# ---- design 1 ----
### Metal layers overlaid, design 1

Scale: 2 px per micron. Two of the layers only.
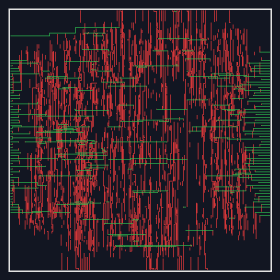

### config.mk
export PLATFORM = sky130hd
export DESIGN_NAME = fetch_stage
export DESIGN_NICKNAME = d
export VERILOG_FILES = /design/src/rtl/core_pkg.sv /design/src/rtl/fetch_skid_buf.sv /design/src/rtl/fetch_stage.sv
export SDC_FILE = /design/constraint.sdc
export NUM_CORES = 1
export LEC_CHECK = 0
export ABC_AREA = 0
export CAP_MARGIN = 20
export CORE_MARGIN = 4
export CORE_UTILIZATION = 50
export DETAILED_ROUTE_END_ITERATION = 10
export PLACE_DENSITY = 0.8
export SYNTH_ARGS = -nofsm -noshare
export SYNTH_HDL_FRONTEND = slang
export SYNTH_SLANG_ARGS = --single-unit
export TNS_END_PERCENT = 10
### constraint.sdc
create_clock -name clk -period 3.9 [get_ports clk]
set_clock_uncertainty 0.1 [all_clocks]
set_input_delay 1.17 -clock clk [delete_from_list [all_inputs] [get_ports clk]]
set_output_delay 1.17 -clock clk [all_outputs]
set_load 0.01 [all_outputs]
### src/rtl/core_pkg.sv
// Shared types and constants for the 5-stage core front end.
package core_pkg;

    localparam int unsigned     XLEN   = 32;
    localparam logic [XLEN-1:0] NOP_IR = '0;

    typedef enum logic [1:0] {
        RUN  = 2'b00,
        WAIT = 2'b01,
        DROP = 2'b10
    } fetch_state_t;

    typedef enum logic [1:0] {
        SC_IDLE    = 2'b00,
        SC_HOLD    = 2'b01,
        SC_RELEASE = 2'b10,
        SC_ILLEGAL = 2'b11
    } stall_cnt_t;

endpackage

### src/rtl/fetch_skid_buf.sv
// One-entry ir/pc holding register for a fetch response that lands while IF/ID is stalled.
module fetch_skid_buf
    import core_pkg::*;
(
    input  logic            clk,
    input  logic            rst,
    input  logic            i_wr,
    input  logic            i_rd_clr,
    input  logic            i_clr,
    input  logic [XLEN-1:0] i_ir,
    input  logic [XLEN-1:0] i_pc,
    output logic            o_full,
    output logic [XLEN-1:0] o_ir,
    output logic [XLEN-1:0] o_pc
);

    logic            r_full;
    logic [XLEN-1:0] r_ir;
    logic [XLEN-1:0] r_pc;

    always_ff @(posedge clk) begin
        if (rst) begin
            r_full <= 1'b0;
            r_ir   <= NOP_IR;
            r_pc   <= '0;
        end else if (i_clr || i_rd_clr) begin
            r_full <= 1'b0;
        end else if (i_wr) begin
            r_full <= 1'b1;
            r_ir   <= i_ir;
            r_pc   <= i_pc;
        end
    end

    assign o_full = r_full;
    assign o_ir   = r_ir;
    assign o_pc   = r_pc;

endmodule

### src/rtl/fetch_stage.sv
// Instruction fetch with a single outstanding imem request, IF/ID register and
// the load-interlock stall counter.
module fetch_stage
    import core_pkg::*;
#(
    parameter logic [31:0] RESET_PC = 32'h0000_0000
) (
    input  logic        clk,
    input  logic        rst,
    input  logic        stall,
    input  logic        redirect_valid,
    input  logic [31:0] redirect_pc,
    output logic        imem_req_valid,
    output logic [31:0] imem_req_addr,
    input  logic        imem_req_ready,
    input  logic        imem_rsp_valid,
    input  logic [31:0] imem_rsp_data,
    output logic [31:0] if_id_ir,
    output logic [31:0] if_id_pc,
    output logic        if_id_valid,
    output logic [1:0]  stall_counter
);

    fetch_state_t    r_state,     w_state_nxt;
    stall_cnt_t      r_stall_cnt, w_stall_cnt_nxt;
    logic [XLEN-1:0] r_fetch_pc,  w_fetch_pc_nxt;
    logic [XLEN-1:0] r_req_pc,    w_req_pc_nxt;
    logic [XLEN-1:0] r_if_ir,     w_if_ir_nxt;
    logic [XLEN-1:0] r_if_pc,     w_if_pc_nxt;
    logic            r_if_valid,  w_if_valid_nxt;

    logic            w_req_valid;
    logic            w_accept;
    logic            w_rsp_wait;
    logic            w_outstanding;
    logic [XLEN-1:0] w_redirect_aligned;
    logic            w_skid_wr;
    logic            w_skid_rd;
    logic            w_skid_clr;
    logic            w_skid_full;
    logic [XLEN-1:0] w_skid_ir;
    logic [XLEN-1:0] w_skid_pc;

    fetch_skid_buf u_skid (
        .clk      (clk),
        .rst      (rst),
        .i_wr     (w_skid_wr),
        .i_rd_clr (w_skid_rd),
        .i_clr    (w_skid_clr),
        .i_ir     (imem_rsp_data),
        .i_pc     (r_req_pc),
        .o_full   (w_skid_full),
        .o_ir     (w_skid_ir),
        .o_pc     (w_skid_pc)
    );

    assign w_req_valid        = !rst && (r_state == RUN) && !stall && !w_skid_full;
    assign w_accept           = w_req_valid && imem_req_ready;
    assign w_rsp_wait         = (r_state == WAIT) && imem_rsp_valid;
    assign w_redirect_aligned = redirect_pc & ~32'h3;
    // A response in the redirect cycle retires the old request, so only a still-pending one needs DROP.
    assign w_outstanding      = w_accept ||
                                (((r_state == WAIT) || (r_state == DROP)) && !imem_rsp_valid);

    always_comb begin
        w_state_nxt     = r_state;
        w_fetch_pc_nxt  = r_fetch_pc;
        w_req_pc_nxt    = r_req_pc;
        w_if_ir_nxt     = r_if_ir;
        w_if_pc_nxt     = r_if_pc;
        w_if_valid_nxt  = r_if_valid;
        w_stall_cnt_nxt = SC_IDLE;
        w_skid_wr       = 1'b0;
        w_skid_rd       = 1'b0;
        w_skid_clr      = 1'b0;

        case (r_stall_cnt)
            SC_IDLE:    w_stall_cnt_nxt = stall ? SC_HOLD : SC_IDLE;
            SC_HOLD:    w_stall_cnt_nxt = SC_RELEASE;
            SC_RELEASE: w_stall_cnt_nxt = stall ? SC_HOLD : SC_IDLE;
            default:    w_stall_cnt_nxt = SC_IDLE;
        endcase

        case (r_state)
            RUN: begin
                if (w_accept) begin
                    w_req_pc_nxt   = r_fetch_pc;
                    w_fetch_pc_nxt = r_fetch_pc + 32'd4;
                    w_state_nxt    = WAIT;
                end
            end
            WAIT: begin
                if (imem_rsp_valid) begin
                    w_skid_wr   = stall;
                    w_state_nxt = RUN;
                end
            end
            DROP: begin
                if (imem_rsp_valid) w_state_nxt = RUN;
            end
            default: w_state_nxt = RUN;
        endcase

        if (!stall) begin
            if (w_skid_full) begin
                w_if_ir_nxt    = w_skid_ir;
                w_if_pc_nxt    = w_skid_pc;
                w_if_valid_nxt = 1'b1;
                w_skid_rd      = 1'b1;
            end else if (w_rsp_wait) begin
                w_if_ir_nxt    = imem_rsp_data;
                w_if_pc_nxt    = r_req_pc;
                w_if_valid_nxt = 1'b1;
            end else begin
                w_if_ir_nxt    = NOP_IR;
                w_if_pc_nxt    = '0;
                w_if_valid_nxt = 1'b0;
            end
        end

        if (redirect_valid) begin
            w_fetch_pc_nxt  = w_redirect_aligned;
            w_if_ir_nxt     = NOP_IR;
            w_if_pc_nxt     = '0;
            w_if_valid_nxt  = 1'b0;
            w_skid_wr       = 1'b0;
            w_skid_rd       = 1'b0;
            w_skid_clr      = 1'b1;
            w_stall_cnt_nxt = SC_IDLE;
            w_state_nxt     = w_outstanding ? DROP : RUN;
        end
    end

    always_ff @(posedge clk) begin
        if (rst) begin
            r_state     <= RUN;
            r_stall_cnt <= SC_IDLE;
            r_fetch_pc  <= RESET_PC;
            r_req_pc    <= '0;
            r_if_ir     <= NOP_IR;
            r_if_pc     <= '0;
            r_if_valid  <= 1'b0;
        end else begin
            r_state     <= w_state_nxt;
            r_stall_cnt <= w_stall_cnt_nxt;
            r_fetch_pc  <= w_fetch_pc_nxt;
            r_req_pc    <= w_req_pc_nxt;
            r_if_ir     <= w_if_ir_nxt;
            r_if_pc     <= w_if_pc_nxt;
            r_if_valid  <= w_if_valid_nxt;
        end
    end

    assign imem_req_valid = w_req_valid;
    assign imem_req_addr  = r_fetch_pc;
    assign if_id_ir       = r_if_ir;
    assign if_id_pc       = r_if_pc;
    assign if_id_valid    = r_if_valid;
    assign stall_counter  = r_stall_cnt;

endmodule

# ---- design 2 ----
### src/rtl/time_keeper.sv
// time_keeper: HH:MM wall-clock time base with a two-button set mode and a blinking digit select.
// Define CLOCK_12H_EN for a 12-hour display (01..12) with an added pm output.
module time_keeper #(
    parameter int unsigned CLK_HZ    = 50_000_000,
    parameter int unsigned BLINK_DIV = CLK_HZ / 4
) (
    input  logic       clk,
    input  logic       rst_n,
    input  logic       btn_mode,
    input  logic       btn_inc,
    output logic [3:0] a,
    output logic [3:0] b,
    output logic [3:0] c,
    output logic [3:0] d,
    output logic       sa,
    output logic       sb,
    output logic       sc,
    output logic       sd,
    output logic       sec_tick
`ifdef CLOCK_12H_EN
    ,
    output logic       pm
`endif
);
    localparam int unsigned PW = (CLK_HZ > 1) ? $clog2(CLK_HZ) : 1;
    localparam int unsigned BW = (BLINK_DIV > 1) ? $clog2(BLINK_DIV) : 1;
    localparam logic [PW-1:0] PRESC_TC = PW'(CLK_HZ - 1);
    localparam logic [BW-1:0] BLINK_TC = BW'(BLINK_DIV - 1);
`ifdef CLOCK_12H_EN
    localparam logic [3:0] HR_T_RST = 4'd1;
    localparam logic [3:0] HR_U_RST = 4'd2;
`else
    localparam logic [3:0] HR_T_RST = 4'd0;
    localparam logic [3:0] HR_U_RST = 4'd0;
`endif

    typedef enum logic [1:0] {RUN, SET_HOUR, SET_MIN} state_t;

    state_t        state_q, state_d;
    logic [PW-1:0] presc_q, presc_d;
    logic [BW-1:0] bcnt_q, bcnt_d;
    logic [5:0]    sec_q, sec_d;
    logic [3:0]    hr_t, hr_u, mn_t, mn_u;
    logic [3:0]    hr_t_d, hr_u_d, mn_t_d, mn_u_d;
    logic          phase_q, phase_d, blink_rst;
    logic          tick_d, sel_hr_q, sel_mn_q;
    logic [1:0]    mode_sync, inc_sync;
    logic          mode_prev, inc_prev, mode_edge, inc_edge;
    logic [3:0]    hr_t_inc, hr_u_inc, mn_t_inc, mn_u_inc;
    logic          mn_wrap;
`ifdef CLOCK_12H_EN
    logic          pm_q, pm_d, pm_flip;
`endif

    // Button synchronizers and rising-edge detect
    always_ff @(posedge clk or negedge rst_n) begin
        if (!rst_n) begin
            mode_sync <= '0;
            inc_sync  <= '0;
            mode_prev <= 1'b0;
            inc_prev  <= 1'b0;
        end else begin
            mode_sync <= {mode_sync[0], btn_mode};
            inc_sync  <= {inc_sync[0], btn_inc};
            mode_prev <= mode_sync[1];
            inc_prev  <= inc_sync[1];
        end
    end

    assign mode_edge = mode_sync[1] & ~mode_prev;
    assign inc_edge  = inc_sync[1] & ~inc_prev;

    // BCD increment of the hour and minute pairs, each wrapping within its own range
    always_comb begin
        hr_t_inc = hr_t;
        hr_u_inc = hr_u + 4'd1;
`ifdef CLOCK_12H_EN
        pm_flip = 1'b0;
        if (hr_t == 4'd1 && hr_u == 4'd2) begin
            hr_t_inc = 4'd0;
            hr_u_inc = 4'd1;
        end else if (hr_t == 4'd1 && hr_u == 4'd1) begin
            pm_flip = 1'b1;
        end else if (hr_u == 4'd9) begin
            hr_t_inc = 4'd1;
            hr_u_inc = 4'd0;
        end
`else
        if (hr_t == 4'd2 && hr_u == 4'd3) begin
            hr_t_inc = 4'd0;
            hr_u_inc = 4'd0;
        end else if (hr_u == 4'd9) begin
            hr_t_inc = hr_t + 4'd1;
            hr_u_inc = 4'd0;
        end
`endif
        mn_wrap  = (mn_t == 4'd5) && (mn_u == 4'd9);
        mn_u_inc = (mn_u == 4'd9) ? 4'd0 : mn_u + 4'd1;
        mn_t_inc = (mn_u != 4'd9) ? mn_t : (mn_t == 4'd5) ? 4'd0 : mn_t + 4'd1;
    end

    // Next-state, timekeeping and blink logic
    always_comb begin
        state_d   = state_q;
        presc_d   = presc_q;
        sec_d     = sec_q;
        hr_t_d    = hr_t;
        hr_u_d    = hr_u;
        mn_t_d    = mn_t;
        mn_u_d    = mn_u;
        tick_d    = 1'b0;
        blink_rst = 1'b0;
        bcnt_d    = bcnt_q;
        phase_d   = phase_q;
`ifdef CLOCK_12H_EN
        pm_d      = pm_q;
`endif
        case (state_q)
            RUN: begin
                if (presc_q == PRESC_TC) begin
                    presc_d = '0;
                    tick_d  = 1'b1;
                    if (sec_q == 6'd59) begin
                        sec_d  = '0;
                        mn_t_d = mn_t_inc;
                        mn_u_d = mn_u_inc;
                        if (mn_wrap) begin
                            hr_t_d = hr_t_inc;
                            hr_u_d = hr_u_inc;
`ifdef CLOCK_12H_EN
                            pm_d   = pm_q ^ pm_flip;
`endif
                        end
                    end else begin
                        sec_d = sec_q + 6'd1;
                    end
                end else begin
                    presc_d = presc_q + PW'(1);
                end
                if (mode_edge) begin
                    state_d   = SET_HOUR;
                    blink_rst = 1'b1;
                end
            end
            SET_HOUR: begin
                if (mode_edge) begin
                    state_d   = SET_MIN;
                    blink_rst = 1'b1;
                end else if (inc_edge) begin
                    hr_t_d    = hr_t_inc;
                    hr_u_d    = hr_u_inc;
`ifdef CLOCK_12H_EN
                    pm_d      = pm_q ^ pm_flip;
`endif
                    blink_rst = 1'b1;
                end
            end
            SET_MIN: begin
                if (mode_edge) begin
                    state_d = RUN;
                    presc_d = '0;
                    sec_d   = '0;
                end else if (inc_edge) begin
                    mn_t_d    = mn_t_inc;
                    mn_u_d    = mn_u_inc;
                    blink_rst = 1'b1;
                end
            end
            default: state_d = RUN;
        endcase
        if (blink_rst) begin
            bcnt_d  = '0;
            phase_d = 1'b1;
        end else if (bcnt_q == BLINK_TC) begin
            bcnt_d  = '0;
            phase_d = ~phase_q;
        end else begin
            bcnt_d = bcnt_q + BW'(1);
        end
    end

    always_ff @(posedge clk or negedge rst_n) begin
        if (!rst_n) begin
            state_q  <= RUN;
            presc_q  <= '0;
            sec_q    <= '0;
            hr_t     <= HR_T_RST;
            hr_u     <= HR_U_RST;
            mn_t     <= 4'd0;
            mn_u     <= 4'd0;
            bcnt_q   <= '0;
            phase_q  <= 1'b1;
            sec_tick <= 1'b0;
            sel_hr_q <= 1'b0;
            sel_mn_q <= 1'b0;
`ifdef CLOCK_12H_EN
            pm_q     <= 1'b0;
`endif
        end else begin
            state_q  <= state_d;
            presc_q  <= presc_d;
            sec_q    <= sec_d;
            hr_t     <= hr_t_d;
            hr_u     <= hr_u_d;
            mn_t     <= mn_t_d;
            mn_u     <= mn_u_d;
            bcnt_q   <= bcnt_d;
            phase_q  <= phase_d;
            sec_tick <= tick_d;
            sel_hr_q <= (state_d == SET_HOUR) & phase_d;
            sel_mn_q <= (state_d == SET_MIN) & phase_d;
`ifdef CLOCK_12H_EN
            pm_q     <= pm_d;
`endif
        end
    end

    assign a  = hr_t;
    assign b  = hr_u;
    assign c  = mn_t;
    assign d  = mn_u;
    assign sa = sel_hr_q;
    assign sb = sel_hr_q;
    assign sc = sel_mn_q;
    assign sd = sel_mn_q;
`ifdef CLOCK_12H_EN
    assign pm = pm_q;
`endif

endmodule
### config.mk
export PLATFORM = sky130hd
export DESIGN_NAME = time_keeper
export DESIGN_NICKNAME = d
export VERILOG_FILES = /design/src/rtl/time_keeper.sv
export SDC_FILE = /design/constraint.sdc
export NUM_CORES = 1
export LEC_CHECK = 0
export ABC_AREA = 1
export ABC_CLOCK_PERIOD_IN_PS = 3300
export CAP_MARGIN = 20
export CORE_ASPECT_RATIO = 1.75
export CORE_UTILIZATION = 40
export DETAILED_ROUTE_END_ITERATION = 16
export PLACE_DENSITY = 0.6
export SYNTH_ARGS = -nofsm -noshare
export SYNTH_HDL_FRONTEND = slang
export SYNTH_SLANG_ARGS = --single-unit
### constraint.sdc
create_clock -name clk -period 3.3 [get_ports clk]
set_clock_uncertainty 0.05 [all_clocks]
set_input_delay 0.33 -clock clk [delete_from_list [all_inputs] [get_ports clk]]
set_output_delay 0.33 -clock clk [all_outputs]
set_load 0.05 [all_outputs]
# ---- design 3 ----
File: src/rtl/loop_counter_ctrl.sv
// Loadable down-counter with latched reload value, start/done handshake,
// pause, abort and optional auto-reload looping with a saturating loop count.
module loop_counter_ctrl #(
  parameter int WIDTH  = 10,
  parameter int LOOP_W = 4
) (
  input  logic              clk,
  input  logic              rst_n,
  input  logic              start,
  input  logic [WIDTH-1:0]  initial_count,
  input  logic              auto_reload,
  input  logic              pause,
  input  logic              abort,
  output logic [WIDTH-1:0]  count,
  output logic              busy,
  output logic              done,
  output logic [LOOP_W-1:0] loops
);

  typedef enum logic [1:0] {IDLE = 2'd0, RUN = 2'd1, PAUSE = 2'd2} state_t;

  localparam logic [LOOP_W-1:0] LOOPS_MAX = '1;

  state_t            state, state_nxt;
  logic [WIDTH-1:0]  count_q, count_nxt;
  logic [WIDTH-1:0]  init_reg, init_nxt;
  logic              done_q, done_nxt;
  logic [LOOP_W-1:0] loops_q, loops_nxt;
  logic              at_zero;

  assign at_zero = (count_q == '0);

  always_ff @(posedge clk or negedge rst_n) begin
    if (!rst_n) begin
      state    <= IDLE;
      count_q  <= '0;
      init_reg <= '0;
      done_q   <= 1'b0;
      loops_q  <= '0;
    end else begin
      state    <= state_nxt;
      count_q  <= count_nxt;
      init_reg <= init_nxt;
      done_q   <= done_nxt;
      loops_q  <= loops_nxt;
    end
  end

  always_comb begin
    state_nxt = state;
    case (state)
      IDLE:  if (start) state_nxt = RUN;
      RUN: begin
        if (abort)                          state_nxt = IDLE;
        else if (pause)                     state_nxt = PAUSE;
        else if (at_zero && !auto_reload)   state_nxt = IDLE;
      end
      PAUSE: begin
        if (abort)       state_nxt = IDLE;
        else if (!pause) state_nxt = RUN;
      end
      default: state_nxt = IDLE;
    endcase
  end

  // Next values of the registered outputs; everything holds unless the
  // current state acts on it, and done is a single-cycle pulse.
  always_comb begin
    count_nxt = count_q;
    init_nxt  = init_reg;
    loops_nxt = loops_q;
    done_nxt  = 1'b0;
    case (state)
      IDLE: begin
        if (start) begin
          init_nxt  = initial_count;
          count_nxt = initial_count;
          loops_nxt = '0;
        end
      end
      RUN: begin
        if (!abort && !pause) begin
          if (!at_zero) begin
            count_nxt = count_q - WIDTH'(1);
          end else begin
            done_nxt = 1'b1;
            if (loops_q != LOOPS_MAX) loops_nxt = loops_q + LOOP_W'(1);
            if (auto_reload) count_nxt = init_reg;
          end
        end
      end
      default: ;
    endcase
  end

  assign count = count_q;
  assign busy  = (state != IDLE);
  assign done  = done_q;
  assign loops = loops_q;

endmodule

File: config.mk
export PLATFORM = sky130hd
export DESIGN_NAME = loop_counter_ctrl
export DESIGN_NICKNAME = d
export VERILOG_FILES = /design/src/rtl/loop_counter_ctrl.sv
export SDC_FILE = /design/constraint.sdc
export NUM_CORES = 1
export LEC_CHECK = 0
export CAP_MARGIN = 40
export CORE_ASPECT_RATIO = 0.5
export CORE_UTILIZATION = 45
export DETAILED_ROUTE_END_ITERATION = 16
export MAX_ROUTING_LAYER = met4
export PLACE_DENSITY_LB_ADDON = 0.05
export SETUP_SLACK_MARGIN = 0.2
export SLEW_MARGIN = 20
export SYNTH_ARGS = -nofsm -noshare
export SYNTH_HDL_FRONTEND = slang
export SYNTH_SLANG_ARGS = --single-unit
File: constraint.sdc
create_clock -name clk -period 4 [get_ports clk]
set_input_delay 0.4 -clock clk [delete_from_list [all_inputs] [get_ports clk]]
set_output_delay 0.4 -clock clk [all_outputs]
set_load 0.02 [all_outputs]
### M2 wires, design 1

Scale: 4 px per micron.
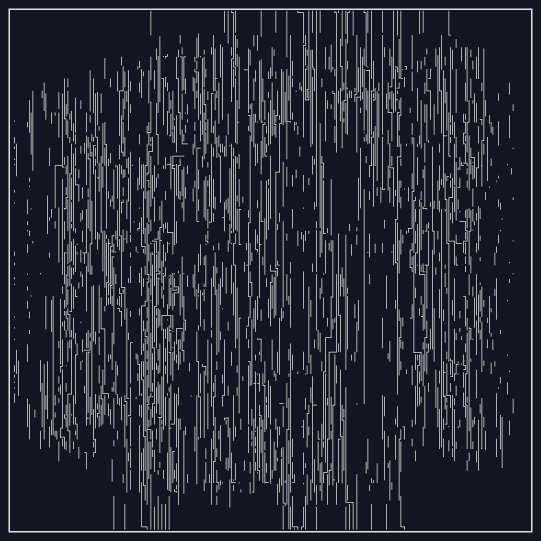
longest straight run: 59.5 microns
wire length on this layer: 9220 microns
detailed-route via count: 7088
Total Wirelength: 20.5 mm
met2 Use GR: 36.7%

About 'Metal layers overlaid' of design 1:
[red] met2 | wire length: 9220 microns
[green] met3 | wire length: 2020 microns
post-DR wirelength/cell: 17.0 microns
Tot GR Track Use: 24.0%

==> metrics.yaml, design 1 <==
comb_power_share_pct: 7.2
critical_path_buf_inv_count: 3
maximum_number_of_pins_on_one_net_before_global_route_repair: 71
globalRoute.totalOverflow: 0
cp.depth: 4
cell_area_placed_sq_um: 9190
worstHoldPathType: "flip-flop to flip-flop"
timing.fmax_ghz: 0.263
kind_of_start_point_of_the_critical_path: "input pin"
final_antenna_net_count: 0
run_status: "finished clean"
final_cell_mix: "sky130_fd_sc_hd__nand2_1, sky130_fd_sc_hd__dfxtp_1, sky130_fd_sc_hd__clkdlybuf4s50_1"
synthAoiAreaFrac_pct: 20.9
setup_viol_count_final: 0
most_frequently_used_cell_type_in_the_post_synthesis_netlist: "sky130_fd_sc_hd__nand2_1"
rsz_0062_raised_after_global_routing: "false"
power.density_cell_area_nw_per_um2: 412
top_layer_used: "met4"
peakVddDrop_mv: 0.327
post_synth_main_logic_family: "simple AND/OR/NAND/NOR gates"
regToRegSetupSlack_ps: 1130
sequentialPowerShare_pct: 50.3
synth.top_cells.by_area: "sky130_fd_sc_hd__dfxtp_1, sky130_fd_sc_hd__nand2_1, sky130_fd_sc_hd__a222oi_1"
ys.flops: 190
[design 1: final cells by class]
cell class,count,area (sq um)
multi-input combinational,607,3330
sequential,190,3800
clock buffer,23,478
fill,1188,4810
timing repair buffer,182,1790
inverter,9,33.8
tap,184,230
clock inverter,9,110
[design 1: per-stage QoR]
step | worst slack (ps) | instances
floorplan | 566 | 887
global placement | 116 | 1172
detailed placement | 124 | 1172
CTS | 118 | 1204
global route | 88.7 | 1204
finish | 105 | 1204
### Port wiring, design 2

Scale: 2 px per micron.
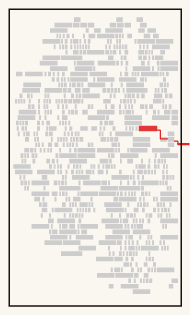
[red] sb | direction: output | edge: right | end cells: 1 | buffers: 1 | wire: 14.2 microns

==> metrics.yaml, design 2 <==
layout.core_utilization_pct: 47.8
cts_hold_repair.buffers: 1
critical_path_buf_inv_count: 1
cp.depth: 10
run_status: "finished clean"
yosysWarningCount: 0
post_synth_main_logic_family: "simple AND/OR/NAND/NOR gates"
synth.top_cells.by_area: "sky130_fd_sc_hd__dfrtp_1, sky130_fd_sc_hd__nand2_1, sky130_fd_sc_hd__nor2_1"
layout.nets: 702
top_level_ports: 25
sequentialPowerShare_pct: 34.5
critPathCaptureType: "flip-flop"
drv_slew: 0
m1_wl_mm: 4.49
post-route-period-util_pct: 62.3
gp_congestion: 0.887
edf_count: 0
final_cell_mix: "sky130_fd_sc_hd__nand2_1, sky130_fd_sc_hd__nor2_1, sky130_fd_sc_hd__dfrtp_1"
[design 2: metrics by stage]
stage	total power [mW]	setup WS, ps	hold WS, ps	cells
2_1_floorplan	2.32	1510	-15.6	662
5_1_grt	4.14	1010	311	831
6_report	3.90	1240	300	831
4_1_cts	3.95	1210	303	831
3_5_place_dp	2.64	1250	244	814
3_3_place_gp	2.61	1300	239	814
[design 2: power by group through the flow]
stage	registers, mW	clock network, mW	logic (mW)
finish	1.34	1.29	1.27
CTS	1.34	1.32	1.29
global placement	1.35	0	1.26
detailed placement	1.36	0	1.28
floorplan	1.52	0	0.801
global route	1.37	1.35	1.42
### Pin placement, design 3

Scale: 8 px per micron. Pins as bars across the die edge, other pins in gray.
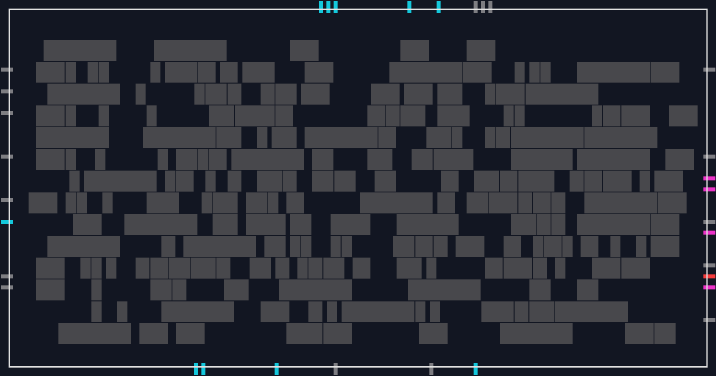
[magenta] loops | pins: 4 | direction: output | edge: right
[cyan] count | pins: 10 | direction: output | edge: 5 top, 4 bottom, 1 left
[red] abort | pins: 1 | direction: input | edge: right

==> metrics.yaml, design 3 <==
place.port_buffers: 31
maximum_clock_insertion_buffer_count: 2
tritoncts_num_sinks: 27
warning_count: 26
final_antenna_net_count: 0
synth.cells.most_frequent: "sky130_fd_sc_hd__nand2_1, sky130_fd_sc_hd__dfrtp_1, sky130_fd_sc_hd__nor2_1, sky130_fd_sc_hd__o21ai_0, sky130_fd_sc_hd__clkbuf_1"
synth.mux.area_fraction_pct: 3.92
layout_setup_ws_ps: 1150
post_synth.cell_area_avg_sq_um: 8.99
critPathCaptureType: "flip-flop"
cts_tree: "done"
placement.setup.worst_slack_ps: 1190
detailroute.wirelength.met3_microns: 252
crit_type: "flip-flop to flip-flop"
placement_rows: 14
synth.top_cells.by_area: "sky130_fd_sc_hd__dfrtp_1, sky130_fd_sc_hd__nand2_1, sky130_fd_sc_hd__o21ai_0"
slew_margin_rel_pct: 64.1
netlist.top_cell.by_area: "sky130_fd_sc_hd__dfrtp_1"
run_status: "finished clean"
maximum_number_of_pins_on_one_net_before_global_route_repair: 28
cp_data_required_time_ps: 4160
stdcell_count: 254
die_h_microns: 44.5
dpl.cell_count: 250
comb_cells: 135
ys.flop_type: "sky130_fd_sc_hd__dfrtp_1"
fin_setup_tns_ps: 0
cts-htree-levels: 1
gr-usage-met3_pct: 4.66
yosys.area_share.simple_pct: 26.9
design 3: critical path, cell delays in order (launching register included):
cell and delay, ps:
sky130_fd_sc_hd__dfrtp_1 490, sky130_fd_sc_hd__inv_1 100, sky130_fd_sc_hd__ha_1 250, sky130_fd_sc_hd__or4b_4 580
sky130_fd_sc_hd__nor4_4 480, sky130_fd_sc_hd__nand2b_1 440, sky130_fd_sc_hd__mux2_2 390
design 3: power by group:
group | internal (mW) | switching [mW]
registers | 0.384 | 0.155
logic | 0.318 | 0.375
clock network | 0.0700 | 0.0884
total | 0.772 | 0.618

# ---- design 4 ----
**src/rtl/modulo_receptor_uart.sv**
```systemverilog
// UART receiver: 2-flop line synchroniser, mid-bit sampling (LSB first), stop-bit
// check, registered one-cycle valid / framing-error strobes.
module modulo_receptor_uart #(
  parameter int CICLOS_DE_RELOJ_POR_BIT = 10417,
  parameter int CANTIDAD_BITS_RECEPCION = 8
) (
  input  logic                               reloj,
  input  logic                               reinicio,
  input  logic                               lineaRecepcionBits,
  output logic [CANTIDAD_BITS_RECEPCION-1:0] bitsRecibidos,
  output logic                               datoValido,
  output logic                               errorTrama,
  output logic                               ocupado
);

  localparam int N     = CANTIDAD_BITS_RECEPCION;
  localparam int CNT_W = $clog2(CICLOS_DE_RELOJ_POR_BIT);
  localparam int IDX_W = $clog2(N) + 1;
  localparam int MITAD = CICLOS_DE_RELOJ_POR_BIT / 2;

  localparam logic [CNT_W-1:0] CNT_MITAD = CNT_W'(MITAD - 1);
  localparam logic [CNT_W-1:0] CNT_FIN   = CNT_W'(CICLOS_DE_RELOJ_POR_BIT - 1);
  localparam logic [IDX_W-1:0] IDX_FIN   = IDX_W'(N - 1);

  typedef enum logic [2:0] {
    ESPERA            = 3'd0,
    BIT_INICIO        = 3'd1,
    DATOS             = 3'd2,
    BIT_FINALIZACION  = 3'd3,
    ESPERA_LINEA_ALTA = 3'd4
  } estado_t;

  estado_t          state_q, state_d;
  logic [1:0]       sync_q;
  logic             rx_s;
  logic [CNT_W-1:0] cnt_q, cnt_d;
  logic [IDX_W-1:0] idx_q, idx_d;
  logic [N-1:0]     shreg_q, shreg_d;
  logic [N-1:0]     data_q, data_d;
  logic             valid_q, valid_d;
  logic             err_q, err_d;

  assign rx_s = sync_q[1];

  always_ff @(posedge reloj or negedge reinicio) begin
    if (!reinicio) begin
      sync_q  <= 2'b11;
      state_q <= ESPERA;
      cnt_q   <= '0;
      idx_q   <= '0;
      shreg_q <= '0;
      data_q  <= '0;
      valid_q <= 1'b0;
      err_q   <= 1'b0;
    end else begin
      sync_q  <= {sync_q[0], lineaRecepcionBits};
      state_q <= state_d;
      cnt_q   <= cnt_d;
      idx_q   <= idx_d;
      shreg_q <= shreg_d;
      data_q  <= data_d;
      valid_q <= valid_d;
      err_q   <= err_d;
    end
  end

  always_comb begin
    state_d = state_q;
    cnt_d   = cnt_q + CNT_W'(1);
    idx_d   = idx_q;
    shreg_d = shreg_q;
    data_d  = data_q;
    valid_d = 1'b0;
    err_d   = 1'b0;
    case (state_q)
      ESPERA: begin
        cnt_d = '0;
        idx_d = '0;
        if (!rx_s) state_d = BIT_INICIO;
      end
      BIT_INICIO: begin
        // Recheck at mid start bit; a line already back high was a glitch.
        if (cnt_q == CNT_MITAD) begin
          cnt_d   = '0;
          state_d = rx_s ? ESPERA : DATOS;
        end
      end
      DATOS: begin
        if (cnt_q == CNT_FIN) begin
          cnt_d          = '0;
          shreg_d        = shreg_q >> 1;
          shreg_d[N-1]   = rx_s;
          idx_d          = idx_q + IDX_W'(1);
          if (idx_q == IDX_FIN) state_d = BIT_FINALIZACION;
        end
      end
      BIT_FINALIZACION: begin
        if (cnt_q == CNT_FIN) begin
          cnt_d = '0;
          if (rx_s) begin
            data_d  = shreg_q;
            valid_d = 1'b1;
            state_d = ESPERA;
          end else begin
            err_d   = 1'b1;
            state_d = ESPERA_LINEA_ALTA;
          end
        end
      end
      ESPERA_LINEA_ALTA: begin
        // A held-low line must not be mistaken for a new start bit.
        cnt_d = '0;
        if (rx_s) state_d = ESPERA;
      end
      default: begin
        cnt_d   = '0;
        idx_d   = '0;
        state_d = ESPERA;
      end
    endcase
  end

  assign bitsRecibidos = data_q;
  assign datoValido    = valid_q;
  assign errorTrama    = err_q;
  assign ocupado       = (state_q != ESPERA);

endmodule

```
**config.mk**
```make
export PLATFORM = sky130hd
export DESIGN_NAME = modulo_receptor_uart
export DESIGN_NICKNAME = d
export VERILOG_FILES = /design/src/rtl/modulo_receptor_uart.sv
export SDC_FILE = /design/constraint.sdc
export NUM_CORES = 1
export LEC_CHECK = 0
export ABC_AREA = 1
export CORE_UTILIZATION = 30
export CTS_BUF_LIST = sky130_fd_sc_hd__clkbuf_2 sky130_fd_sc_hd__clkbuf_4 sky130_fd_sc_hd__clkbuf_8
export CTS_CLUSTER_DIAMETER = 120
export DETAILED_ROUTE_END_ITERATION = 12
export HOLD_SLACK_MARGIN = 0.1
export PLACE_DENSITY_LB_ADDON = 0.2
export SETUP_SLACK_MARGIN = 0.4
export SLEW_MARGIN = 20
export SYNTH_ARGS = -nofsm -noshare
export SYNTH_HDL_FRONTEND = slang
export SYNTH_SLANG_ARGS = --single-unit
export TNS_END_PERCENT = 10
```
**constraint.sdc**
```tcl
create_clock -name reloj -period 1.6 [get_ports reloj]
set_input_delay 0.48 -clock reloj [delete_from_list [all_inputs] [get_ports reloj]]
set_output_delay 0.48 -clock reloj [all_outputs]
set_load 0.1 [all_outputs]
```
# ---- design 5 ----
`config.mk`:
```
export PLATFORM = sky130hd
export DESIGN_NAME = mem_arbiter
export DESIGN_NICKNAME = d
export VERILOG_FILES = /design/src/rtl/mem_arbiter.sv
export SDC_FILE = /design/constraint.sdc
export NUM_CORES = 1
export LEC_CHECK = 0
export ABC_CLOCK_PERIOD_IN_PS = 1500
export CELL_PAD_IN_SITES_DETAIL_PLACEMENT = 1
export CELL_PAD_IN_SITES_GLOBAL_PLACEMENT = 2
export CORE_AREA = 2 2 128 130
export CTS_CLUSTER_SIZE = 28
export DETAILED_ROUTE_END_ITERATION = 8
export DIE_AREA = 0 0 130 132
export GPL_ROUTABILITY_DRIVEN = 0
export HOLD_SLACK_MARGIN = 0.02
export PLACE_DENSITY_LB_ADDON = 0.3
export SYNTH_ARGS = -nofsm -noshare
export SYNTH_HDL_FRONTEND = slang
export SYNTH_SLANG_ARGS = --single-unit
```
`constraint.sdc`:
```
create_clock -name CLK -period 1.5 [get_ports CLK]
set_input_delay 0.225 -clock CLK [delete_from_list [all_inputs] [get_ports CLK]]
set_output_delay 0.225 -clock CLK [all_outputs]
set_load 0.02 [all_outputs]
```
`src/rtl/mem_arbiter.sv`:
```
// Single-port RAM arbiter: data over fetch, with starvation guard.
// Optional grant watchdog enabled by defining MEM_ARB_TIMEOUT_EN.
module mem_arbiter #(
  parameter int unsigned STARVE_LIMIT = 4,
  parameter int unsigned TIMEOUT      = 64
) (
  input  logic        CLK,
  input  logic        RST,
  input  logic        iREN,
  input  logic [31:0] iaddr,
  input  logic        dREN,
  input  logic        dWEN,
  input  logic [31:0] daddr,
  input  logic [31:0] dstore,
  output logic        ihit,
  output logic [31:0] iload,
  output logic        dhit,
  output logic [31:0] dload,
  output logic        ramREN,
  output logic        ramWEN,
  output logic [31:0] ramaddr,
  output logic [31:0] ramstore,
  input  logic [31:0] ramload,
  input  logic        ram_ready,
  output logic        arb_err
);

  localparam int unsigned SW = $clog2(STARVE_LIMIT + 1);
  localparam logic [SW-1:0] SLIM = SW'(STARVE_LIMIT);

  typedef enum logic [1:0] {
    IDLE,
    IGNT,
    DGNT
  } state_e;

  state_e        state_q, state_d;
  logic [SW-1:0] starve_cnt_q, starve_cnt_d;
  logic          d_req;
  logic          starved;
  logic          wd_hit;
  logic          tmo_fire;

  assign d_req   = dREN | dWEN;
  assign starved = iREN && (starve_cnt_q == SLIM);

  always_comb begin
    state_d      = state_q;
    starve_cnt_d = starve_cnt_q;
    tmo_fire     = 1'b0;
    ihit         = 1'b0;
    iload        = '0;
    dhit         = 1'b0;
    dload        = '0;
    ramREN       = 1'b0;
    ramWEN       = 1'b0;
    ramaddr      = '0;
    ramstore     = '0;
    // Outputs are forced quiet while RST is high so an access aborts at once.
    if (!RST) begin
      unique case (state_q)
        IDLE: begin
          if (d_req && !starved) begin
            state_d = DGNT;
          end else if (iREN) begin
            state_d = IGNT;
          end
        end
        IGNT: begin
          if (!iREN) begin
            state_d = IDLE;
          end else begin
            ramREN  = 1'b1;
            ramaddr = iaddr;
            if (ram_ready) begin
              ihit         = 1'b1;
              iload        = ramload;
              state_d      = IDLE;
              starve_cnt_d = '0;
            end else if (wd_hit) begin
              tmo_fire = 1'b1;
              state_d  = IDLE;
            end
          end
        end
        DGNT: begin
          if (!d_req) begin
            state_d = IDLE;
          end else begin
            ramREN   = dREN;
            ramWEN   = dWEN;
            ramaddr  = daddr;
            ramstore = dstore;
            if (ram_ready) begin
              dhit    = 1'b1;
              dload   = dREN ? ramload : '0;
              state_d = IDLE;
              if (!iREN) begin
                starve_cnt_d = '0;
              end else if (starve_cnt_q != SLIM) begin
                starve_cnt_d = starve_cnt_q + 1'b1;
              end
            end else if (wd_hit) begin
              tmo_fire = 1'b1;
              state_d  = IDLE;
            end
          end
        end
        default: begin
          state_d = IDLE;
        end
      endcase
    end
  end

  always_ff @(posedge CLK) begin
    if (RST) begin
      state_q      <= IDLE;
      starve_cnt_q <= '0;
    end else begin
      state_q      <= state_d;
      starve_cnt_q <= starve_cnt_d;
    end
  end

`ifdef MEM_ARB_TIMEOUT_EN
  localparam int unsigned WW = (TIMEOUT > 1) ? $clog2(TIMEOUT) : 1;
  localparam logic [WW-1:0] WLIM = WW'(TIMEOUT - 1);

  logic [WW-1:0] wd_cnt_q, wd_cnt_d;
  logic          arb_err_q, arb_err_d;

  assign wd_hit  = (wd_cnt_q == WLIM) && !ram_ready;
  assign arb_err = arb_err_q;

  always_comb begin
    wd_cnt_d  = wd_cnt_q;
    arb_err_d = arb_err_q | tmo_fire;
    // Counts only while a grant is live; any return to IDLE restarts it.
    if (state_q == IDLE || state_d == IDLE) begin
      wd_cnt_d = '0;
    end else if (!ram_ready) begin
      wd_cnt_d = wd_cnt_q + 1'b1;
    end
  end

  always_ff @(posedge CLK) begin
    if (RST) begin
      wd_cnt_q  <= '0;
      arb_err_q <= 1'b0;
    end else begin
      wd_cnt_q  <= wd_cnt_d;
      arb_err_q <= arb_err_d;
    end
  end
`else
  logic unused_cfg;

  assign wd_hit     = 1'b0;
  assign arb_err    = 1'b0;
  assign unused_cfg = ^{TIMEOUT, tmo_fire};
`endif

endmodule

```
### Port wiring, design 4

Scale: 3 px per micron.
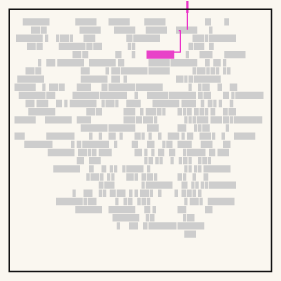
[magenta] datoValido | direction: output | edge: top | end cells: 1 | buffers: 1 | wire: 16.2 microns
io pins: 14
count of port buffers added during placement: 13

==> metrics.yaml, design 4 <==
combAreaFraction_pct: 38.9
run_status: "finished clean"
critPathCapture: "ocupado"
drt_pass1_iterations: 4
insertion_delay_ps: 290
place.detailed.hpwl_mm: 3.20
final_antenna_net_count: 0
ys.flops: 41
remaining_design_rule_violation_count: 0
gr_met1_demand_resource_pct: 18.9
critPathCaptureType: "output port"
sh_seq_area_pct: 35.9
crit_type: "flip-flop to output port"
maximum_number_of_pins_on_one_net_before_global_route_repair: 17
largest_register_by_flop_count: "cnt_q"
critical_path_buf_inv_count: 1
-- design 4: stage by stage --
stage               std cells  total power, mW  TNS (ps)  worst slack [ps]
global placement          374             1.10         0              52.5
detailed placement        374             1.10     -5.56             -5.56
finish                    390             1.77         0              18.2
global route              390             1.85      -327             -56.3
CTS                       388             1.80         0              20.4
floorplan                 261             1.06         0               185
-- design 4: power by group --
group / leakage, nW / internal [mW] / total (mW) / switching [mW]
Sequential: 0.547 / 1.04 / 1.04 / 0.00230
Combinational: 0.735 / 0.0131 / 0.0380 / 0.0249
Clock: 0.0445 / 0.310 / 0.694 / 0.384
### Metal layers overlaid, design 5

Scale: 2 px per micron. Two of the layers only.
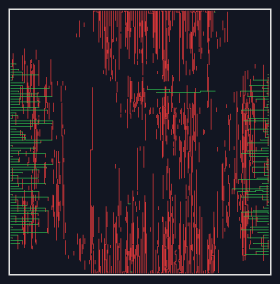
[green] met3 | wire length: 1050 microns
[red] met2 | wire length: 6510 microns

==> metrics.yaml, design 5 <==
run_status: "complete, but fails checks"
proportion_of_synthesized_flip_flops_having_asynchronous_set_or_reset_pct: 0
cap_viol_max_count: 0
cts_inserted_buffers: 3
rsz_0062_raised_after_global_routing: "true"
setup_viol_count_final: 131
antenna_found_initial: 0
dpl.cell_count: 718
failing_checks: "setup timing"
detail_route.iter0.violations: 27
layout_setup_ws_ps: -457
comb-power_mw: 1.10
seq-power_uw: 147
yosys.cell_types.count: 34
remaining_design_rule_violation_count: 0
==> design 5: worst max-delay path by stage <==
stage | startpoint | to | slack [ps] | depth (start not counted)
2_1_floorplan | state_q[0] | ramaddr[11] | -30 | 6
3_3_place_gp | dREN | ramstore[25] | -820 | 6
3_5_place_dp | dREN | ramstore[1] | -880 | 6
4_1_cts | state_q[0] | ramaddr[7] | -490 | 7
5_1_grt | state_q[0] | iload[22] | -520 | 7
6_report | state_q[0] | iload[7] | -460 | 7
==> design 5: state kept, by name (all words and copies together), names as in the netlist <==
name          cells
state_q           2
starve_cnt_q      3

## Gallery

Placement view.
panel A
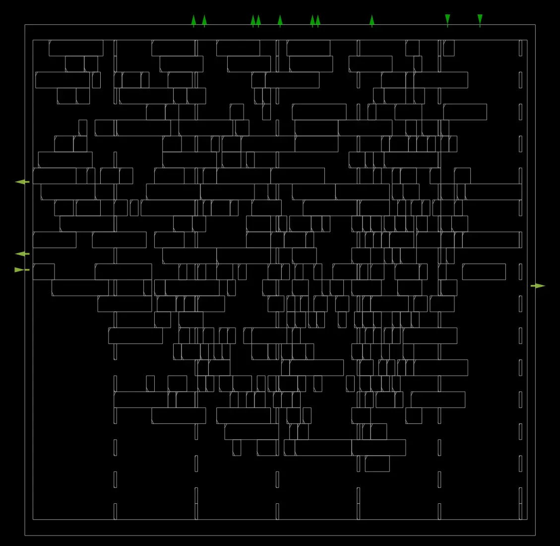
panel B
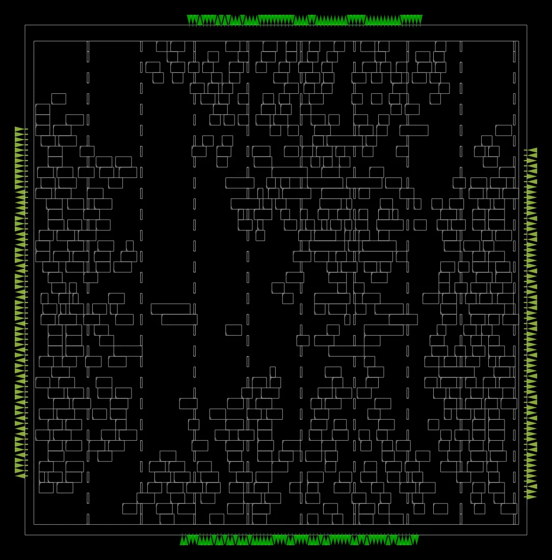
Design 4 is panel A.
Design 5 is panel B.
Of these, highest utilization: panel A
Of these, most sequential cells: panel A


# ---- design 6 ----
### Placement view, design 6

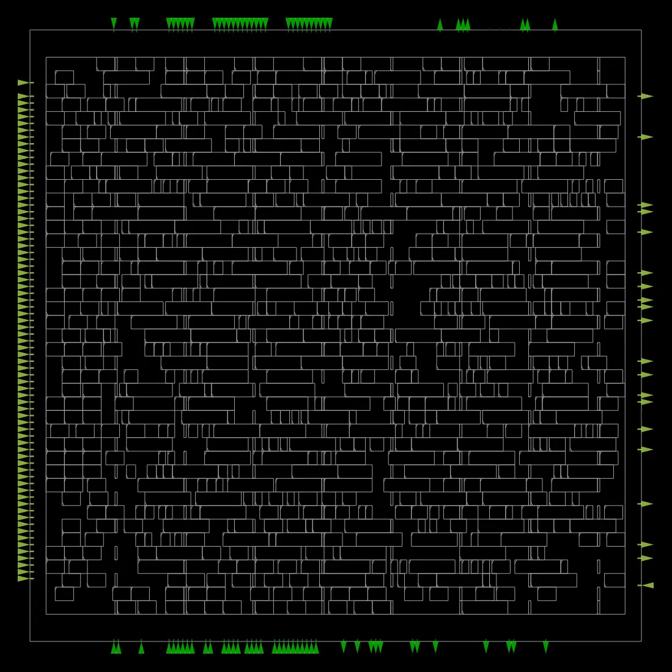

[config.mk]
export PLATFORM = sky130hd
export DESIGN_NAME = adder_sched_ctrl
export DESIGN_NICKNAME = d
export VERILOG_FILES = /design/src/rtl/adder_sched_ctrl_pkg.sv /design/src/rtl/bit8adder.sv /design/src/rtl/adder_sched_ctrl.sv
export SDC_FILE = /design/constraint.sdc
export NUM_CORES = 1
export LEC_CHECK = 0
export CAP_MARGIN = 10
export CORE_MARGIN = 3
export CORE_UTILIZATION = 49
export CTS_CLUSTER_DIAMETER = 120
export CTS_CLUSTER_SIZE = 28
export DETAILED_ROUTE_END_ITERATION = 12
export GPL_ROUTABILITY_DRIVEN = 0
export PLACE_DENSITY_LB_ADDON = 0.05
export SLEW_MARGIN = 0
export SYNTH_ARGS = -nofsm -noshare
export SYNTH_HDL_FRONTEND = slang
export SYNTH_SLANG_ARGS = --single-unit
export TNS_END_PERCENT = 30
[constraint.sdc]
create_clock -name clk -period 4.4 [get_ports clk]
set_input_delay 0.44 -clock clk [delete_from_list [all_inputs] [get_ports clk]]
set_output_delay 0.44 -clock clk [all_outputs]
set_load 0.1 [all_outputs]
[src/rtl/adder_sched_ctrl_pkg.sv]
// Shared types and defaults for the time-shared slice adder scheduler.
// Holds FSM state encoding, requester IDs and round-robin pick helper.
package adder_sched_ctrl_pkg;

    localparam int DEF_WIDTH = 32;
    localparam int DEF_SLICE = 8;

    typedef enum logic [1:0] {
        ST_IDLE = 2'b00,
        ST_RUN  = 2'b01,
        ST_DONE = 2'b10
    } state_t;

    typedef enum logic {
        REQ_ID0 = 1'b0,
        REQ_ID1 = 1'b1
    } req_id_t;

    // On a tie the requester not granted last wins; a single request always wins.
    function automatic req_id_t rr_pick(input logic req0, input logic req1, input req_id_t last_id);
        req_id_t pick;
        if (req0 && req1) begin
            pick = (last_id == REQ_ID0) ? REQ_ID1 : REQ_ID0;
        end else if (req1) begin
            pick = REQ_ID1;
        end else begin
            pick = REQ_ID0;
        end
        return pick;
    endfunction

endpackage

[src/rtl/bit8adder.sv]
// Plain 8-bit ripple adder slice with carry in/out.
module bit8adder (
    input  logic [7:0] a,
    input  logic [7:0] b,
    input  logic       cin,
    output logic [7:0] sum,
    output logic       cout
);

    logic [8:0] w_total;

    assign w_total = {1'b0, a} + {1'b0, b} + {8'd0, cin};
    assign sum     = w_total[7:0];
    assign cout    = w_total[8];

endmodule

[src/rtl/adder_sched_ctrl.sv]
// Two-requester round-robin scheduler sharing one 8-bit adder slice;
// a WIDTH-bit add runs over WIDTH/SLICE cycles, one slice per cycle.
module adder_sched_ctrl
    import adder_sched_ctrl_pkg::*;
#(
    parameter int WIDTH = DEF_WIDTH,
    parameter int SLICE = DEF_SLICE
) (
    input  logic             clk,
    input  logic             rst_n,
    input  logic             req0,
    input  logic [WIDTH-1:0] a0,
    input  logic [WIDTH-1:0] b0,
    input  logic             cin0,
    input  logic             req1,
    input  logic [WIDTH-1:0] a1,
    input  logic [WIDTH-1:0] b1,
    input  logic             cin1,
    output logic             gnt0,
    output logic             gnt1,
    output logic             busy,
    output logic             done,
    output logic             done_id,
    output logic [WIDTH-1:0] sum,
    output logic             cout
);

    localparam int NSLICE = WIDTH / SLICE;
    localparam int IDXW   = (NSLICE > 1) ? $clog2(NSLICE) : 1;
    localparam logic [IDXW-1:0] LAST_IDX = IDXW'(NSLICE - 1);

    state_t           r_state;
    req_id_t          r_last_id;
    req_id_t          r_owner;
    logic [IDXW-1:0]  r_idx;
    logic             r_carry;
    logic [WIDTH-1:0] r_a;
    logic [WIDTH-1:0] r_b;
    logic [WIDTH-1:0] r_acc;
    logic             r_gnt0, r_gnt1, r_busy, r_done, r_done_id, r_cout;
    logic [WIDTH-1:0] r_sum;

    req_id_t          w_pick;
    logic [SLICE-1:0] w_a_slice, w_b_slice, w_slice_sum;
    logic             w_slice_cout;
    logic [WIDTH-1:0] w_result;

    // Arbitration pick and slice selection for the current cycle.
    always_comb begin
        w_pick    = rr_pick(req0, req1, r_last_id);
        w_a_slice = r_a[r_idx*SLICE +: SLICE];
        w_b_slice = r_b[r_idx*SLICE +: SLICE];
        w_result  = r_acc;
        w_result[r_idx*SLICE +: SLICE] = w_slice_sum;
    end

    bit8adder u_slice (
        .a    (w_a_slice),
        .b    (w_b_slice),
        .cin  (r_carry),
        .sum  (w_slice_sum),
        .cout (w_slice_cout)
    );

    // Scheduler FSM: grant and latch in IDLE, one slice per RUN cycle, pulse done after DONE.
    always_ff @(posedge clk or negedge rst_n) begin
        if (!rst_n) begin
            r_state   <= ST_IDLE;
            r_last_id <= REQ_ID1;
            r_owner   <= REQ_ID0;
            r_idx     <= '0;
            r_carry   <= 1'b0;
            r_a       <= '0;
            r_b       <= '0;
            r_acc     <= '0;
            r_gnt0    <= 1'b0;
            r_gnt1    <= 1'b0;
            r_busy    <= 1'b0;
            r_done    <= 1'b0;
            r_done_id <= 1'b0;
            r_cout    <= 1'b0;
            r_sum     <= '0;
        end else begin
            r_gnt0 <= 1'b0;
            r_gnt1 <= 1'b0;
            r_done <= 1'b0;
            case (r_state)
                ST_IDLE: begin
                    if (req0 || req1) begin
                        r_owner   <= w_pick;
                        r_last_id <= w_pick;
                        r_gnt0    <= (w_pick == REQ_ID0);
                        r_gnt1    <= (w_pick == REQ_ID1);
                        r_a       <= (w_pick == REQ_ID1) ? a1 : a0;
                        r_b       <= (w_pick == REQ_ID1) ? b1 : b0;
                        r_carry   <= (w_pick == REQ_ID1) ? cin1 : cin0;
                        r_idx     <= '0;
                        r_acc     <= '0;
                        r_busy    <= 1'b1;
                        r_state   <= ST_RUN;
                    end else begin
                        r_busy    <= 1'b0;
                        r_state   <= ST_IDLE;
                    end
                end
                ST_RUN: begin
                    r_acc   <= w_result;
                    r_carry <= w_slice_cout;
                    r_idx   <= r_idx + 1'b1;
                    if (r_idx == LAST_IDX) begin
                        r_sum     <= w_result;
                        r_cout    <= w_slice_cout;
                        r_done_id <= r_owner;
                        r_state   <= ST_DONE;
                    end else begin
                        r_state   <= ST_RUN;
                    end
                end
                ST_DONE: begin
                    r_done  <= 1'b1;
                    r_busy  <= 1'b0;
                    r_state <= ST_IDLE;
                end
                default: begin
                    r_busy  <= 1'b0;
                    r_state <= ST_IDLE;
                end
            endcase
        end
    end

    assign gnt0    = r_gnt0;
    assign gnt1    = r_gnt1;
    assign busy    = r_busy;
    assign done    = r_done;
    assign done_id = r_done_id;
    assign sum     = r_sum;
    assign cout    = r_cout;

endmodule
# ---- design 7 ----
`src/rtl/and3_pattern_checker_hold_timer.sv`:
```
// Hold counter: counts 0..HOLD_CYCLES-1 while enabled and pulses
// tc on the last count, then wraps to 0.
module hold_timer #(
    parameter int CNT_W       = 8,
    parameter int HOLD_CYCLES = 4
) (
    input  logic clk,
    input  logic rst_n,
    input  logic clr,
    input  logic en,
    output logic tc
);

    localparam logic [CNT_W-1:0] LAST = CNT_W'(HOLD_CYCLES - 1);

    logic [CNT_W-1:0] cnt;

    assign tc = en & (cnt == LAST);

    always_ff @(posedge clk or negedge rst_n) begin
        if (!rst_n) begin
            cnt <= '0;
        end else if (clr || tc) begin
            cnt <= '0;
        end else if (en) begin
            cnt <= cnt + 1'b1;
        end
    end

endmodule

```
`config.mk`:
```
export PLATFORM = sky130hd
export DESIGN_NAME = hold_timer
export DESIGN_NICKNAME = d
export VERILOG_FILES = /design/src/rtl/and3_pattern_checker_hold_timer.sv
export SDC_FILE = /design/constraint.sdc
export NUM_CORES = 1
export LEC_CHECK = 0
export CORE_MARGIN = 2
export CORE_UTILIZATION = 29
export DETAILED_ROUTE_END_ITERATION = 10
export PLACE_DENSITY_LB_ADDON = 0.1
export SETUP_SLACK_MARGIN = 0.2
export SYNTH_ARGS = -nofsm -noshare
export SYNTH_HDL_FRONTEND = slang
export SYNTH_SLANG_ARGS = --single-unit
```
`constraint.sdc`:
```
create_clock -name clk -period 3.25 [get_ports clk]
set_input_delay 0.4875 -clock clk [delete_from_list [all_inputs] [get_ports clk]]
set_output_delay 0.4875 -clock clk [all_outputs]
set_load 0.02 [all_outputs]
```
# ---- design 8 ----
`src/rtl/mem_arbiter.sv`:
```
// Two-requester arbiter for a single-port RAM with a registered read port.
// Each access takes three cycles: arbitrate (IDLE), drive the RAM (ISSUE), respond (RESP).
module mem_arbiter #(
    parameter int unsigned FIXED_PRIO = 0
) (
    input  logic        clk,
    input  logic        rst,

    input  logic        m0_req,
    input  logic [31:0] m0_addr,
    input  logic [31:0] m0_wdata,
    input  logic        m0_wr,
    output logic        m0_ack,
    output logic [31:0] m0_rdata,
    output logic        m0_err,

    input  logic        m1_req,
    input  logic [31:0] m1_addr,
    input  logic [31:0] m1_wdata,
    input  logic        m1_wr,
    output logic        m1_ack,
    output logic [31:0] m1_rdata,
    output logic        m1_err,

    output logic        ram_en,
    output logic        ram_wr,
    output logic [31:0] ram_addr,
    output logic [31:0] ram_wdata,
    input  logic [31:0] ram_rdata,

    output logic        busy
);

    localparam int unsigned AW = 32;
    localparam int unsigned DW = 32;

    typedef enum logic [1:0] {IDLE, ISSUE, RESP} state_t;

    state_t        state;
    logic          grant;
    logic          last_grant;
    logic          wr_q;
    logic          err_q;

    logic          winner;
    logic [AW-1:0] sel_addr;
    logic [DW-1:0] sel_wdata;
    logic          sel_wr;
    logic          sel_mis;

    // Winner selection: alternate on contention unless m0 has fixed priority
    always_comb begin
        winner = 1'b0;
        if (m0_req && m1_req) begin
            winner = (FIXED_PRIO != 0) ? 1'b0 : ~last_grant;
        end else begin
            winner = m1_req;
        end
        sel_addr  = winner ? m1_addr  : m0_addr;
        sel_wdata = winner ? m1_wdata : m0_wdata;
        sel_wr    = winner ? m1_wr    : m0_wr;
        sel_mis   = (sel_addr[1:0] != 2'b00);
    end

    // The RAM drive registers double as the latched request copy during ISSUE
    always_ff @(posedge clk or posedge rst) begin
        if (rst) begin
            state      <= IDLE;
            grant      <= 1'b0;
            last_grant <= 1'b1;
            wr_q       <= 1'b0;
            err_q      <= 1'b0;
            ram_en     <= 1'b0;
            ram_wr     <= 1'b0;
            ram_addr   <= '0;
            ram_wdata  <= '0;
            m0_ack     <= 1'b0;
            m1_ack     <= 1'b0;
            m0_err     <= 1'b0;
            m1_err     <= 1'b0;
        end else begin
            ram_en    <= 1'b0;
            ram_wr    <= 1'b0;
            ram_addr  <= '0;
            ram_wdata <= '0;
            m0_ack    <= 1'b0;
            m1_ack    <= 1'b0;
            m0_err    <= 1'b0;
            m1_err    <= 1'b0;
            case (state)
                IDLE: begin
                    if (m0_req || m1_req) begin
                        state      <= ISSUE;
                        grant      <= winner;
                        last_grant <= winner;
                        wr_q       <= sel_wr;
                        err_q      <= sel_mis;
                        ram_en     <= ~sel_mis;
                        ram_wr     <= ~sel_mis & sel_wr;
                        ram_addr   <= sel_addr;
                        ram_wdata  <= sel_wdata;
                    end
                end
                ISSUE: begin
                    state <= RESP;
                    if (grant) begin
                        m1_ack <= 1'b1;
                        m1_err <= err_q;
                    end else begin
                        m0_ack <= 1'b1;
                        m0_err <= err_q;
                    end
                end
                RESP: begin
                    state <= IDLE;
                end
                default: begin
                    state <= IDLE;
                end
            endcase
        end
    end

    // RAM read data only exists during RESP, so it is gated rather than registered
    assign m0_rdata = (m0_ack && !wr_q && !err_q) ? ram_rdata : '0;
    assign m1_rdata = (m1_ack && !wr_q && !err_q) ? ram_rdata : '0;
    assign busy     = (state != IDLE);

endmodule

```
`config.mk`:
```
export PLATFORM = sky130hd
export DESIGN_NAME = mem_arbiter
export DESIGN_NICKNAME = d
export VERILOG_FILES = /design/src/rtl/mem_arbiter.sv
export SDC_FILE = /design/constraint.sdc
export NUM_CORES = 1
export LEC_CHECK = 0
export ABC_CLOCK_PERIOD_IN_PS = 3300
export CAP_MARGIN = 40
export CORE_ASPECT_RATIO = 0.5
export CORE_MARGIN = 5
export CORE_UTILIZATION = 32
export DETAILED_ROUTE_END_ITERATION = 10
export GPL_TIMING_DRIVEN = 0
export PLACE_DENSITY_LB_ADDON = 0.08
export SKIP_CTS_REPAIR_TIMING = 1
export SYNTH_ARGS = -nofsm -noshare
export SYNTH_HDL_FRONTEND = slang
export SYNTH_SLANG_ARGS = --single-unit
```
`constraint.sdc`:
```
create_clock -name clk -period 3.3 [get_ports clk]
set_clock_uncertainty 0.2 [all_clocks]
set_input_delay 0.33 -clock clk [delete_from_list [all_inputs] [get_ports clk]]
set_output_delay 0.33 -clock clk [all_outputs]
set_load 0.02 [all_outputs]
```
# ---- design 9 ----
==> config.mk <==
export PLATFORM = sky130hd
export DESIGN_NAME = fpu_core
export DESIGN_NICKNAME = d
export VERILOG_FILES = /design/src/rtl/fpu_core.sv
export SDC_FILE = /design/constraint.sdc
export NUM_CORES = 2
export LEC_CHECK = 0
export ABC_AREA = 1
export CORE_MARGIN = 4
export CORE_UTILIZATION = 50
export CTS_BUF_LIST = sky130_fd_sc_hd__clkbuf_4
export CTS_CLUSTER_DIAMETER = 40
export DETAILED_ROUTE_END_ITERATION = 12
export PLACE_DENSITY = 0.67
export SYNTH_ARGS = -nofsm -noshare
export SYNTH_HDL_FRONTEND = slang
export SYNTH_SLANG_ARGS = --single-unit
==> constraint.sdc <==
create_clock -name clk -period 14.7 [get_ports clk]
set_input_delay 4.41 -clock clk [delete_from_list [all_inputs] [get_ports clk]]
set_output_delay 4.41 -clock clk [all_outputs]
set_load 0.03 [all_outputs]
==> src/rtl/fpu_core.sv <==
// Purpose: binary32 add/sub/mul/div unit that runs continuously: it samples A, B and the operator, computes, publishes, then samples again.
// Latency: a fixed 28-cycle period for every operator. The capture edge is k, the result lands at edge k+27, and the next capture is at k+28.
// Backpressure: none. m_axis_result_tvalid is a one-cycle strobe and there is no downstream ready.
// Ports: clk/rst (synchronous, active-high), A/B operands, operator (00 add, 01 sub, 02 mul, 03 div),
//        result (registered, held between strobes), m_axis_result_tvalid (new-result strobe).
module fpu_core (
    input  logic        clk,
    input  logic        rst,
    input  logic [31:0] A,
    input  logic [31:0] B,
    input  logic [7:0]  operator,
    output logic [31:0] result,
    output logic        m_axis_result_tvalid
);

    localparam logic [1:0] S_LOAD = 2'd0;
    localparam logic [1:0] S_EXEC = 2'd1;
    localparam logic [1:0] S_DONE = 2'd2;

    localparam logic [31:0] QNAN = 32'h7FC00000;

    logic [1:0]  state;
    logic [4:0]  cnt;
    logic [31:0] a_q, b_q;
    logic [7:0]  op_q;
    logic [25:0] rem_q;
    logic [25:0] quo_q;
    logic [31:0] res_comb;

    // ------------------------------------------------------------------
    // Operand decode (works on the captured copies only)
    // ------------------------------------------------------------------
    logic        sa, sb, sb_add;
    logic [7:0]  ea, eb;
    logic [22:0] fa, fb;
    logic        za, zb, ia, ib, na, nb;
    logic [23:0] ma, mb;

    assign sa = a_q[31];
    assign sb = b_q[31];
    assign ea = a_q[30:23];
    assign eb = b_q[30:23];
    assign fa = a_q[22:0];
    assign fb = b_q[22:0];
    assign za = (ea == 8'd0);              // zero and denormals alike
    assign zb = (eb == 8'd0);
    assign ia = (ea == 8'hFF) && (fa == 23'd0);
    assign ib = (eb == 8'hFF) && (fb == 23'd0);
    assign na = (ea == 8'hFF) && (fa != 23'd0);
    assign nb = (eb == 8'hFF) && (fb != 23'd0);
    assign ma = za ? 24'd0 : {1'b1, fa};
    assign mb = zb ? 24'd0 : {1'b1, fb};
    assign sb_add = sb ^ (op_q == 8'h01);  // subtract is add with B negated

    // Saturating exponent/mantissa packer shared by every arithmetic path.
    function automatic logic [31:0] pack(input logic s, input logic signed [10:0] e,
                                         input logic [23:0] m);
        logic [31:0] r;
        if (e >= 11'sd255)
            r = {s, 8'hFF, 23'd0};
        else if (e <= 11'sd0)
            r = {s, 31'd0};
        else
            r = {s, e[7:0], m[22:0]};
        return r;
    endfunction

    function automatic logic [5:0] clz48(input logic [47:0] v);
        logic [5:0] n;
        n = 6'd48;
        for (int i = 0; i < 48; i++)
            if (v[i]) n = 6'(47 - i);
        return n;
    endfunction

    // ------------------------------------------------------------------
    // Add / subtract
    // ------------------------------------------------------------------
    logic        a_big, eff_sub, big_s, sticky;
    logic [7:0]  big_e, sml_e, dexp;
    logic [23:0] big_m, sml_m;
    logic [71:0] sml_sh;
    logic [47:0] sml_al;
    logic [48:0] sum;
    logic [5:0]  lz;
    logic [47:0] norm;
    logic signed [10:0] e_add;
    logic [23:0] m_add;

    assign a_big   = (a_q[30:0] >= b_q[30:0]);
    assign big_e   = a_big ? ea : eb;
    assign sml_e   = a_big ? eb : ea;
    assign big_m   = a_big ? ma : mb;
    assign sml_m   = a_big ? mb : ma;
    assign big_s   = a_big ? sa : sb_add;
    assign eff_sub = sa ^ sb_add;
    assign dexp    = big_e - sml_e;

    // The smaller operand is carried with 24 extra fraction bits. Anything
    // shifted past them collapses into sticky. Sticky only matters when
    // subtracting: it makes the integer difference the floor of the exact
    // one, which is what truncation wants.
    assign sml_sh = {sml_m, 48'd0} >> dexp;
    assign sml_al = sml_sh[71:24];
    assign sticky = (dexp >= 8'd48) ? (|sml_m) : (|sml_sh[23:0]);

    assign sum = eff_sub ? ({1'b0, big_m, 24'd0} - {1'b0, sml_al} - {48'd0, sticky})
                         : ({1'b0, big_m, 24'd0} + {1'b0, sml_al});

    assign lz    = clz48(sum[47:0]);
    assign norm  = sum[47:0] << lz;
    assign e_add = sum[48] ? $signed({3'b000, big_e}) + 11'sd1
                           : $signed({3'b000, big_e}) - $signed({5'b00000, lz});
    assign m_add = sum[48] ? sum[48:25] : norm[47:24];

    // ------------------------------------------------------------------
    // Multiply
    // ------------------------------------------------------------------
    logic [47:0] prod;
    logic signed [10:0] e_mul;
    logic [23:0] m_mul;

    assign prod  = ma * mb;
    assign e_mul = $signed({3'b000, ea}) + $signed({3'b000, eb}) - 11'sd127
                   + (prod[47] ? 11'sd1 : 11'sd0);
    assign m_mul = prod[47] ? prod[47:24] : prod[46:23];

    // ------------------------------------------------------------------
    // Divide: quotient bits come from the iterative register. quo_q[25]
    // has weight 2^0, so a 0 there means the ratio was below 1.
    // ------------------------------------------------------------------
    logic signed [10:0] e_div;
    logic [23:0] m_div;

    assign e_div = $signed({3'b000, ea}) - $signed({3'b000, eb}) + 11'sd127
                   - (quo_q[25] ? 11'sd0 : 11'sd1);
    assign m_div = quo_q[25] ? quo_q[25:2] : quo_q[24:1];

    // Bits that are dropped by truncation
    logic unused_bits;
    assign unused_bits = ^{quo_q[0], prod[22:0], norm[23:0]};

    // ------------------------------------------------------------------
    // Result select including special operands
    // ------------------------------------------------------------------
    always_comb begin
        res_comb = QNAN;
        case (op_q)
            8'h00, 8'h01: begin
                if (na || nb)
                    res_comb = QNAN;
                else if (ia && ib)
                    res_comb = eff_sub ? QNAN : {sa, 8'hFF, 23'd0};
                else if (ia)
                    res_comb = {sa, 8'hFF, 23'd0};
                else if (ib)
                    res_comb = {sb_add, 8'hFF, 23'd0};
                else if (za && zb)
                    res_comb = {sa & sb_add, 31'd0};
                else if (za)
                    res_comb = {sb_add, b_q[30:0]};
                else if (zb)
                    res_comb = a_q;
                else if (sum == 49'd0)
                    res_comb = 32'h00000000;
                else
                    res_comb = pack(big_s, e_add, m_add);
            end
            8'h02: begin
                if (na || nb || (ia && zb) || (za && ib))
                    res_comb = QNAN;
                else if (ia || ib)
                    res_comb = {sa ^ sb, 8'hFF, 23'd0};
                else if (za || zb)
                    res_comb = {sa ^ sb, 31'd0};
                else
                    res_comb = pack(sa ^ sb, e_mul, m_mul);
            end
            8'h03: begin
                if (na || nb || (za && zb) || (ia && ib))
                    res_comb = QNAN;
                else if (ia)
                    res_comb = {sa ^ sb, 8'hFF, 23'd0};
                else if (ib)
                    res_comb = {sa ^ sb, 31'd0};
                else if (zb)
                    res_comb = {sa ^ sb, 8'hFF, 23'd0};
                else if (za)
                    res_comb = {sa ^ sb, 31'd0};
                else
                    res_comb = pack(sa ^ sb, e_div, m_div);
            end
            default: res_comb = QNAN;
        endcase
    end

    // ------------------------------------------------------------------
    // Sequencer and iterative divider
    // ------------------------------------------------------------------
    always_ff @(posedge clk) begin
        if (rst) begin
            state                <= S_LOAD;
            cnt                  <= 5'd0;
            a_q                  <= 32'd0;
            b_q                  <= 32'd0;
            op_q                 <= 8'd0;
            rem_q                <= 26'd0;
            quo_q                <= 26'd0;
            result               <= 32'd0;
            m_axis_result_tvalid <= 1'b0;
        end else begin
            case (state)
                S_LOAD: begin
                    m_axis_result_tvalid <= 1'b0;
                    a_q   <= A;
                    b_q   <= B;
                    op_q  <= operator;
                    // Partial remainder starts as A's mantissa (0 for a flushed A)
                    rem_q <= {2'b00, (A[30:23] != 8'd0), (A[30:23] != 8'd0) ? A[22:0] : 23'd0};
                    quo_q <= 26'd0;
                    cnt   <= 5'd0;
                    state <= S_EXEC;
                end
                S_EXEC: begin
                    // One restoring step per cycle, 26 quotient bits in total
                    if (rem_q >= {2'b00, mb}) begin
                        rem_q <= (rem_q - {2'b00, mb}) << 1;
                        quo_q <= {quo_q[24:0], 1'b1};
                    end else begin
                        rem_q <= rem_q << 1;
                        quo_q <= {quo_q[24:0], 1'b0};
                    end
                    cnt <= cnt + 5'd1;
                    if (cnt == 5'd25)
                        state <= S_DONE;
                end
                S_DONE: begin
                    result               <= res_comb;
                    m_axis_result_tvalid <= 1'b1;
                    state                <= S_LOAD;
                end
                default: state <= S_LOAD;
            endcase
        end
    end

endmodule

# ---- design 10 ----
## src/rtl/tow_cyber_player.sv

```systemverilog
// Computer opponent for tug-of-war: an LFSR is compared against a difficulty threshold
// to fire one-cycle player-2 press pulses, with an enforced cooldown between presses.
module tow_cyber_player #(
    parameter int unsigned       WIDTH    = 10,
    parameter logic [WIDTH-1:0]  SEED     = 10'h001,
    parameter int unsigned       COOLDOWN = 4
) (
    input  logic             clk,
    input  logic             reset,
    input  logic             enable,
    input  logic [WIDTH-2:0] difficulty,
    output logic             press,
    output logic [WIDTH-1:0] lfsr_q,
    output logic             busy
);

    typedef enum logic [1:0] {
        StIdle,
        StArmed,
        StPress,
        StCooldown
    } state_e;

    localparam logic [3:0]       CoolLoad = 4'(COOLDOWN - 1);
    localparam logic [WIDTH-1:0] LfsrOne  = {{(WIDTH-1){1'b0}}, 1'b1};

    state_e           state_q, state_d;
    logic [3:0]       cnt_q, cnt_d;
    logic [WIDTH-1:0] lfsr_d;
    logic             hit;

    // Taps WIDTH-1 and WIDTH-4 give x^10+x^7+1 at the default width; zero is escaped.
    always_comb begin
        lfsr_d = lfsr_q;
        if (enable) begin
            if (lfsr_q == '0) begin
                lfsr_d = LfsrOne;
            end else begin
                lfsr_d = {lfsr_q[WIDTH-2:0], lfsr_q[WIDTH-1] ^ lfsr_q[WIDTH-4]};
            end
        end
    end

    assign hit = ({1'b0, difficulty} > lfsr_q);

    always_comb begin
        state_d = state_q;
        cnt_d   = cnt_q;
        unique case (state_q)
            StIdle: begin
                if (enable) begin
                    state_d = StArmed;
                end
            end
            StArmed: begin
                // A dropped enable outranks a simultaneous hit.
                if (!enable) begin
                    state_d = StIdle;
                end else if (hit) begin
                    state_d = StPress;
                end
            end
            StPress: begin
                if (enable) begin
                    state_d = StCooldown;
                    cnt_d   = CoolLoad;
                end else begin
                    state_d = StIdle;
                end
            end
            StCooldown: begin
                if (!enable) begin
                    state_d = StIdle;
                    cnt_d   = 4'd0;
                end else if (cnt_q == 4'd0) begin
                    state_d = StArmed;
                end else begin
                    cnt_d = cnt_q - 4'd1;
                end
            end
            default: begin
                state_d = StIdle;
                cnt_d   = 4'd0;
            end
        endcase
    end

    always_ff @(posedge clk or negedge reset) begin
        if (!reset) begin
            state_q <= StIdle;
            cnt_q   <= 4'd0;
            lfsr_q  <= SEED;
        end else begin
            state_q <= state_d;
            cnt_q   <= cnt_d;
            lfsr_q  <= lfsr_d;
        end
    end

    // Pure decode of the state register: no combinational path from any input.
    assign press = (state_q == StPress);
    assign busy  = (state_q == StPress) || (state_q == StCooldown);

endmodule

```

## config.mk

```make
export PLATFORM = sky130hd
export DESIGN_NAME = tow_cyber_player
export DESIGN_NICKNAME = d
export VERILOG_FILES = /design/src/rtl/tow_cyber_player.sv
export SDC_FILE = /design/constraint.sdc
export NUM_CORES = 1
export LEC_CHECK = 0
export ABC_AREA = 1
export CAP_MARGIN = 10
export CORE_ASPECT_RATIO = 1.5
export CORE_MARGIN = 2
export CORE_UTILIZATION = 50
export DETAILED_ROUTE_END_ITERATION = 8
export PLACE_DENSITY = 0.82
export RECOVER_POWER = 50
export SYNTH_ARGS = -nofsm -noshare
export SYNTH_HDL_FRONTEND = slang
export SYNTH_SLANG_ARGS = --single-unit
```

## constraint.sdc

```tcl
create_clock -name clk -period 1.51 [get_ports clk]
set_input_delay 0.151 -clock clk [delete_from_list [all_inputs] [get_ports clk]]
set_output_delay 0.151 -clock clk [all_outputs]
set_load 0.02 [all_outputs]
```

### Port wiring, design 7

Scale: 6 px per micron.
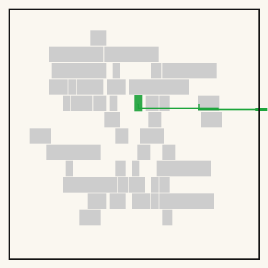
[green] clr | direction: input | edge: right | end cells: 1 | buffers: 1 | wire: 24.4 microns

### Metal layers overlaid, design 7

Scale: 6 px per micron. Two of the layers only.
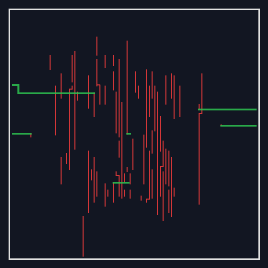
[red] met2 | wire length: 372 microns
[green] met3 | wire length: 35.9 microns

==> metrics.yaml, design 7 <==
run_status: "finished clean"
detail_route.iter0.violations: 1
num-nonclk-inverters: 1
regToRegSetupSlack_ps: 1510
grt_pass1_wl_mm: 1.30
timing.critical_path.fanout_max: 5
layout.nets: 52
post_synth.cell_area_avg_sq_um: 10.7
tritoncts_num_sinks: 8
edf_count: 0
crit_path_cell_trace: "or4_4 > nor4_1 > clkdlybuf4s50_1"
layout_cell_share_with_drive_strength_beyond_1_pct: 13.3
net_count_after_synthesis: 43
rsz_0062_raised_after_global_routing: "false"
wl_microns: 743
placement_rows: 13
cts_hold_repair.buffers: 0
logic_area_sq_um: 201
insertedDiodeCount: 0
clock_tree.root_cell: "sky130_fd_sc_hd__clkbuf_4"
ys.flop_type: "sky130_fd_sc_hd__dfrtp_1"
-- design 7: routing by layer --
layer	track usage (%)	wire length [microns]
met4	9.68	8
met1	13.3	327
met3	3.19	35
met5	0	0
met2	20.3	372
-- design 7: cell usage in the layout, fill, tap and decap left out, drive strengths merged --
cell           count
dfrtp              8
nor2               5
clkdlybuf4s50      4
nand2              3
nand4              3
o21ai              3
a21oi              3
xor2               3
clkbuf             3
or3                3
or4                1
nor4               1
inv                1
o41ai              1
mux2i              1
xnor2              1
ha                 1
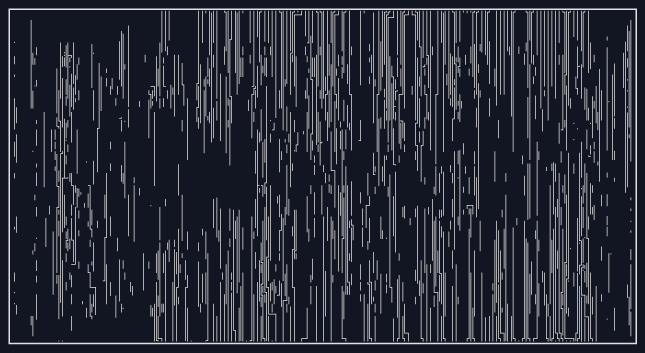
*M2 wires, design 8*
Scale: 4 px per micron.
main direction: vertical
wire length on this layer: 7440 microns
longest straight run: 39.9 microns
nets with wire on the layer: 720
share of all routed wire: 54%

### Pin placement, design 8

Scale: 4 px per micron. Pins as bars across the die edge, other pins in gray.
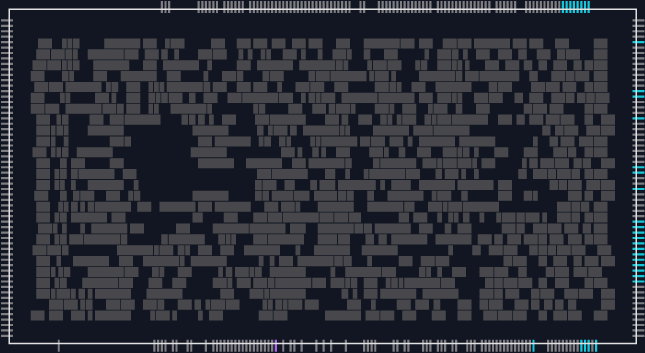
[purple] m0_wr | pins: 1 | direction: input | edge: bottom
[cyan] m1_rdata | pins: 32 | direction: output | edge: 19 right, 8 top, 5 bottom
all pins by edge: 99 top, 84 bottom, 59 left, 59 right

==> metrics.yaml, design 8 <==
run_status: "finished clean"
combAreaFraction_pct: 20.0
die_area_sq_um: 13000
yosys.cell_types.count: 23
globalRoute.totalOverflow: 0
cts_inserted_buffers: 9
detailroute.wirelength.met3_mm: 1.24
regToRegSetupSlack_ps: 1620
core_area_sq_um: 10300
fp-utilization_pct: 33.1
synth.top_cells.by_area: "sky130_fd_sc_hd__dfrtp_1, sky130_fd_sc_hd__nand2_1, sky130_fd_sc_hd__and2_1"
timing.critical_path.arrival_ps: 2440
slew_margin_rel_pct: 57.6
m1_wl_mm: 4.94
worst_path_largest_cell_delay_ps: 630
final_antenna_net_count: 0
nonClkBufAreaFrac_pct: 45.6
## design 8: synthesized netlist by cell type, drive strengths merged
cell type	n
a21bo	1
a22o	1
dfrtp	75
dfstp	1
nor3b	2
mux2	3
a21boi	1
nand3	2
clkbuf	11
a31oi	1
and2	66
buf	16
nor2	4
o21ai	1
mux2i	1
inv	3
a21oi	66
nor2b	2
and3	1
nand2	128
## design 8: state kept, by name, indices dropped and copies added, names as in the netlist
name and cells:
wr_q 1, last_grant 1, m0_ack 1, err_q 1, state 2, grant 1
m1_err 1, ram_addr 32, ram_en 1, ram_wr 1, m0_err 1, ram_wdata 32
m1_ack 1
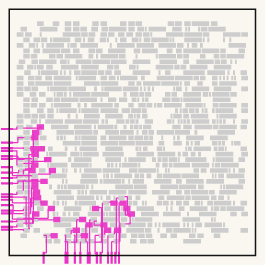
*Port wiring, design 6*
Scale: 2 px per micron.
[magenta] b0 | direction: input | edge: 19 left, 13 bottom | end cells: 32 | buffers: 32 | wire: 633 microns

## Picture notes: 'Placement view' of design 6
Final Non-Filler Cells: 926
total number of tap cells: 172

==> metrics.yaml, design 6 <==
chipWidth_microns: 122
worstHoldPathType: "input pin to async pin"
setup.worst_path.start: "r_idx[0]"
cp.depth: 8
final_antenna_net_count: 0
worst_pin_slew_ps: 985
post_synth_main_logic_family: "AND-OR/OR-AND gates"
layout_setup_ws_ps: 1060
run_status: "finished clean"
cp_data_required_time_ps: 4710
dpl.cell_count: 894
fp-utilization_pct: 51.4
grt_pass1_wl_mm: 28.6
synth.cells.most_frequent: "sky130_fd_sc_hd__dfrtp_1, sky130_fd_sc_hd__nor2_1, sky130_fd_sc_hd__inv_1"
slew_margin_rel_pct: 33.8
maximum_number_of_pins_on_one_net_before_global_route_repair: 110
seq_area_sq_um: 3530
cts_hold_repair.buffers: 0
post_cts_resized: 0
post-route-period-util_pct: 76.0
postSynthCellCount: 580
placement_rows: 41
drv_slew: 0
top_logic_cell_by_instance_count_in_the_layout: "sky130_fd_sc_hd__clkdlybuf4s50_1"
design 6: routing by layer:
metal,vias to the layer above,share of wire (%)
met5,-,0
met4,0,3.2
met2,227,50
li1,2500,-
met3,46,5.9
met1,2724,41
design 6: cells by family after synthesis:
group,count (synthesis)
compound gates,162
flops,141
simple gates,129
buf+inv,84
mux,45
fa+ha+maj,15
xor+xnor,4
design 6: area by class of cell:
class / count / share of cell area, %
Clock buffer: 21 / 5.16
Inverter: 47 / 1.93
Clock inverter: 11 / 1.80
Multi-Input combinational cell: 355 / 30.6
Sequential cell: 141 / 38.7
Tap cell: 172 / 2.36
Timing Repair Buffer: 179 / 19.4
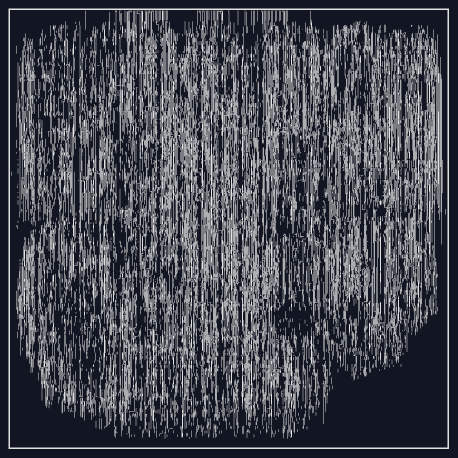
*M2 wires, design 9*
Scale: 1.5 px per micron.
longest straight run: 119 microns
nets with wire on the layer: 5685
share of all routed wire: 43%

### Port wiring, design 9

Scale: 1 px per micron.
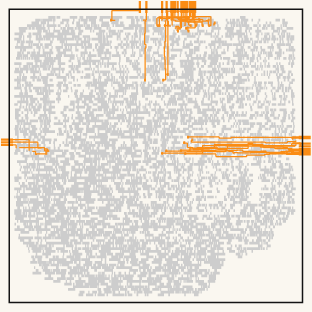
[orange] B | direction: input | edge: 20 top, 9 right, 3 left | end cells: 32 | buffers: 32 | wire: 2080 microns

==> metrics.yaml, design 9 <==
synth.top_cells.by_area: "sky130_fd_sc_hd__fa_1, sky130_fd_sc_hd__nand2_1, sky130_fd_sc_hd__ha_1"
comb_cells: 4645
critical_path.reg2reg.startpoint: "b_q[23]"
critical_path_buf_inv_count: 16
rsz_0062_raised_after_global_routing: "false"
fp-utilization_pct: 50.7
cts_tree: "done"
run_status: "finished clean"
insertedDiodeCount: 1
synth.cells.most_frequent: "sky130_fd_sc_hd__nand2_1, sky130_fd_sc_hd__inv_1, sky130_fd_sc_hd__nand3_1"
holdPathEnd: "result[31]"
final_antenna_net_count: 0
maximum_clock_insertion_buffer_count: 2
nonClkBufAreaFrac_pct: 4.40
## design 9: through the flow
| stage | instance area (sq um) | cells | hold WS [ps] | setup slack, ps |
|---|---|---|---|---|
| final | 42700 | 7141 | 487 | 1070 |
| after global routing | 42700 | 7141 | 525 | 34.8 |
| after CTS | 42600 | 7138 | 482 | 629 |
| after detailed placement | 42300 | 7106 | 460 | 746 |
| after global placement | 42300 | 7106 | 455 | 904 |
| after floorplan | 40200 | 6123 | 441 | 3090 |
### Port wiring, design 10

Scale: 4 px per micron.
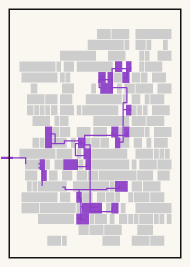
[purple] enable | direction: input | edge: left | end cells: 28 | buffers: 2 | wire: 148 microns
count of port buffers added during placement: 23
io pins: 24

==> metrics.yaml, design 10 <==
run_status: "finished clean"
cts_inserted_buffers: 3
place.detailed.hpwl_mm: 1.81
netlist.top_cell.by_area: "sky130_fd_sc_hd__dfrtp_1"
placement.setup.worst_slack_ps: -134
chipWidth_microns: 42.5
met2_length_mm: 1.16
critical_path_buf_inv_count: 1
layout_cell_share_with_drive_strength_beyond_1_pct: 25.0
m1_wl_mm: 1.01
proportion_of_synthesized_flip_flops_having_asynchronous_set_or_reset_pct: 100
crit_path_cell_trace: "inv_2 > ha_4 > nand2_1 > nor2_2 > nand3_2 > nand3_2 > nand2_2 > nand2_2 > o211ai_1"
top_layer_used: "met4"
largest_register_ff_count: 10
dr_total_vias: 972
design 10: cell type report:
cell class	count	area [sq um]	area share [%]
multi-input combinational	96	632	42.2
inverter	24	90.1	6.01
timing repair buffer	32	320	21.4
clock buffer	4	26.3	1.75
tap	22	27.5	1.84
sequential	16	403	26.9

# ---- design 11 ----
### Metal layers overlaid, design 11

Scale: 6 px per micron. Two of the layers only.
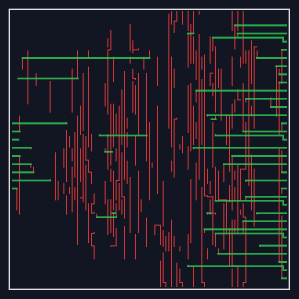

$ cat src/rtl/mux_rr_arbiter.sv
// Packet-level round-robin arbiter in front of a shared mux datapath.
// A grant is taken in IDLE, held in BUSY until the granted requester's
// last beat is accepted, then the search pointer moves past the winner.
// The data path is combinational from the inputs and the registered grant.

// Generic N:1 mux. AND-OR selection, so select codes with no matching input
// (possible when COUNT is not a power of two) produce zero.
module mux_generic #(
    parameter int COUNT = 4,
    parameter int WIDTH = 8,
    parameter int SEL_W = (COUNT > 1) ? $clog2(COUNT) : 1
) (
    input  logic [COUNT-1:0][WIDTH-1:0] data_i,
    input  logic [SEL_W-1:0]            sel_i,
    output logic [WIDTH-1:0]            data_o
);

    // OR together every input whose index matches the select code
    always_comb begin
        data_o = '0;
        for (int i = 0; i < COUNT; i++) begin
            data_o = data_o | (data_i[i] & {WIDTH{sel_i == SEL_W'(i)}});
        end
    end

endmodule

module mux_rr_arbiter #(
    parameter int CHANNELS_COUNT = 4,
    parameter int CHANNELS_WIDTH = 8
) (
    input  logic                                          clk,
    input  logic                                          rst_n,
    input  logic [CHANNELS_COUNT-1:0]                     in_valid,
    input  logic [CHANNELS_COUNT-1:0]                     in_last,
    input  logic [CHANNELS_COUNT-1:0][CHANNELS_WIDTH-1:0] in_data,
    output logic [CHANNELS_COUNT-1:0]                     in_ready,
    output logic                                          out_valid,
    output logic                                          out_last,
    output logic [CHANNELS_WIDTH-1:0]                     out_data,
    input  logic                                          out_ready,
    output logic                                          grant_valid,
    output logic [$clog2(CHANNELS_COUNT)-1:0]             grant_idx
);

    localparam int IDX_W = (CHANNELS_COUNT > 1) ? $clog2(CHANNELS_COUNT) : 1;

    // Parameter sanity: a single requester or zero-width data makes no sense
    if (CHANNELS_COUNT < 2) begin : g_bad_count
        $fatal(1, "mux_rr_arbiter: CHANNELS_COUNT must be >= 2");
    end
    if (CHANNELS_WIDTH < 1) begin : g_bad_width
        $fatal(1, "mux_rr_arbiter: CHANNELS_WIDTH must be >= 1");
    end

    typedef enum logic [0:0] {
        ST_IDLE = 1'b0,
        ST_BUSY = 1'b1
    } state_e;

    state_e                      state_q;
    state_e                      state_d;
    logic [IDX_W-1:0]            grant_idx_q;
    logic [IDX_W-1:0]            grant_idx_d;
    logic [IDX_W-1:0]            rr_ptr_q;
    logic [IDX_W-1:0]            rr_ptr_d;

    logic                        hi_found_s;
    logic [IDX_W-1:0]            hi_idx_s;
    logic [IDX_W-1:0]            lo_idx_s;
    logic [IDX_W-1:0]            rr_pick_s;

    logic [CHANNELS_COUNT-1:0]   gnt_onehot_s;
    logic                        sel_valid_s;
    logic                        sel_last_s;
    logic [CHANNELS_WIDTH-1:0]   mux_data_s;

    // Round-robin search: lowest requester at or above rr_ptr wins; if none,
    // wrap to the lowest requester overall. Descending scan so the last
    // update is the lowest index.
    always_comb begin
        hi_found_s = 1'b0;
        hi_idx_s   = '0;
        lo_idx_s   = '0;
        for (int i = CHANNELS_COUNT - 1; i >= 0; i--) begin
            lo_idx_s   = in_valid[i] ? IDX_W'(i) : lo_idx_s;
            hi_idx_s   = (in_valid[i] && (IDX_W'(i) >= rr_ptr_q)) ? IDX_W'(i) : hi_idx_s;
            hi_found_s = hi_found_s | (in_valid[i] & (IDX_W'(i) >= rr_ptr_q));
        end
        rr_pick_s = hi_found_s ? hi_idx_s : lo_idx_s;
    end

    // Decode the held grant into a one-hot and pick the granted valid/last
    always_comb begin
        gnt_onehot_s = '0;
        sel_valid_s  = 1'b0;
        sel_last_s   = 1'b0;
        for (int i = 0; i < CHANNELS_COUNT; i++) begin
            gnt_onehot_s[i] = (grant_idx_q == IDX_W'(i));
            sel_valid_s     = sel_valid_s | (in_valid[i] & (grant_idx_q == IDX_W'(i)));
            sel_last_s      = sel_last_s  | (in_last[i]  & (grant_idx_q == IDX_W'(i)));
        end
    end

    mux_generic #(
        .COUNT (CHANNELS_COUNT),
        .WIDTH (CHANNELS_WIDTH),
        .SEL_W (IDX_W)
    ) u_mux (
        .data_i (in_data),
        .sel_i  (grant_idx_q),
        .data_o (mux_data_s)
    );

    // Next-state, pointer update and data-path outputs; IDLE forces all
    // outputs low so nothing leaks through during arbitration or reset
    always_comb begin
        state_d     = state_q;
        grant_idx_d = grant_idx_q;
        rr_ptr_d    = rr_ptr_q;
        in_ready    = '0;
        out_valid   = 1'b0;
        out_last    = 1'b0;
        out_data    = '0;
        case (state_q)
            ST_IDLE: begin
                if (|in_valid) begin
                    state_d     = ST_BUSY;
                    grant_idx_d = rr_pick_s;
                end else begin
                    state_d     = ST_IDLE;
                end
            end
            ST_BUSY: begin
                out_valid = sel_valid_s;
                out_last  = sel_last_s;
                out_data  = mux_data_s;
                in_ready  = gnt_onehot_s & {CHANNELS_COUNT{out_ready}};
                if (sel_valid_s && out_ready && sel_last_s) begin
                    // Packet done: release, and advance modulo the channel count
                    state_d  = ST_IDLE;
                    rr_ptr_d = (grant_idx_q == IDX_W'(CHANNELS_COUNT - 1)) ?
                               '0 : (grant_idx_q + IDX_W'(1'b1));
                end else begin
                    state_d  = ST_BUSY;
                end
            end
            default: begin
                state_d = ST_IDLE;
            end
        endcase
    end

    // State, grant and pointer registers with asynchronous clear
    always_ff @(posedge clk or negedge rst_n) begin
        if (!rst_n) begin
            state_q     <= ST_IDLE;
            grant_idx_q <= '0;
            rr_ptr_q    <= '0;
        end else begin
            state_q     <= state_d;
            grant_idx_q <= grant_idx_d;
            rr_ptr_q    <= rr_ptr_d;
        end
    end

    assign grant_valid = (state_q == ST_BUSY);
    assign grant_idx   = grant_idx_q;

endmodule

$ cat config.mk
export PLATFORM = sky130hd
export DESIGN_NAME = mux_rr_arbiter
export DESIGN_NICKNAME = d
export VERILOG_FILES = /design/src/rtl/mux_rr_arbiter.sv
export SDC_FILE = /design/constraint.sdc
export NUM_CORES = 1
export LEC_CHECK = 0
export CAP_MARGIN = 20
export CORE_UTILIZATION = 31
export DETAILED_ROUTE_END_ITERATION = 7
export PLACE_DENSITY = 0.83
export SYNTH_ARGS = -nofsm -noshare
export SYNTH_HDL_FRONTEND = slang
export SYNTH_SLANG_ARGS = --single-unit
$ cat constraint.sdc
create_clock -name clk -period 3.65 [get_ports clk]
set_clock_uncertainty 0.15 [all_clocks]
set_input_delay 0.73 -clock clk [delete_from_list [all_inputs] [get_ports clk]]
set_output_delay 0.73 -clock clk [all_outputs]
set_load 0.01 [all_outputs]
# ---- design 12 ----
$ cat config.mk
export PLATFORM = sky130hd
export DESIGN_NAME = ajuste_escala
export DESIGN_NICKNAME = d
export VERILOG_FILES = /design/src/rtl/ajuste_escala.sv
export SDC_FILE = /design/constraint.sdc
export NUM_CORES = 1
export LEC_CHECK = 0
export CAP_MARGIN = 20
export CELL_PAD_IN_SITES_DETAIL_PLACEMENT = 0
export CELL_PAD_IN_SITES_GLOBAL_PLACEMENT = 1
export CORE_ASPECT_RATIO = 0.7
export CORE_UTILIZATION = 45
export CTS_BUF_LIST = sky130_fd_sc_hd__clkbuf_2
export DETAILED_ROUTE_END_ITERATION = 8
export GPL_TIMING_DRIVEN = 0
export HOLD_SLACK_MARGIN = 0.1
export PLACE_DENSITY_LB_ADDON = 0.1
export REMOVE_ABC_BUFFERS = 1
export SYNTH_ARGS = -nofsm -noshare
export SYNTH_HDL_FRONTEND = slang
export SYNTH_SLANG_ARGS = --single-unit
$ cat constraint.sdc
create_clock -name clk -period 7.66 [get_ports clk]
set_clock_uncertainty 0.2 [all_clocks]
set_input_delay 0.766 -clock clk [delete_from_list [all_inputs] [get_ports clk]]
set_output_delay 0.766 -clock clk [all_outputs]
set_load 0.05 [all_outputs]
$ cat src/rtl/ajuste_escala.sv
// ajuste_escala: two-stage pipelined fixed-point rescaler.
// Picks an OUT_W window at a run-time shift, with rounding and saturation.
module ajuste_escala #(
    parameter int IN_W    = 60,
    parameter int OUT_W   = 18,
    parameter int SHIFT_W = 6,
    parameter int SIGNED  = 0,
    parameter int CNT_W   = 16
) (
    input  logic               clk,
    input  logic               rst_n,
    input  logic               in_valid,
    output logic               in_ready,
    input  logic [IN_W-1:0]    r,
    input  logic [SHIFT_W-1:0] s,
    input  logic               rnd,
    input  logic               sat,
    output logic               out_valid,
    input  logic               out_ready,
    output logic [OUT_W-1:0]   y,
    output logic               ovf,
    output logic               err,
    input  logic               clr_cnt,
    output logic [CNT_W-1:0]   ovf_cnt
);

    localparam int MAX_S = IN_W - OUT_W;
    localparam logic [OUT_W-1:0] U_MAX = {OUT_W{1'b1}};
    localparam logic [OUT_W-1:0] S_MAX = {1'b0, {(OUT_W-1){1'b1}}};
    localparam logic [OUT_W-1:0] S_MIN = {1'b1, {(OUT_W-1){1'b0}}};

    logic adv1;
    logic adv2;

    logic             v1;
    logic [OUT_W-1:0] win1;
    logic             rb1;
    logic             hi1;
    logic             neg1;
    logic             rnd1;
    logic             sat1;
    logic             err1;

    logic [IN_W:0]    rr;
    logic [IN_W:0]    rs;
    logic             hi_c;

    logic             inc;
    logic [OUT_W:0]   sum;
    logic             carry;
    logic             ovf_c;
    logic [OUT_W-1:0] y_c;

    assign adv2     = !out_valid || out_ready;
    assign adv1     = !v1 || adv2;
    assign in_ready = adv1;

    // A guard bit below r turns the round bit into rs[0] for every shift.
    always_comb begin
        rr   = {r, 1'b0};
        rs   = '0;
        hi_c = 1'b0;
        if (SIGNED != 0) begin
            rs   = $signed(rr) >>> s;
            hi_c = !((&rs[IN_W:OUT_W]) || !(|rs[IN_W:OUT_W]));
        end else begin
            rs   = rr >> s;
            hi_c = |rs[IN_W:OUT_W+1];
        end
    end

    always_ff @(posedge clk or negedge rst_n) begin
        if (!rst_n) begin
            v1   <= 1'b0;
            win1 <= '0;
            rb1  <= 1'b0;
            hi1  <= 1'b0;
            neg1 <= 1'b0;
            rnd1 <= 1'b0;
            sat1 <= 1'b0;
            err1 <= 1'b0;
        end else if (adv1) begin
            v1 <= in_valid;
            if (in_valid) begin
                win1 <= rs[OUT_W:1];
                rb1  <= rs[0];
                hi1  <= hi_c;
                neg1 <= r[IN_W-1];
                rnd1 <= rnd;
                sat1 <= sat;
                err1 <= (s > SHIFT_W'(MAX_S));
            end
        end
    end

    always_comb begin
        inc   = rnd1 & rb1;
        sum   = {1'b0, win1} + {{OUT_W{1'b0}}, inc};
        carry = 1'b0;
        y_c   = sum[OUT_W-1:0];
        if (SIGNED != 0) begin
            carry = (win1 == S_MAX) && inc;
        end else begin
            carry = sum[OUT_W];
        end
        ovf_c = hi1 | carry;
        if (err1) begin
            y_c   = '0;
            ovf_c = 1'b0;
        end else if (ovf_c && sat1) begin
            if (SIGNED != 0) begin
                y_c = neg1 ? S_MIN : S_MAX;
            end else begin
                y_c = U_MAX;
            end
        end
    end

    always_ff @(posedge clk or negedge rst_n) begin
        if (!rst_n) begin
            out_valid <= 1'b0;
            y         <= '0;
            ovf       <= 1'b0;
            err       <= 1'b0;
        end else if (adv2) begin
            out_valid <= v1;
            if (v1) begin
                y   <= y_c;
                ovf <= ovf_c;
                err <= err1;
            end
        end
    end

    always_ff @(posedge clk or negedge rst_n) begin
        if (!rst_n) begin
            ovf_cnt <= '0;
        end else if (clr_cnt) begin
            ovf_cnt <= '0;
        end else if (out_valid && out_ready && ovf && (ovf_cnt != '1)) begin
            ovf_cnt <= ovf_cnt + 1'b1;
        end
    end

endmodule

# ---- design 13 ----
==> src/rtl/des_key_schedule.sv <==
// rtl/des_key_schedule.sv - DES/3DES round-subkey generator with a single rotating C/D pair
// Optional key parity checking is enabled by defining KS_PARITY_CHECK_EN.
module des_key_schedule #(
    parameter int KEYS = 3
) (
    input  logic                clk,
    input  logic                rst,
    input  logic                start,
    input  logic [64*KEYS-1:0]  key_in,
    input  logic [KEYS-1:0]     mode,
    output logic                busy,
    output logic                subkey_valid,
    input  logic                subkey_ready,
    output logic [47:0]         subkey,
    output logic [3:0]          round_idx,
    output logic [1:0]          key_idx,
    output logic                last,
    output logic                done,
    output logic                parity_err
);

    localparam int PC1_T [56] = '{
        57, 49, 41, 33, 25, 17,  9,  1, 58, 50, 42, 34, 26, 18,
        10,  2, 59, 51, 43, 35, 27, 19, 11,  3, 60, 52, 44, 36,
        63, 55, 47, 39, 31, 23, 15,  7, 62, 54, 46, 38, 30, 22,
        14,  6, 61, 53, 45, 37, 29, 21, 13,  5, 28, 20, 12,  4};
    localparam int PC2_T [48] = '{
        14, 17, 11, 24,  1,  5,  3, 28, 15,  6, 21, 10,
        23, 19, 12,  4, 26,  8, 16,  7, 27, 20, 13,  2,
        41, 52, 31, 37, 47, 55, 30, 40, 51, 45, 33, 48,
        44, 49, 39, 56, 34, 53, 46, 42, 50, 36, 29, 32};
    // Bit n-1 set where the shift table entry S[n] is 1 (n = 1, 2, 9, 16).
    localparam logic [15:0] SHIFT_ONE = 16'h8103;
    localparam logic [1:0]  LAST_K    = 2'(KEYS - 1);

    typedef enum logic {IDLE, EMIT} state_t;

    state_t       state, state_next;
    logic [191:0] keys_q, key_pad;
    logic [2:0]   mode_q;
    logic [27:0]  c_q, d_q;
    logic [3:0]   rnd_q;
    logic [1:0]   kidx_q, nk;
    logic         done_q;
    logic         accept, fire, end_key, end_job, par_fail;

    function automatic logic [55:0] pc1(input logic [63:0] k);
        logic [55:0] r;
        for (int i = 0; i < 56; i++) r[55-i] = k[64-PC1_T[i]];
        return r;
    endfunction

    function automatic logic [47:0] pc2(input logic [55:0] cd);
        logic [47:0] r;
        for (int i = 0; i < 48; i++) r[47-i] = cd[56-PC2_T[i]];
        return r;
    endfunction

    // Encrypt order starts already rotated by S[1]; decrypt order starts at C0/D0 (== C16/D16).
    function automatic logic [55:0] load_cd(input logic [63:0] k, input logic dec);
        logic [55:0] p;
        p = pc1(k);
        return dec ? p : {p[54:28], p[55], p[26:0], p[27]};
    endfunction

    function automatic logic [55:0] step_cd(input logic [55:0] cd, input logic dec, input logic [3:0] nr);
        logic [27:0] c, d;
        logic [3:0]  sidx;
        logic        one;
        c    = cd[55:28];
        d    = cd[27:0];
        sidx = dec ? 4'(5'd16 - {1'b0, nr}) : nr;
        one  = SHIFT_ONE[sidx];
        if (dec) begin
            c = one ? {c[0], c[27:1]} : {c[1:0], c[27:2]};
            d = one ? {d[0], d[27:1]} : {d[1:0], d[27:2]};
        end else begin
            c = one ? {c[26:0], c[27]} : {c[25:0], c[27:26]};
            d = one ? {d[26:0], d[27]} : {d[25:0], d[27:26]};
        end
        return {c, d};
    endfunction

    always_comb begin
        key_pad = '0;
        key_pad[191 -: 64*KEYS] = key_in;
    end

`ifdef KS_PARITY_CHECK_EN
    logic perr_q;
    always_comb begin
        par_fail = 1'b0;
        for (int i = 0; i < 8*KEYS; i++)
            if (!(^key_pad[191-8*i -: 8])) par_fail = 1'b1;
    end
    assign parity_err = perr_q;
`else
    assign par_fail   = 1'b0;
    assign parity_err = 1'b0;
`endif

    assign fire    = subkey_valid & subkey_ready;
    assign end_key = fire && (rnd_q == 4'd15);
    assign end_job = end_key && (kidx_q == LAST_K);
    assign nk      = (kidx_q == LAST_K) ? kidx_q : kidx_q + 2'd1;

    always_comb begin
        state_next = state;
        accept     = 1'b0;
        case (state)
            IDLE: if (start) begin
                accept = 1'b1;
                if (!par_fail) state_next = EMIT;
            end
            EMIT: if (end_job) state_next = IDLE;
            default: state_next = IDLE;
        endcase
    end

    always_ff @(posedge clk) begin
        if (rst) begin
            state  <= IDLE;
            keys_q <= '0;
            mode_q <= '0;
            c_q    <= '0;
            d_q    <= '0;
            rnd_q  <= '0;
            kidx_q <= '0;
            done_q <= 1'b0;
`ifdef KS_PARITY_CHECK_EN
            perr_q <= 1'b0;
`endif
        end else begin
            state  <= state_next;
            done_q <= 1'b0;
            if (accept) begin
                keys_q          <= key_pad;
                mode_q          <= '0;
                mode_q[KEYS-1:0] <= mode;
                rnd_q           <= '0;
                kidx_q          <= '0;
                {c_q, d_q}      <= load_cd(key_pad[191 -: 64], mode[0]);
                done_q          <= par_fail;
`ifdef KS_PARITY_CHECK_EN
                perr_q          <= par_fail;
`endif
            end else if (fire) begin
                if (end_job) begin
                    done_q <= 1'b1;
                    rnd_q  <= '0;
                    kidx_q <= '0;
                end else if (end_key) begin
                    rnd_q      <= '0;
                    kidx_q     <= nk;
                    {c_q, d_q} <= load_cd(keys_q[191 - 64*int'(nk) -: 64], mode_q[nk]);
                end else begin
                    rnd_q      <= rnd_q + 4'd1;
                    {c_q, d_q} <= step_cd({c_q, d_q}, mode_q[kidx_q], rnd_q + 4'd1);
                end
            end
        end
    end

    assign busy         = (state == EMIT);
    assign subkey_valid = busy;
    assign subkey       = busy ? pc2({c_q, d_q}) : 48'd0;
    assign round_idx    = rnd_q;
    assign key_idx      = kidx_q;
    assign last         = busy && (rnd_q == 4'd15) && (kidx_q == LAST_K);
    assign done         = done_q;

endmodule

==> config.mk <==
export PLATFORM = sky130hd
export DESIGN_NAME = des_key_schedule
export DESIGN_NICKNAME = d
export VERILOG_FILES = /design/src/rtl/des_key_schedule.sv
export SDC_FILE = /design/constraint.sdc
export NUM_CORES = 1
export LEC_CHECK = 0
export CAP_MARGIN = 20
export CORE_MARGIN = 2
export CORE_UTILIZATION = 53
export DETAILED_ROUTE_END_ITERATION = 8
export HOLD_SLACK_MARGIN = 0.12
export PLACE_DENSITY_LB_ADDON = 0.2
export SLEW_MARGIN = 20
export SYNTH_ARGS = -nofsm -noshare
export SYNTH_HDL_FRONTEND = slang
export SYNTH_SLANG_ARGS = --single-unit
==> constraint.sdc <==
create_clock -name clk -period 3.15 [get_ports clk]
set_input_delay 0.63 -clock clk [delete_from_list [all_inputs] [get_ports clk]]
set_output_delay 0.63 -clock clk [all_outputs]
set_load 0.005 [all_outputs]
# ---- design 14 ----
[config.mk]
export PLATFORM = sky130hd
export DESIGN_NAME = fifo_uart_tx
export DESIGN_NICKNAME = d
export VERILOG_FILES = /design/src/rtl/fifo_uart_tx.sv
export SDC_FILE = /design/constraint.sdc
export NUM_CORES = 1
export LEC_CHECK = 0
export ABC_AREA = 1
export CELL_PAD_IN_SITES_DETAIL_PLACEMENT = 1
export CELL_PAD_IN_SITES_GLOBAL_PLACEMENT = 2
export CORE_MARGIN = 3
export CORE_UTILIZATION = 33
export DETAILED_ROUTE_END_ITERATION = 8
export PLACE_DENSITY = 0.85
export SLEW_MARGIN = 10
export SYNTH_ARGS = -nofsm -noshare
export SYNTH_HDL_FRONTEND = slang
export SYNTH_SLANG_ARGS = --single-unit
[constraint.sdc]
create_clock -name clk -period 2.1 [get_ports clk]
set_clock_uncertainty 0.15 [all_clocks]
set_input_delay 0.315 -clock clk [delete_from_list [all_inputs] [get_ports clk]]
set_output_delay 0.315 -clock clk [all_outputs]
set_load 0.05 [all_outputs]
[src/rtl/fifo_uart_tx.sv]
// -----------------------------------------------------------------------------
// fifo_uart_tx
//   Pulls bytes from a show-ahead FIFO and serializes each one as an 8N1-style
//   UART frame: start bit (0), DATA_WIDTH data bits LSB first, optional even
//   parity bit, stop bit (1). Consecutive frames are sent back to back with no
//   idle gap while tx_en is high and the FIFO has data.
//
//   Optional feature: define FIFO_UART_TX_PARITY_EN to insert an even-parity
//   bit between the last data bit and the stop bit.
//
// Parameters
//   DATA_WIDTH    bits per frame (word width of the FIFO)
//   CLKS_PER_BIT  clock cycles per serial bit, must be >= 2
//
// Ports
//   clk         clock, rising edge
//   reset       asynchronous reset, active low
//   tx_en       permits a new frame to start (never aborts one in flight)
//   fifo_empty  FIFO empty flag
//   fifo_rdata  FIFO head word, valid while fifo_empty is low
//   fifo_rd     FIFO pop strobe, one registered cycle per consumed word
//   tx          serial output, idle high, registered
//   busy        high while a frame is in progress
//   tx_done     one-cycle pulse in the first cycle after a stop bit ends
// -----------------------------------------------------------------------------
module fifo_uart_tx #(
  parameter int DATA_WIDTH   = 8,
  parameter int CLKS_PER_BIT = 10417
) (
  input  logic                  clk,
  input  logic                  reset,
  input  logic                  tx_en,
  input  logic                  fifo_empty,
  input  logic [DATA_WIDTH-1:0] fifo_rdata,
  output logic                  fifo_rd,
  output logic                  tx,
  output logic                  busy,
  output logic                  tx_done
);

  localparam int CNT_W = $clog2(CLKS_PER_BIT);
  localparam int BIT_W = (DATA_WIDTH > 1) ? $clog2(DATA_WIDTH) : 1;

  localparam logic [CNT_W-1:0] BAUD_LAST = CNT_W'(CLKS_PER_BIT - 1);
  localparam logic [BIT_W-1:0] BIT_LAST  = BIT_W'(DATA_WIDTH - 1);

  typedef enum logic [2:0] {
    S_IDLE,
    S_START,
    S_DATA,
`ifdef FIFO_UART_TX_PARITY_EN
    S_PARITY,
`endif
    S_STOP
  } state_e;

  state_e                  state_q, state_d;
  logic [CNT_W-1:0]        baud_q,  baud_d;
  logic [BIT_W-1:0]        bit_q,   bit_d;
  logic [DATA_WIDTH-1:0]   shift_q, shift_d;
  logic                    tx_q,    tx_d;
  logic                    fifo_rd_q, fifo_rd_d;
  logic                    tx_done_q, tx_done_d;
`ifdef FIFO_UART_TX_PARITY_EN
  logic                    parity_q, parity_d;
`endif

  logic bit_end;
  logic pop_ok;
  logic start_frame;

  assign bit_end = (baud_q == BAUD_LAST);
  assign pop_ok  = tx_en && !fifo_empty;

  // tx is computed one cycle ahead from the next state so the line itself
  // comes straight out of a flop and changes on the same edge as the state.
  always_comb begin
    // NOTE: every signal gets a default first so no path leaves one
    // unassigned; otherwise synthesis infers a latch.
    state_d     = state_q;
    baud_d      = bit_end ? '0 : baud_q + CNT_W'(1);
    bit_d       = bit_q;
    shift_d     = shift_q;
    tx_d        = tx_q;
    fifo_rd_d   = 1'b0;
    tx_done_d   = 1'b0;
    start_frame = 1'b0;
`ifdef FIFO_UART_TX_PARITY_EN
    parity_d    = parity_q;
`endif

    case (state_q)
      S_IDLE: begin
        baud_d = '0;
        tx_d   = 1'b1;
        if (pop_ok) start_frame = 1'b1;
      end

      S_START: begin
        if (bit_end) begin
          state_d = S_DATA;
          tx_d    = shift_q[0];
        end
      end

      S_DATA: begin
        if (bit_end) begin
          if (bit_q == BIT_LAST) begin
            bit_d   = '0;
`ifdef FIFO_UART_TX_PARITY_EN
            state_d = S_PARITY;
            tx_d    = parity_q;
`else
            state_d = S_STOP;
            tx_d    = 1'b1;
`endif
          end else begin
            bit_d   = bit_q + BIT_W'(1);
            shift_d = shift_q >> 1;
            tx_d    = shift_d[0];
          end
        end
      end

`ifdef FIFO_UART_TX_PARITY_EN
      S_PARITY: begin
        if (bit_end) begin
          state_d = S_STOP;
          tx_d    = 1'b1;
        end
      end
`endif

      S_STOP: begin
        if (bit_end) begin
          tx_done_d = 1'b1;
          if (pop_ok) begin
            start_frame = 1'b1;
          end else begin
            state_d = S_IDLE;
            tx_d    = 1'b1;
          end
        end
      end

      default: begin
        state_d = S_IDLE;
        tx_d    = 1'b1;
      end
    endcase

    // Frame start is shared by IDLE and the back-to-back path out of STOP:
    // capture the head word and pop it in the following cycle.
    if (start_frame) begin
      state_d   = S_START;
      baud_d    = '0;
      shift_d   = fifo_rdata;
      fifo_rd_d = 1'b1;
      tx_d      = 1'b0;
`ifdef FIFO_UART_TX_PARITY_EN
      parity_d  = ^fifo_rdata;
`endif
    end
  end

  // NOTE: sequential state uses non-blocking assignments so every flop
  // samples the pre-edge values regardless of statement order.
  always_ff @(posedge clk or negedge reset) begin
    if (!reset) begin
      state_q   <= S_IDLE;
      baud_q    <= '0;
      bit_q     <= '0;
      shift_q   <= '0;
      tx_q      <= 1'b1;
      fifo_rd_q <= 1'b0;
      tx_done_q <= 1'b0;
`ifdef FIFO_UART_TX_PARITY_EN
      parity_q  <= 1'b0;
`endif
    end else begin
      state_q   <= state_d;
      baud_q    <= baud_d;
      bit_q     <= bit_d;
      shift_q   <= shift_d;
      tx_q      <= tx_d;
      fifo_rd_q <= fifo_rd_d;
      tx_done_q <= tx_done_d;
`ifdef FIFO_UART_TX_PARITY_EN
      parity_q  <= parity_d;
`endif
    end
  end

  assign tx      = tx_q;
  assign fifo_rd = fifo_rd_q;
  assign tx_done = tx_done_q;
  assign busy    = (state_q != S_IDLE);

endmodule

### M2 wires, design 14

Scale: 6 px per micron.
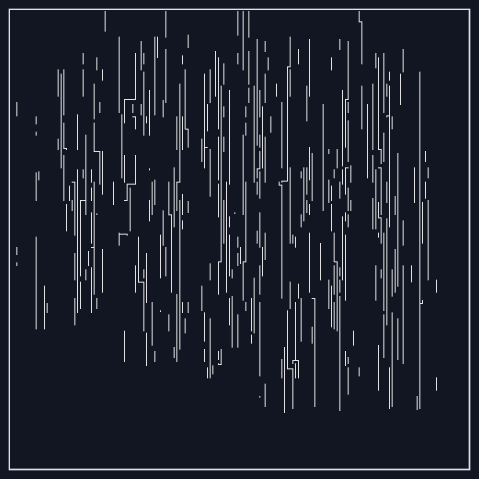
wire length on this layer: 1820 microns
nets with wire on the layer: 198

==> metrics.yaml, design 14 <==
reg2reg_depth: 12
run_status: "finished clean"
clkTransAtPathRegs_ps: 70
report.power.total_mw: 1.05
gr_met1_demand_resource_pct: 17.4
yosys.cell_types.count: 32
insertedDiodeCount: 0
worst_path_largest_cell_delay_ps: 790
synth.yosys.chip_area_sq_um: 1640
power.leakage_nw: 0.937
worstHoldPathType: "input pin to async pin"
nonClkBufAreaFrac_pct: 8.96
setup_viol_count_final: 0
top_logic_cell_by_instance_count_in_the_layout: "sky130_fd_sc_hd__nand2_1"
maximum_clock_insertion_buffer_count: 2
tap-cell-count: 67
largestClassByArea: "multi-input combinational cells"
warning_count: 30
critical_path_buf_inv_count: 1
==> design 14: routing by layer <==
metal / wire length [microns] / part of all wire [%] / up-vias
li1: - / - / 689
met1: 1680 / 46 / 658
met2: 1820 / 49 / 15
met3: 124 / 3.4 / 8
met4: 68 / 1.8 / 0
met5: 0 / 0 / -
==> design 14: flip-flops by register name, summed over array words and instances, names as in the netlist <==
name	flops
baud_q	14
shift_q	8
bit_q	3
state_q	2
fifo_rd	1
tx	1
tx_done	1
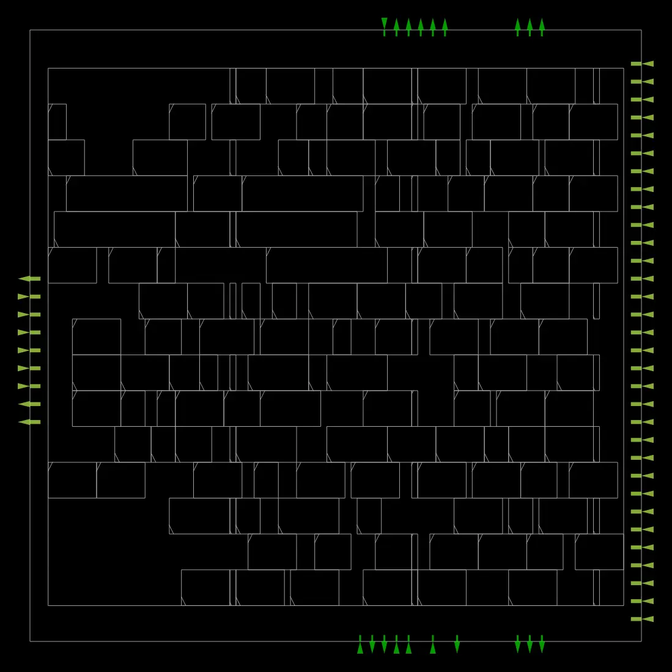
*Placement view, design 11*
Final Non-Filler Cells: 154
Filler Cells Inserted: 149
number of sequential cells: 5
standard-cell rows: 15

## Picture notes: 'Metal layers overlaid' of design 11
[red] met2 | wire length: 1110 microns
[green] met3 | wire length: 306 microns
Total Wirelength: 2.51 mm
Tot GR Track Use: 23.8%
post-DR wirelength/cell: 16.3 microns
detailed-route via count: 857

==> metrics.yaml, design 11 <==
timing.fmax_ghz: 0.325
run_status: "finished clean"
cp_data_required_time_ps: 2770
regToRegSetupSlack_ps: 1460
groute.layer.met2.usage_pct: 40.6
num-nonclk-inverters: 4
worst_hold_startpoint: "rr_ptr_q[0]"
cap_viol_max_count: 0
gr_met1_demand_resource_pct: 26.8
critPathCaptureType: "output port"
finish.instance_area_sq_um: 1220
die_area_sq_um: 2160
critical_path_buf_inv_count: 2
final_antenna_net_count: 0
maximum_clock_insertion_buffer_count: 2
## design 11: cell families after synthesis
logic type / after synthesis
compound gates: 38
fa+ha+maj: 4
buf+inv: 9
flops: 5
mux: 5
simple gates: 10
## design 11: sequential cells by signal, summed over array words and instances (netlist names)
signal and cells:
rr_ptr_q 2, grant_valid 1, grant_idx 2
## design 11: routing by layer
metal  vias to the layer above  share of wire (%)
met5                         -                  0
met4                         0                1.5
li1                        398                  -
met2                        54                 44
met3                         7                 12
met1                       398                 42
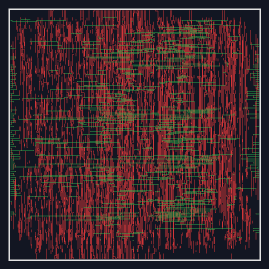
*Metal layers overlaid, design 13*
Scale: 1.5 px per micron. Two of the layers only.
[red] met2 | wire length: 23.3 mm
[green] met3 | wire length: 5260 microns
detailed-route via count: 14889
post-DR wirelength/cell: 23.1 microns
Total Wirelength: 54.4 mm
Tot GR Track Use: 37.5%

### Port wiring, design 13

Scale: 1.5 px per micron.
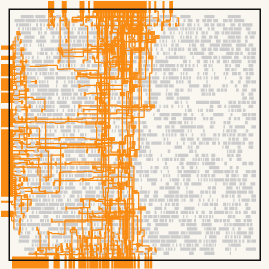
[orange] key_in | direction: input | edge: 71 bottom, 67 left, 54 top | end cells: 238 | buffers: 170 | wire: 7520 microns
io pins: 258
count of port buffers added during placement: 232

==> metrics.yaml, design 13 <==
grt-busiest-layer: "met2"
final_antenna_net_count: 0
antenna_found_initial: 0
critPathCaptureType: "output port"
power.share.switching_pct: 30.4
top_layer_used: "met4"
seq-power_mw: 3.43
remaining_design_rule_violation_count: 0
comb_cells: 1435
chipWidth_microns: 166
run_status: "finished clean"
cp.depth: 5
clkTransAtPathRegs_ps: 60
drv_slew: 0
core_area_sq_um: 26000
yosysTopAreaCellShare_pct: 33.7
maximum_number_of_pins_on_one_net_before_global_route_repair: 121
gr_met1_demand_resource_pct: 54.5
postSynthCellCount: 1846
post-route-period-util_pct: 94.0
dpl.cell_count: 2310
fp-utilization_pct: 53.7
hold-worst-slack_ps: 454
-- design 13: worst min path at each step --
| stage | end | startpoint | cells past startpoint |
|---|---|---|---|
| global placement | keys_q[179] | keys_q[179] | 2 |
| floorplan | keys_q[10] | keys_q[10] | 2 |
| global route | keys_q[92] | keys_q[92] | 2 |
| finish | keys_q[41] | keys_q[41] | 2 |
| detailed placement | keys_q[158] | keys_q[158] | 2 |
| CTS | keys_q[41] | keys_q[41] | 2 |
-- design 13: state kept, by name, summed over array words and instances (netlist names) --
signal / flops
round_idx: 4
mode_q: 3
keys_q: 168
busy: 1
key_idx: 2
c_q: 28
d_q: 28
done: 1
### Metal layers overlaid, design 12

Scale: 2 px per micron. Two of the layers only.
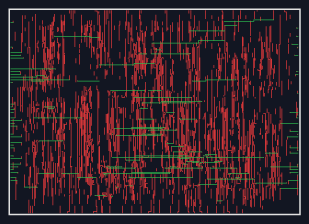
[red] met2 | wire length: 7900 microns
[green] met3 | wire length: 1100 microns

==> metrics.yaml, design 12 <==
placement_rows: 36
report.power.total_mw: 1.25
run_status: "finished clean"
worst_hold_startpoint: "rb1"
worstHoldPathType: "flip-flop to flip-flop"
insertion_delay_ps: 520
power_report.internal_total_uw: 732
final_antenna_net_count: 0
top_layer_used: "met4"
top_level_ports: 111
num-nonclk-inverters: 11
grt_pass1_wl_mm: 29.8
power.clock.fraction_pct: 18.3
slew_margin_rel_pct: 29.8
yosysWarningCount: 0
first_global_vias: 5594
final_cell_mix: "sky130_fd_sc_hd__nand2_1, sky130_fd_sc_hd__clkdlybuf4s50_1, sky130_fd_sc_hd__mux2i_1"
place.port_buffers: 110
-- design 12: worst max-delay path, delay by kind of cell --
family / cells / cell delay (ps)
buf+inv: 2 / 2190
simple gates: 4 / 1610
compound gates: 3 / 260
-- design 12: timing repair --
item / CTS / global route
setup endpoints to repair: 0 / 0
endpoints found under the hold margin: 24 / 0
hold buffers: 1 / 0
resized: 0 / 0
-- design 12: layer usage --
layer  vias to the layer above  global-route usage, %
met2                       202                   39.1
met3                        16                   4.78
met5                         -                      0
met1                      2936                   40.0
met4                         0                   2.67
li1                       2843                      -


==> gallery <==
M2 wires.
Plate I
Scale: 4 px per micron.
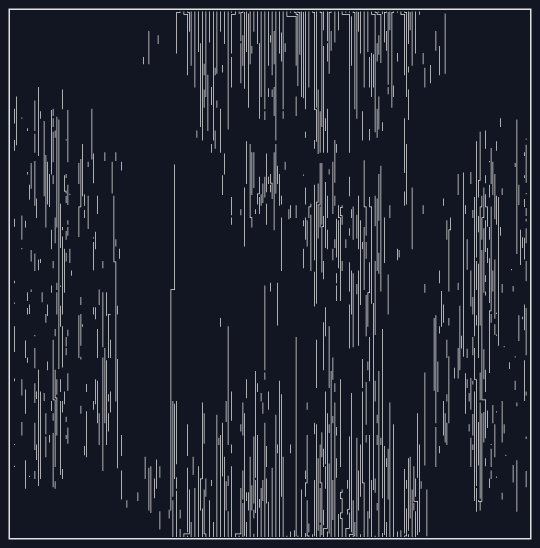
Plate II
Scale: 10 px per micron.
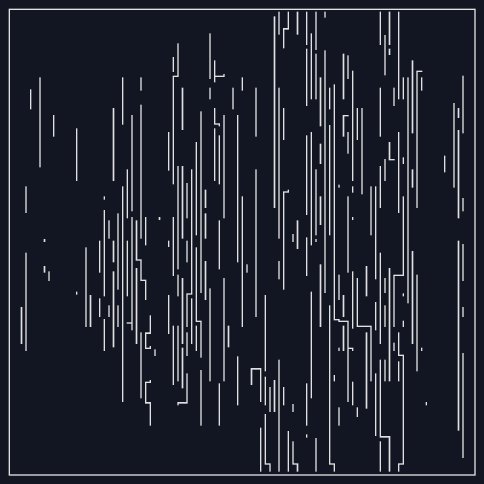
Plate III
Scale: 4 px per micron.
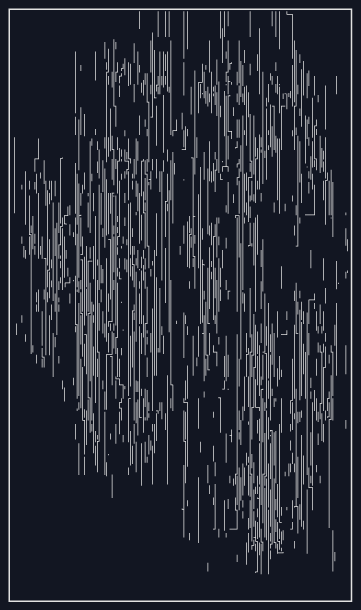
Plate IV
Scale: 4 px per micron.
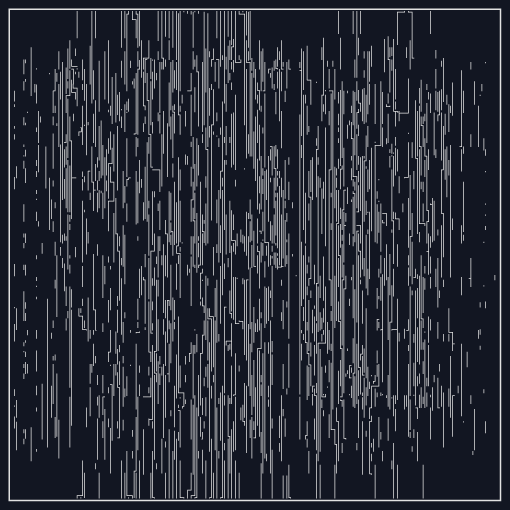
Plate V
Scale: 8 px per micron.
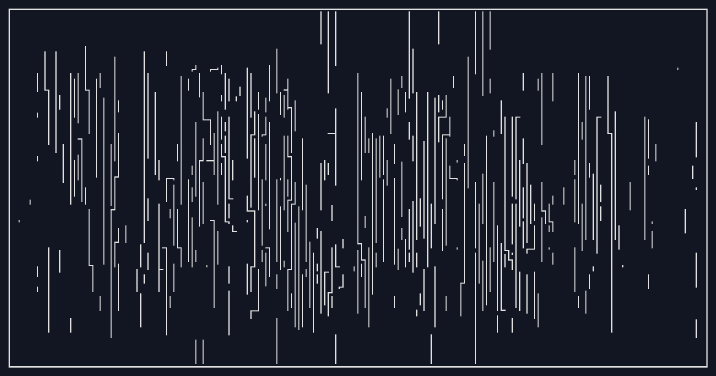
Plate VI
Scale: 12 px per micron.
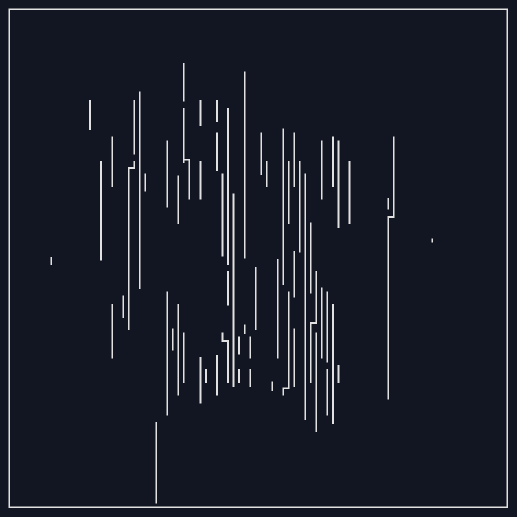
| from | picture |
|---|---|
| design 5 | Plate I |
| design 6 | Plate IV |
| design 2 | Plate III |
| design 3 | Plate V |
| design 11 | Plate II |
| design 7 | Plate VI |
Of these, smallest die: Plate VI


==> gallery <==
Port wiring.
(a)
Scale: 4 px per micron.
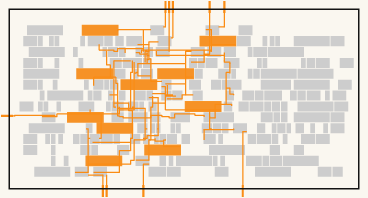
(b)
Scale: 2 px per micron.
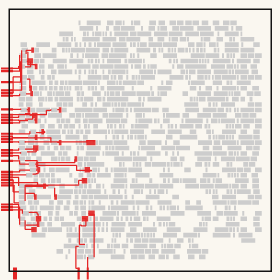
(c)
Scale: 4 px per micron.
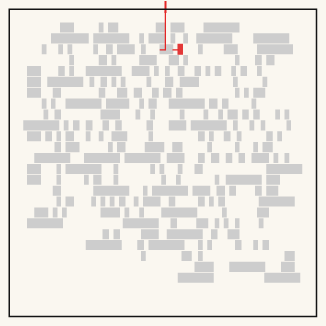
(d)
Scale: 6 px per micron.
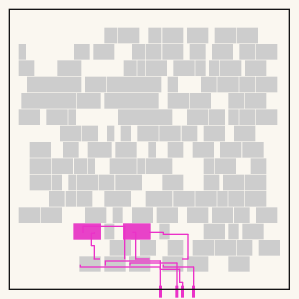
(e)
Scale: 2 px per micron.
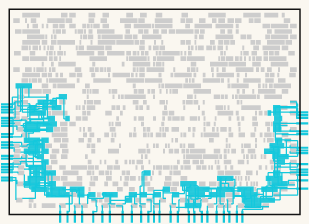
(f)
Scale: 2 px per micron.
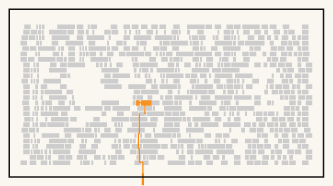
design 1 -> (b)
design 8 -> (f)
design 11 -> (d)
design 3 -> (a)
design 14 -> (c)
design 12 -> (e)
Of these, smallest die: (d)

Key to (b):
[red] redirect_pc | direction: input | edge: 28 left, 4 bottom | end cells: 31 | buffers: 30 | wire: 610 microns

Power is estimated from default activity; no workload was simulated.
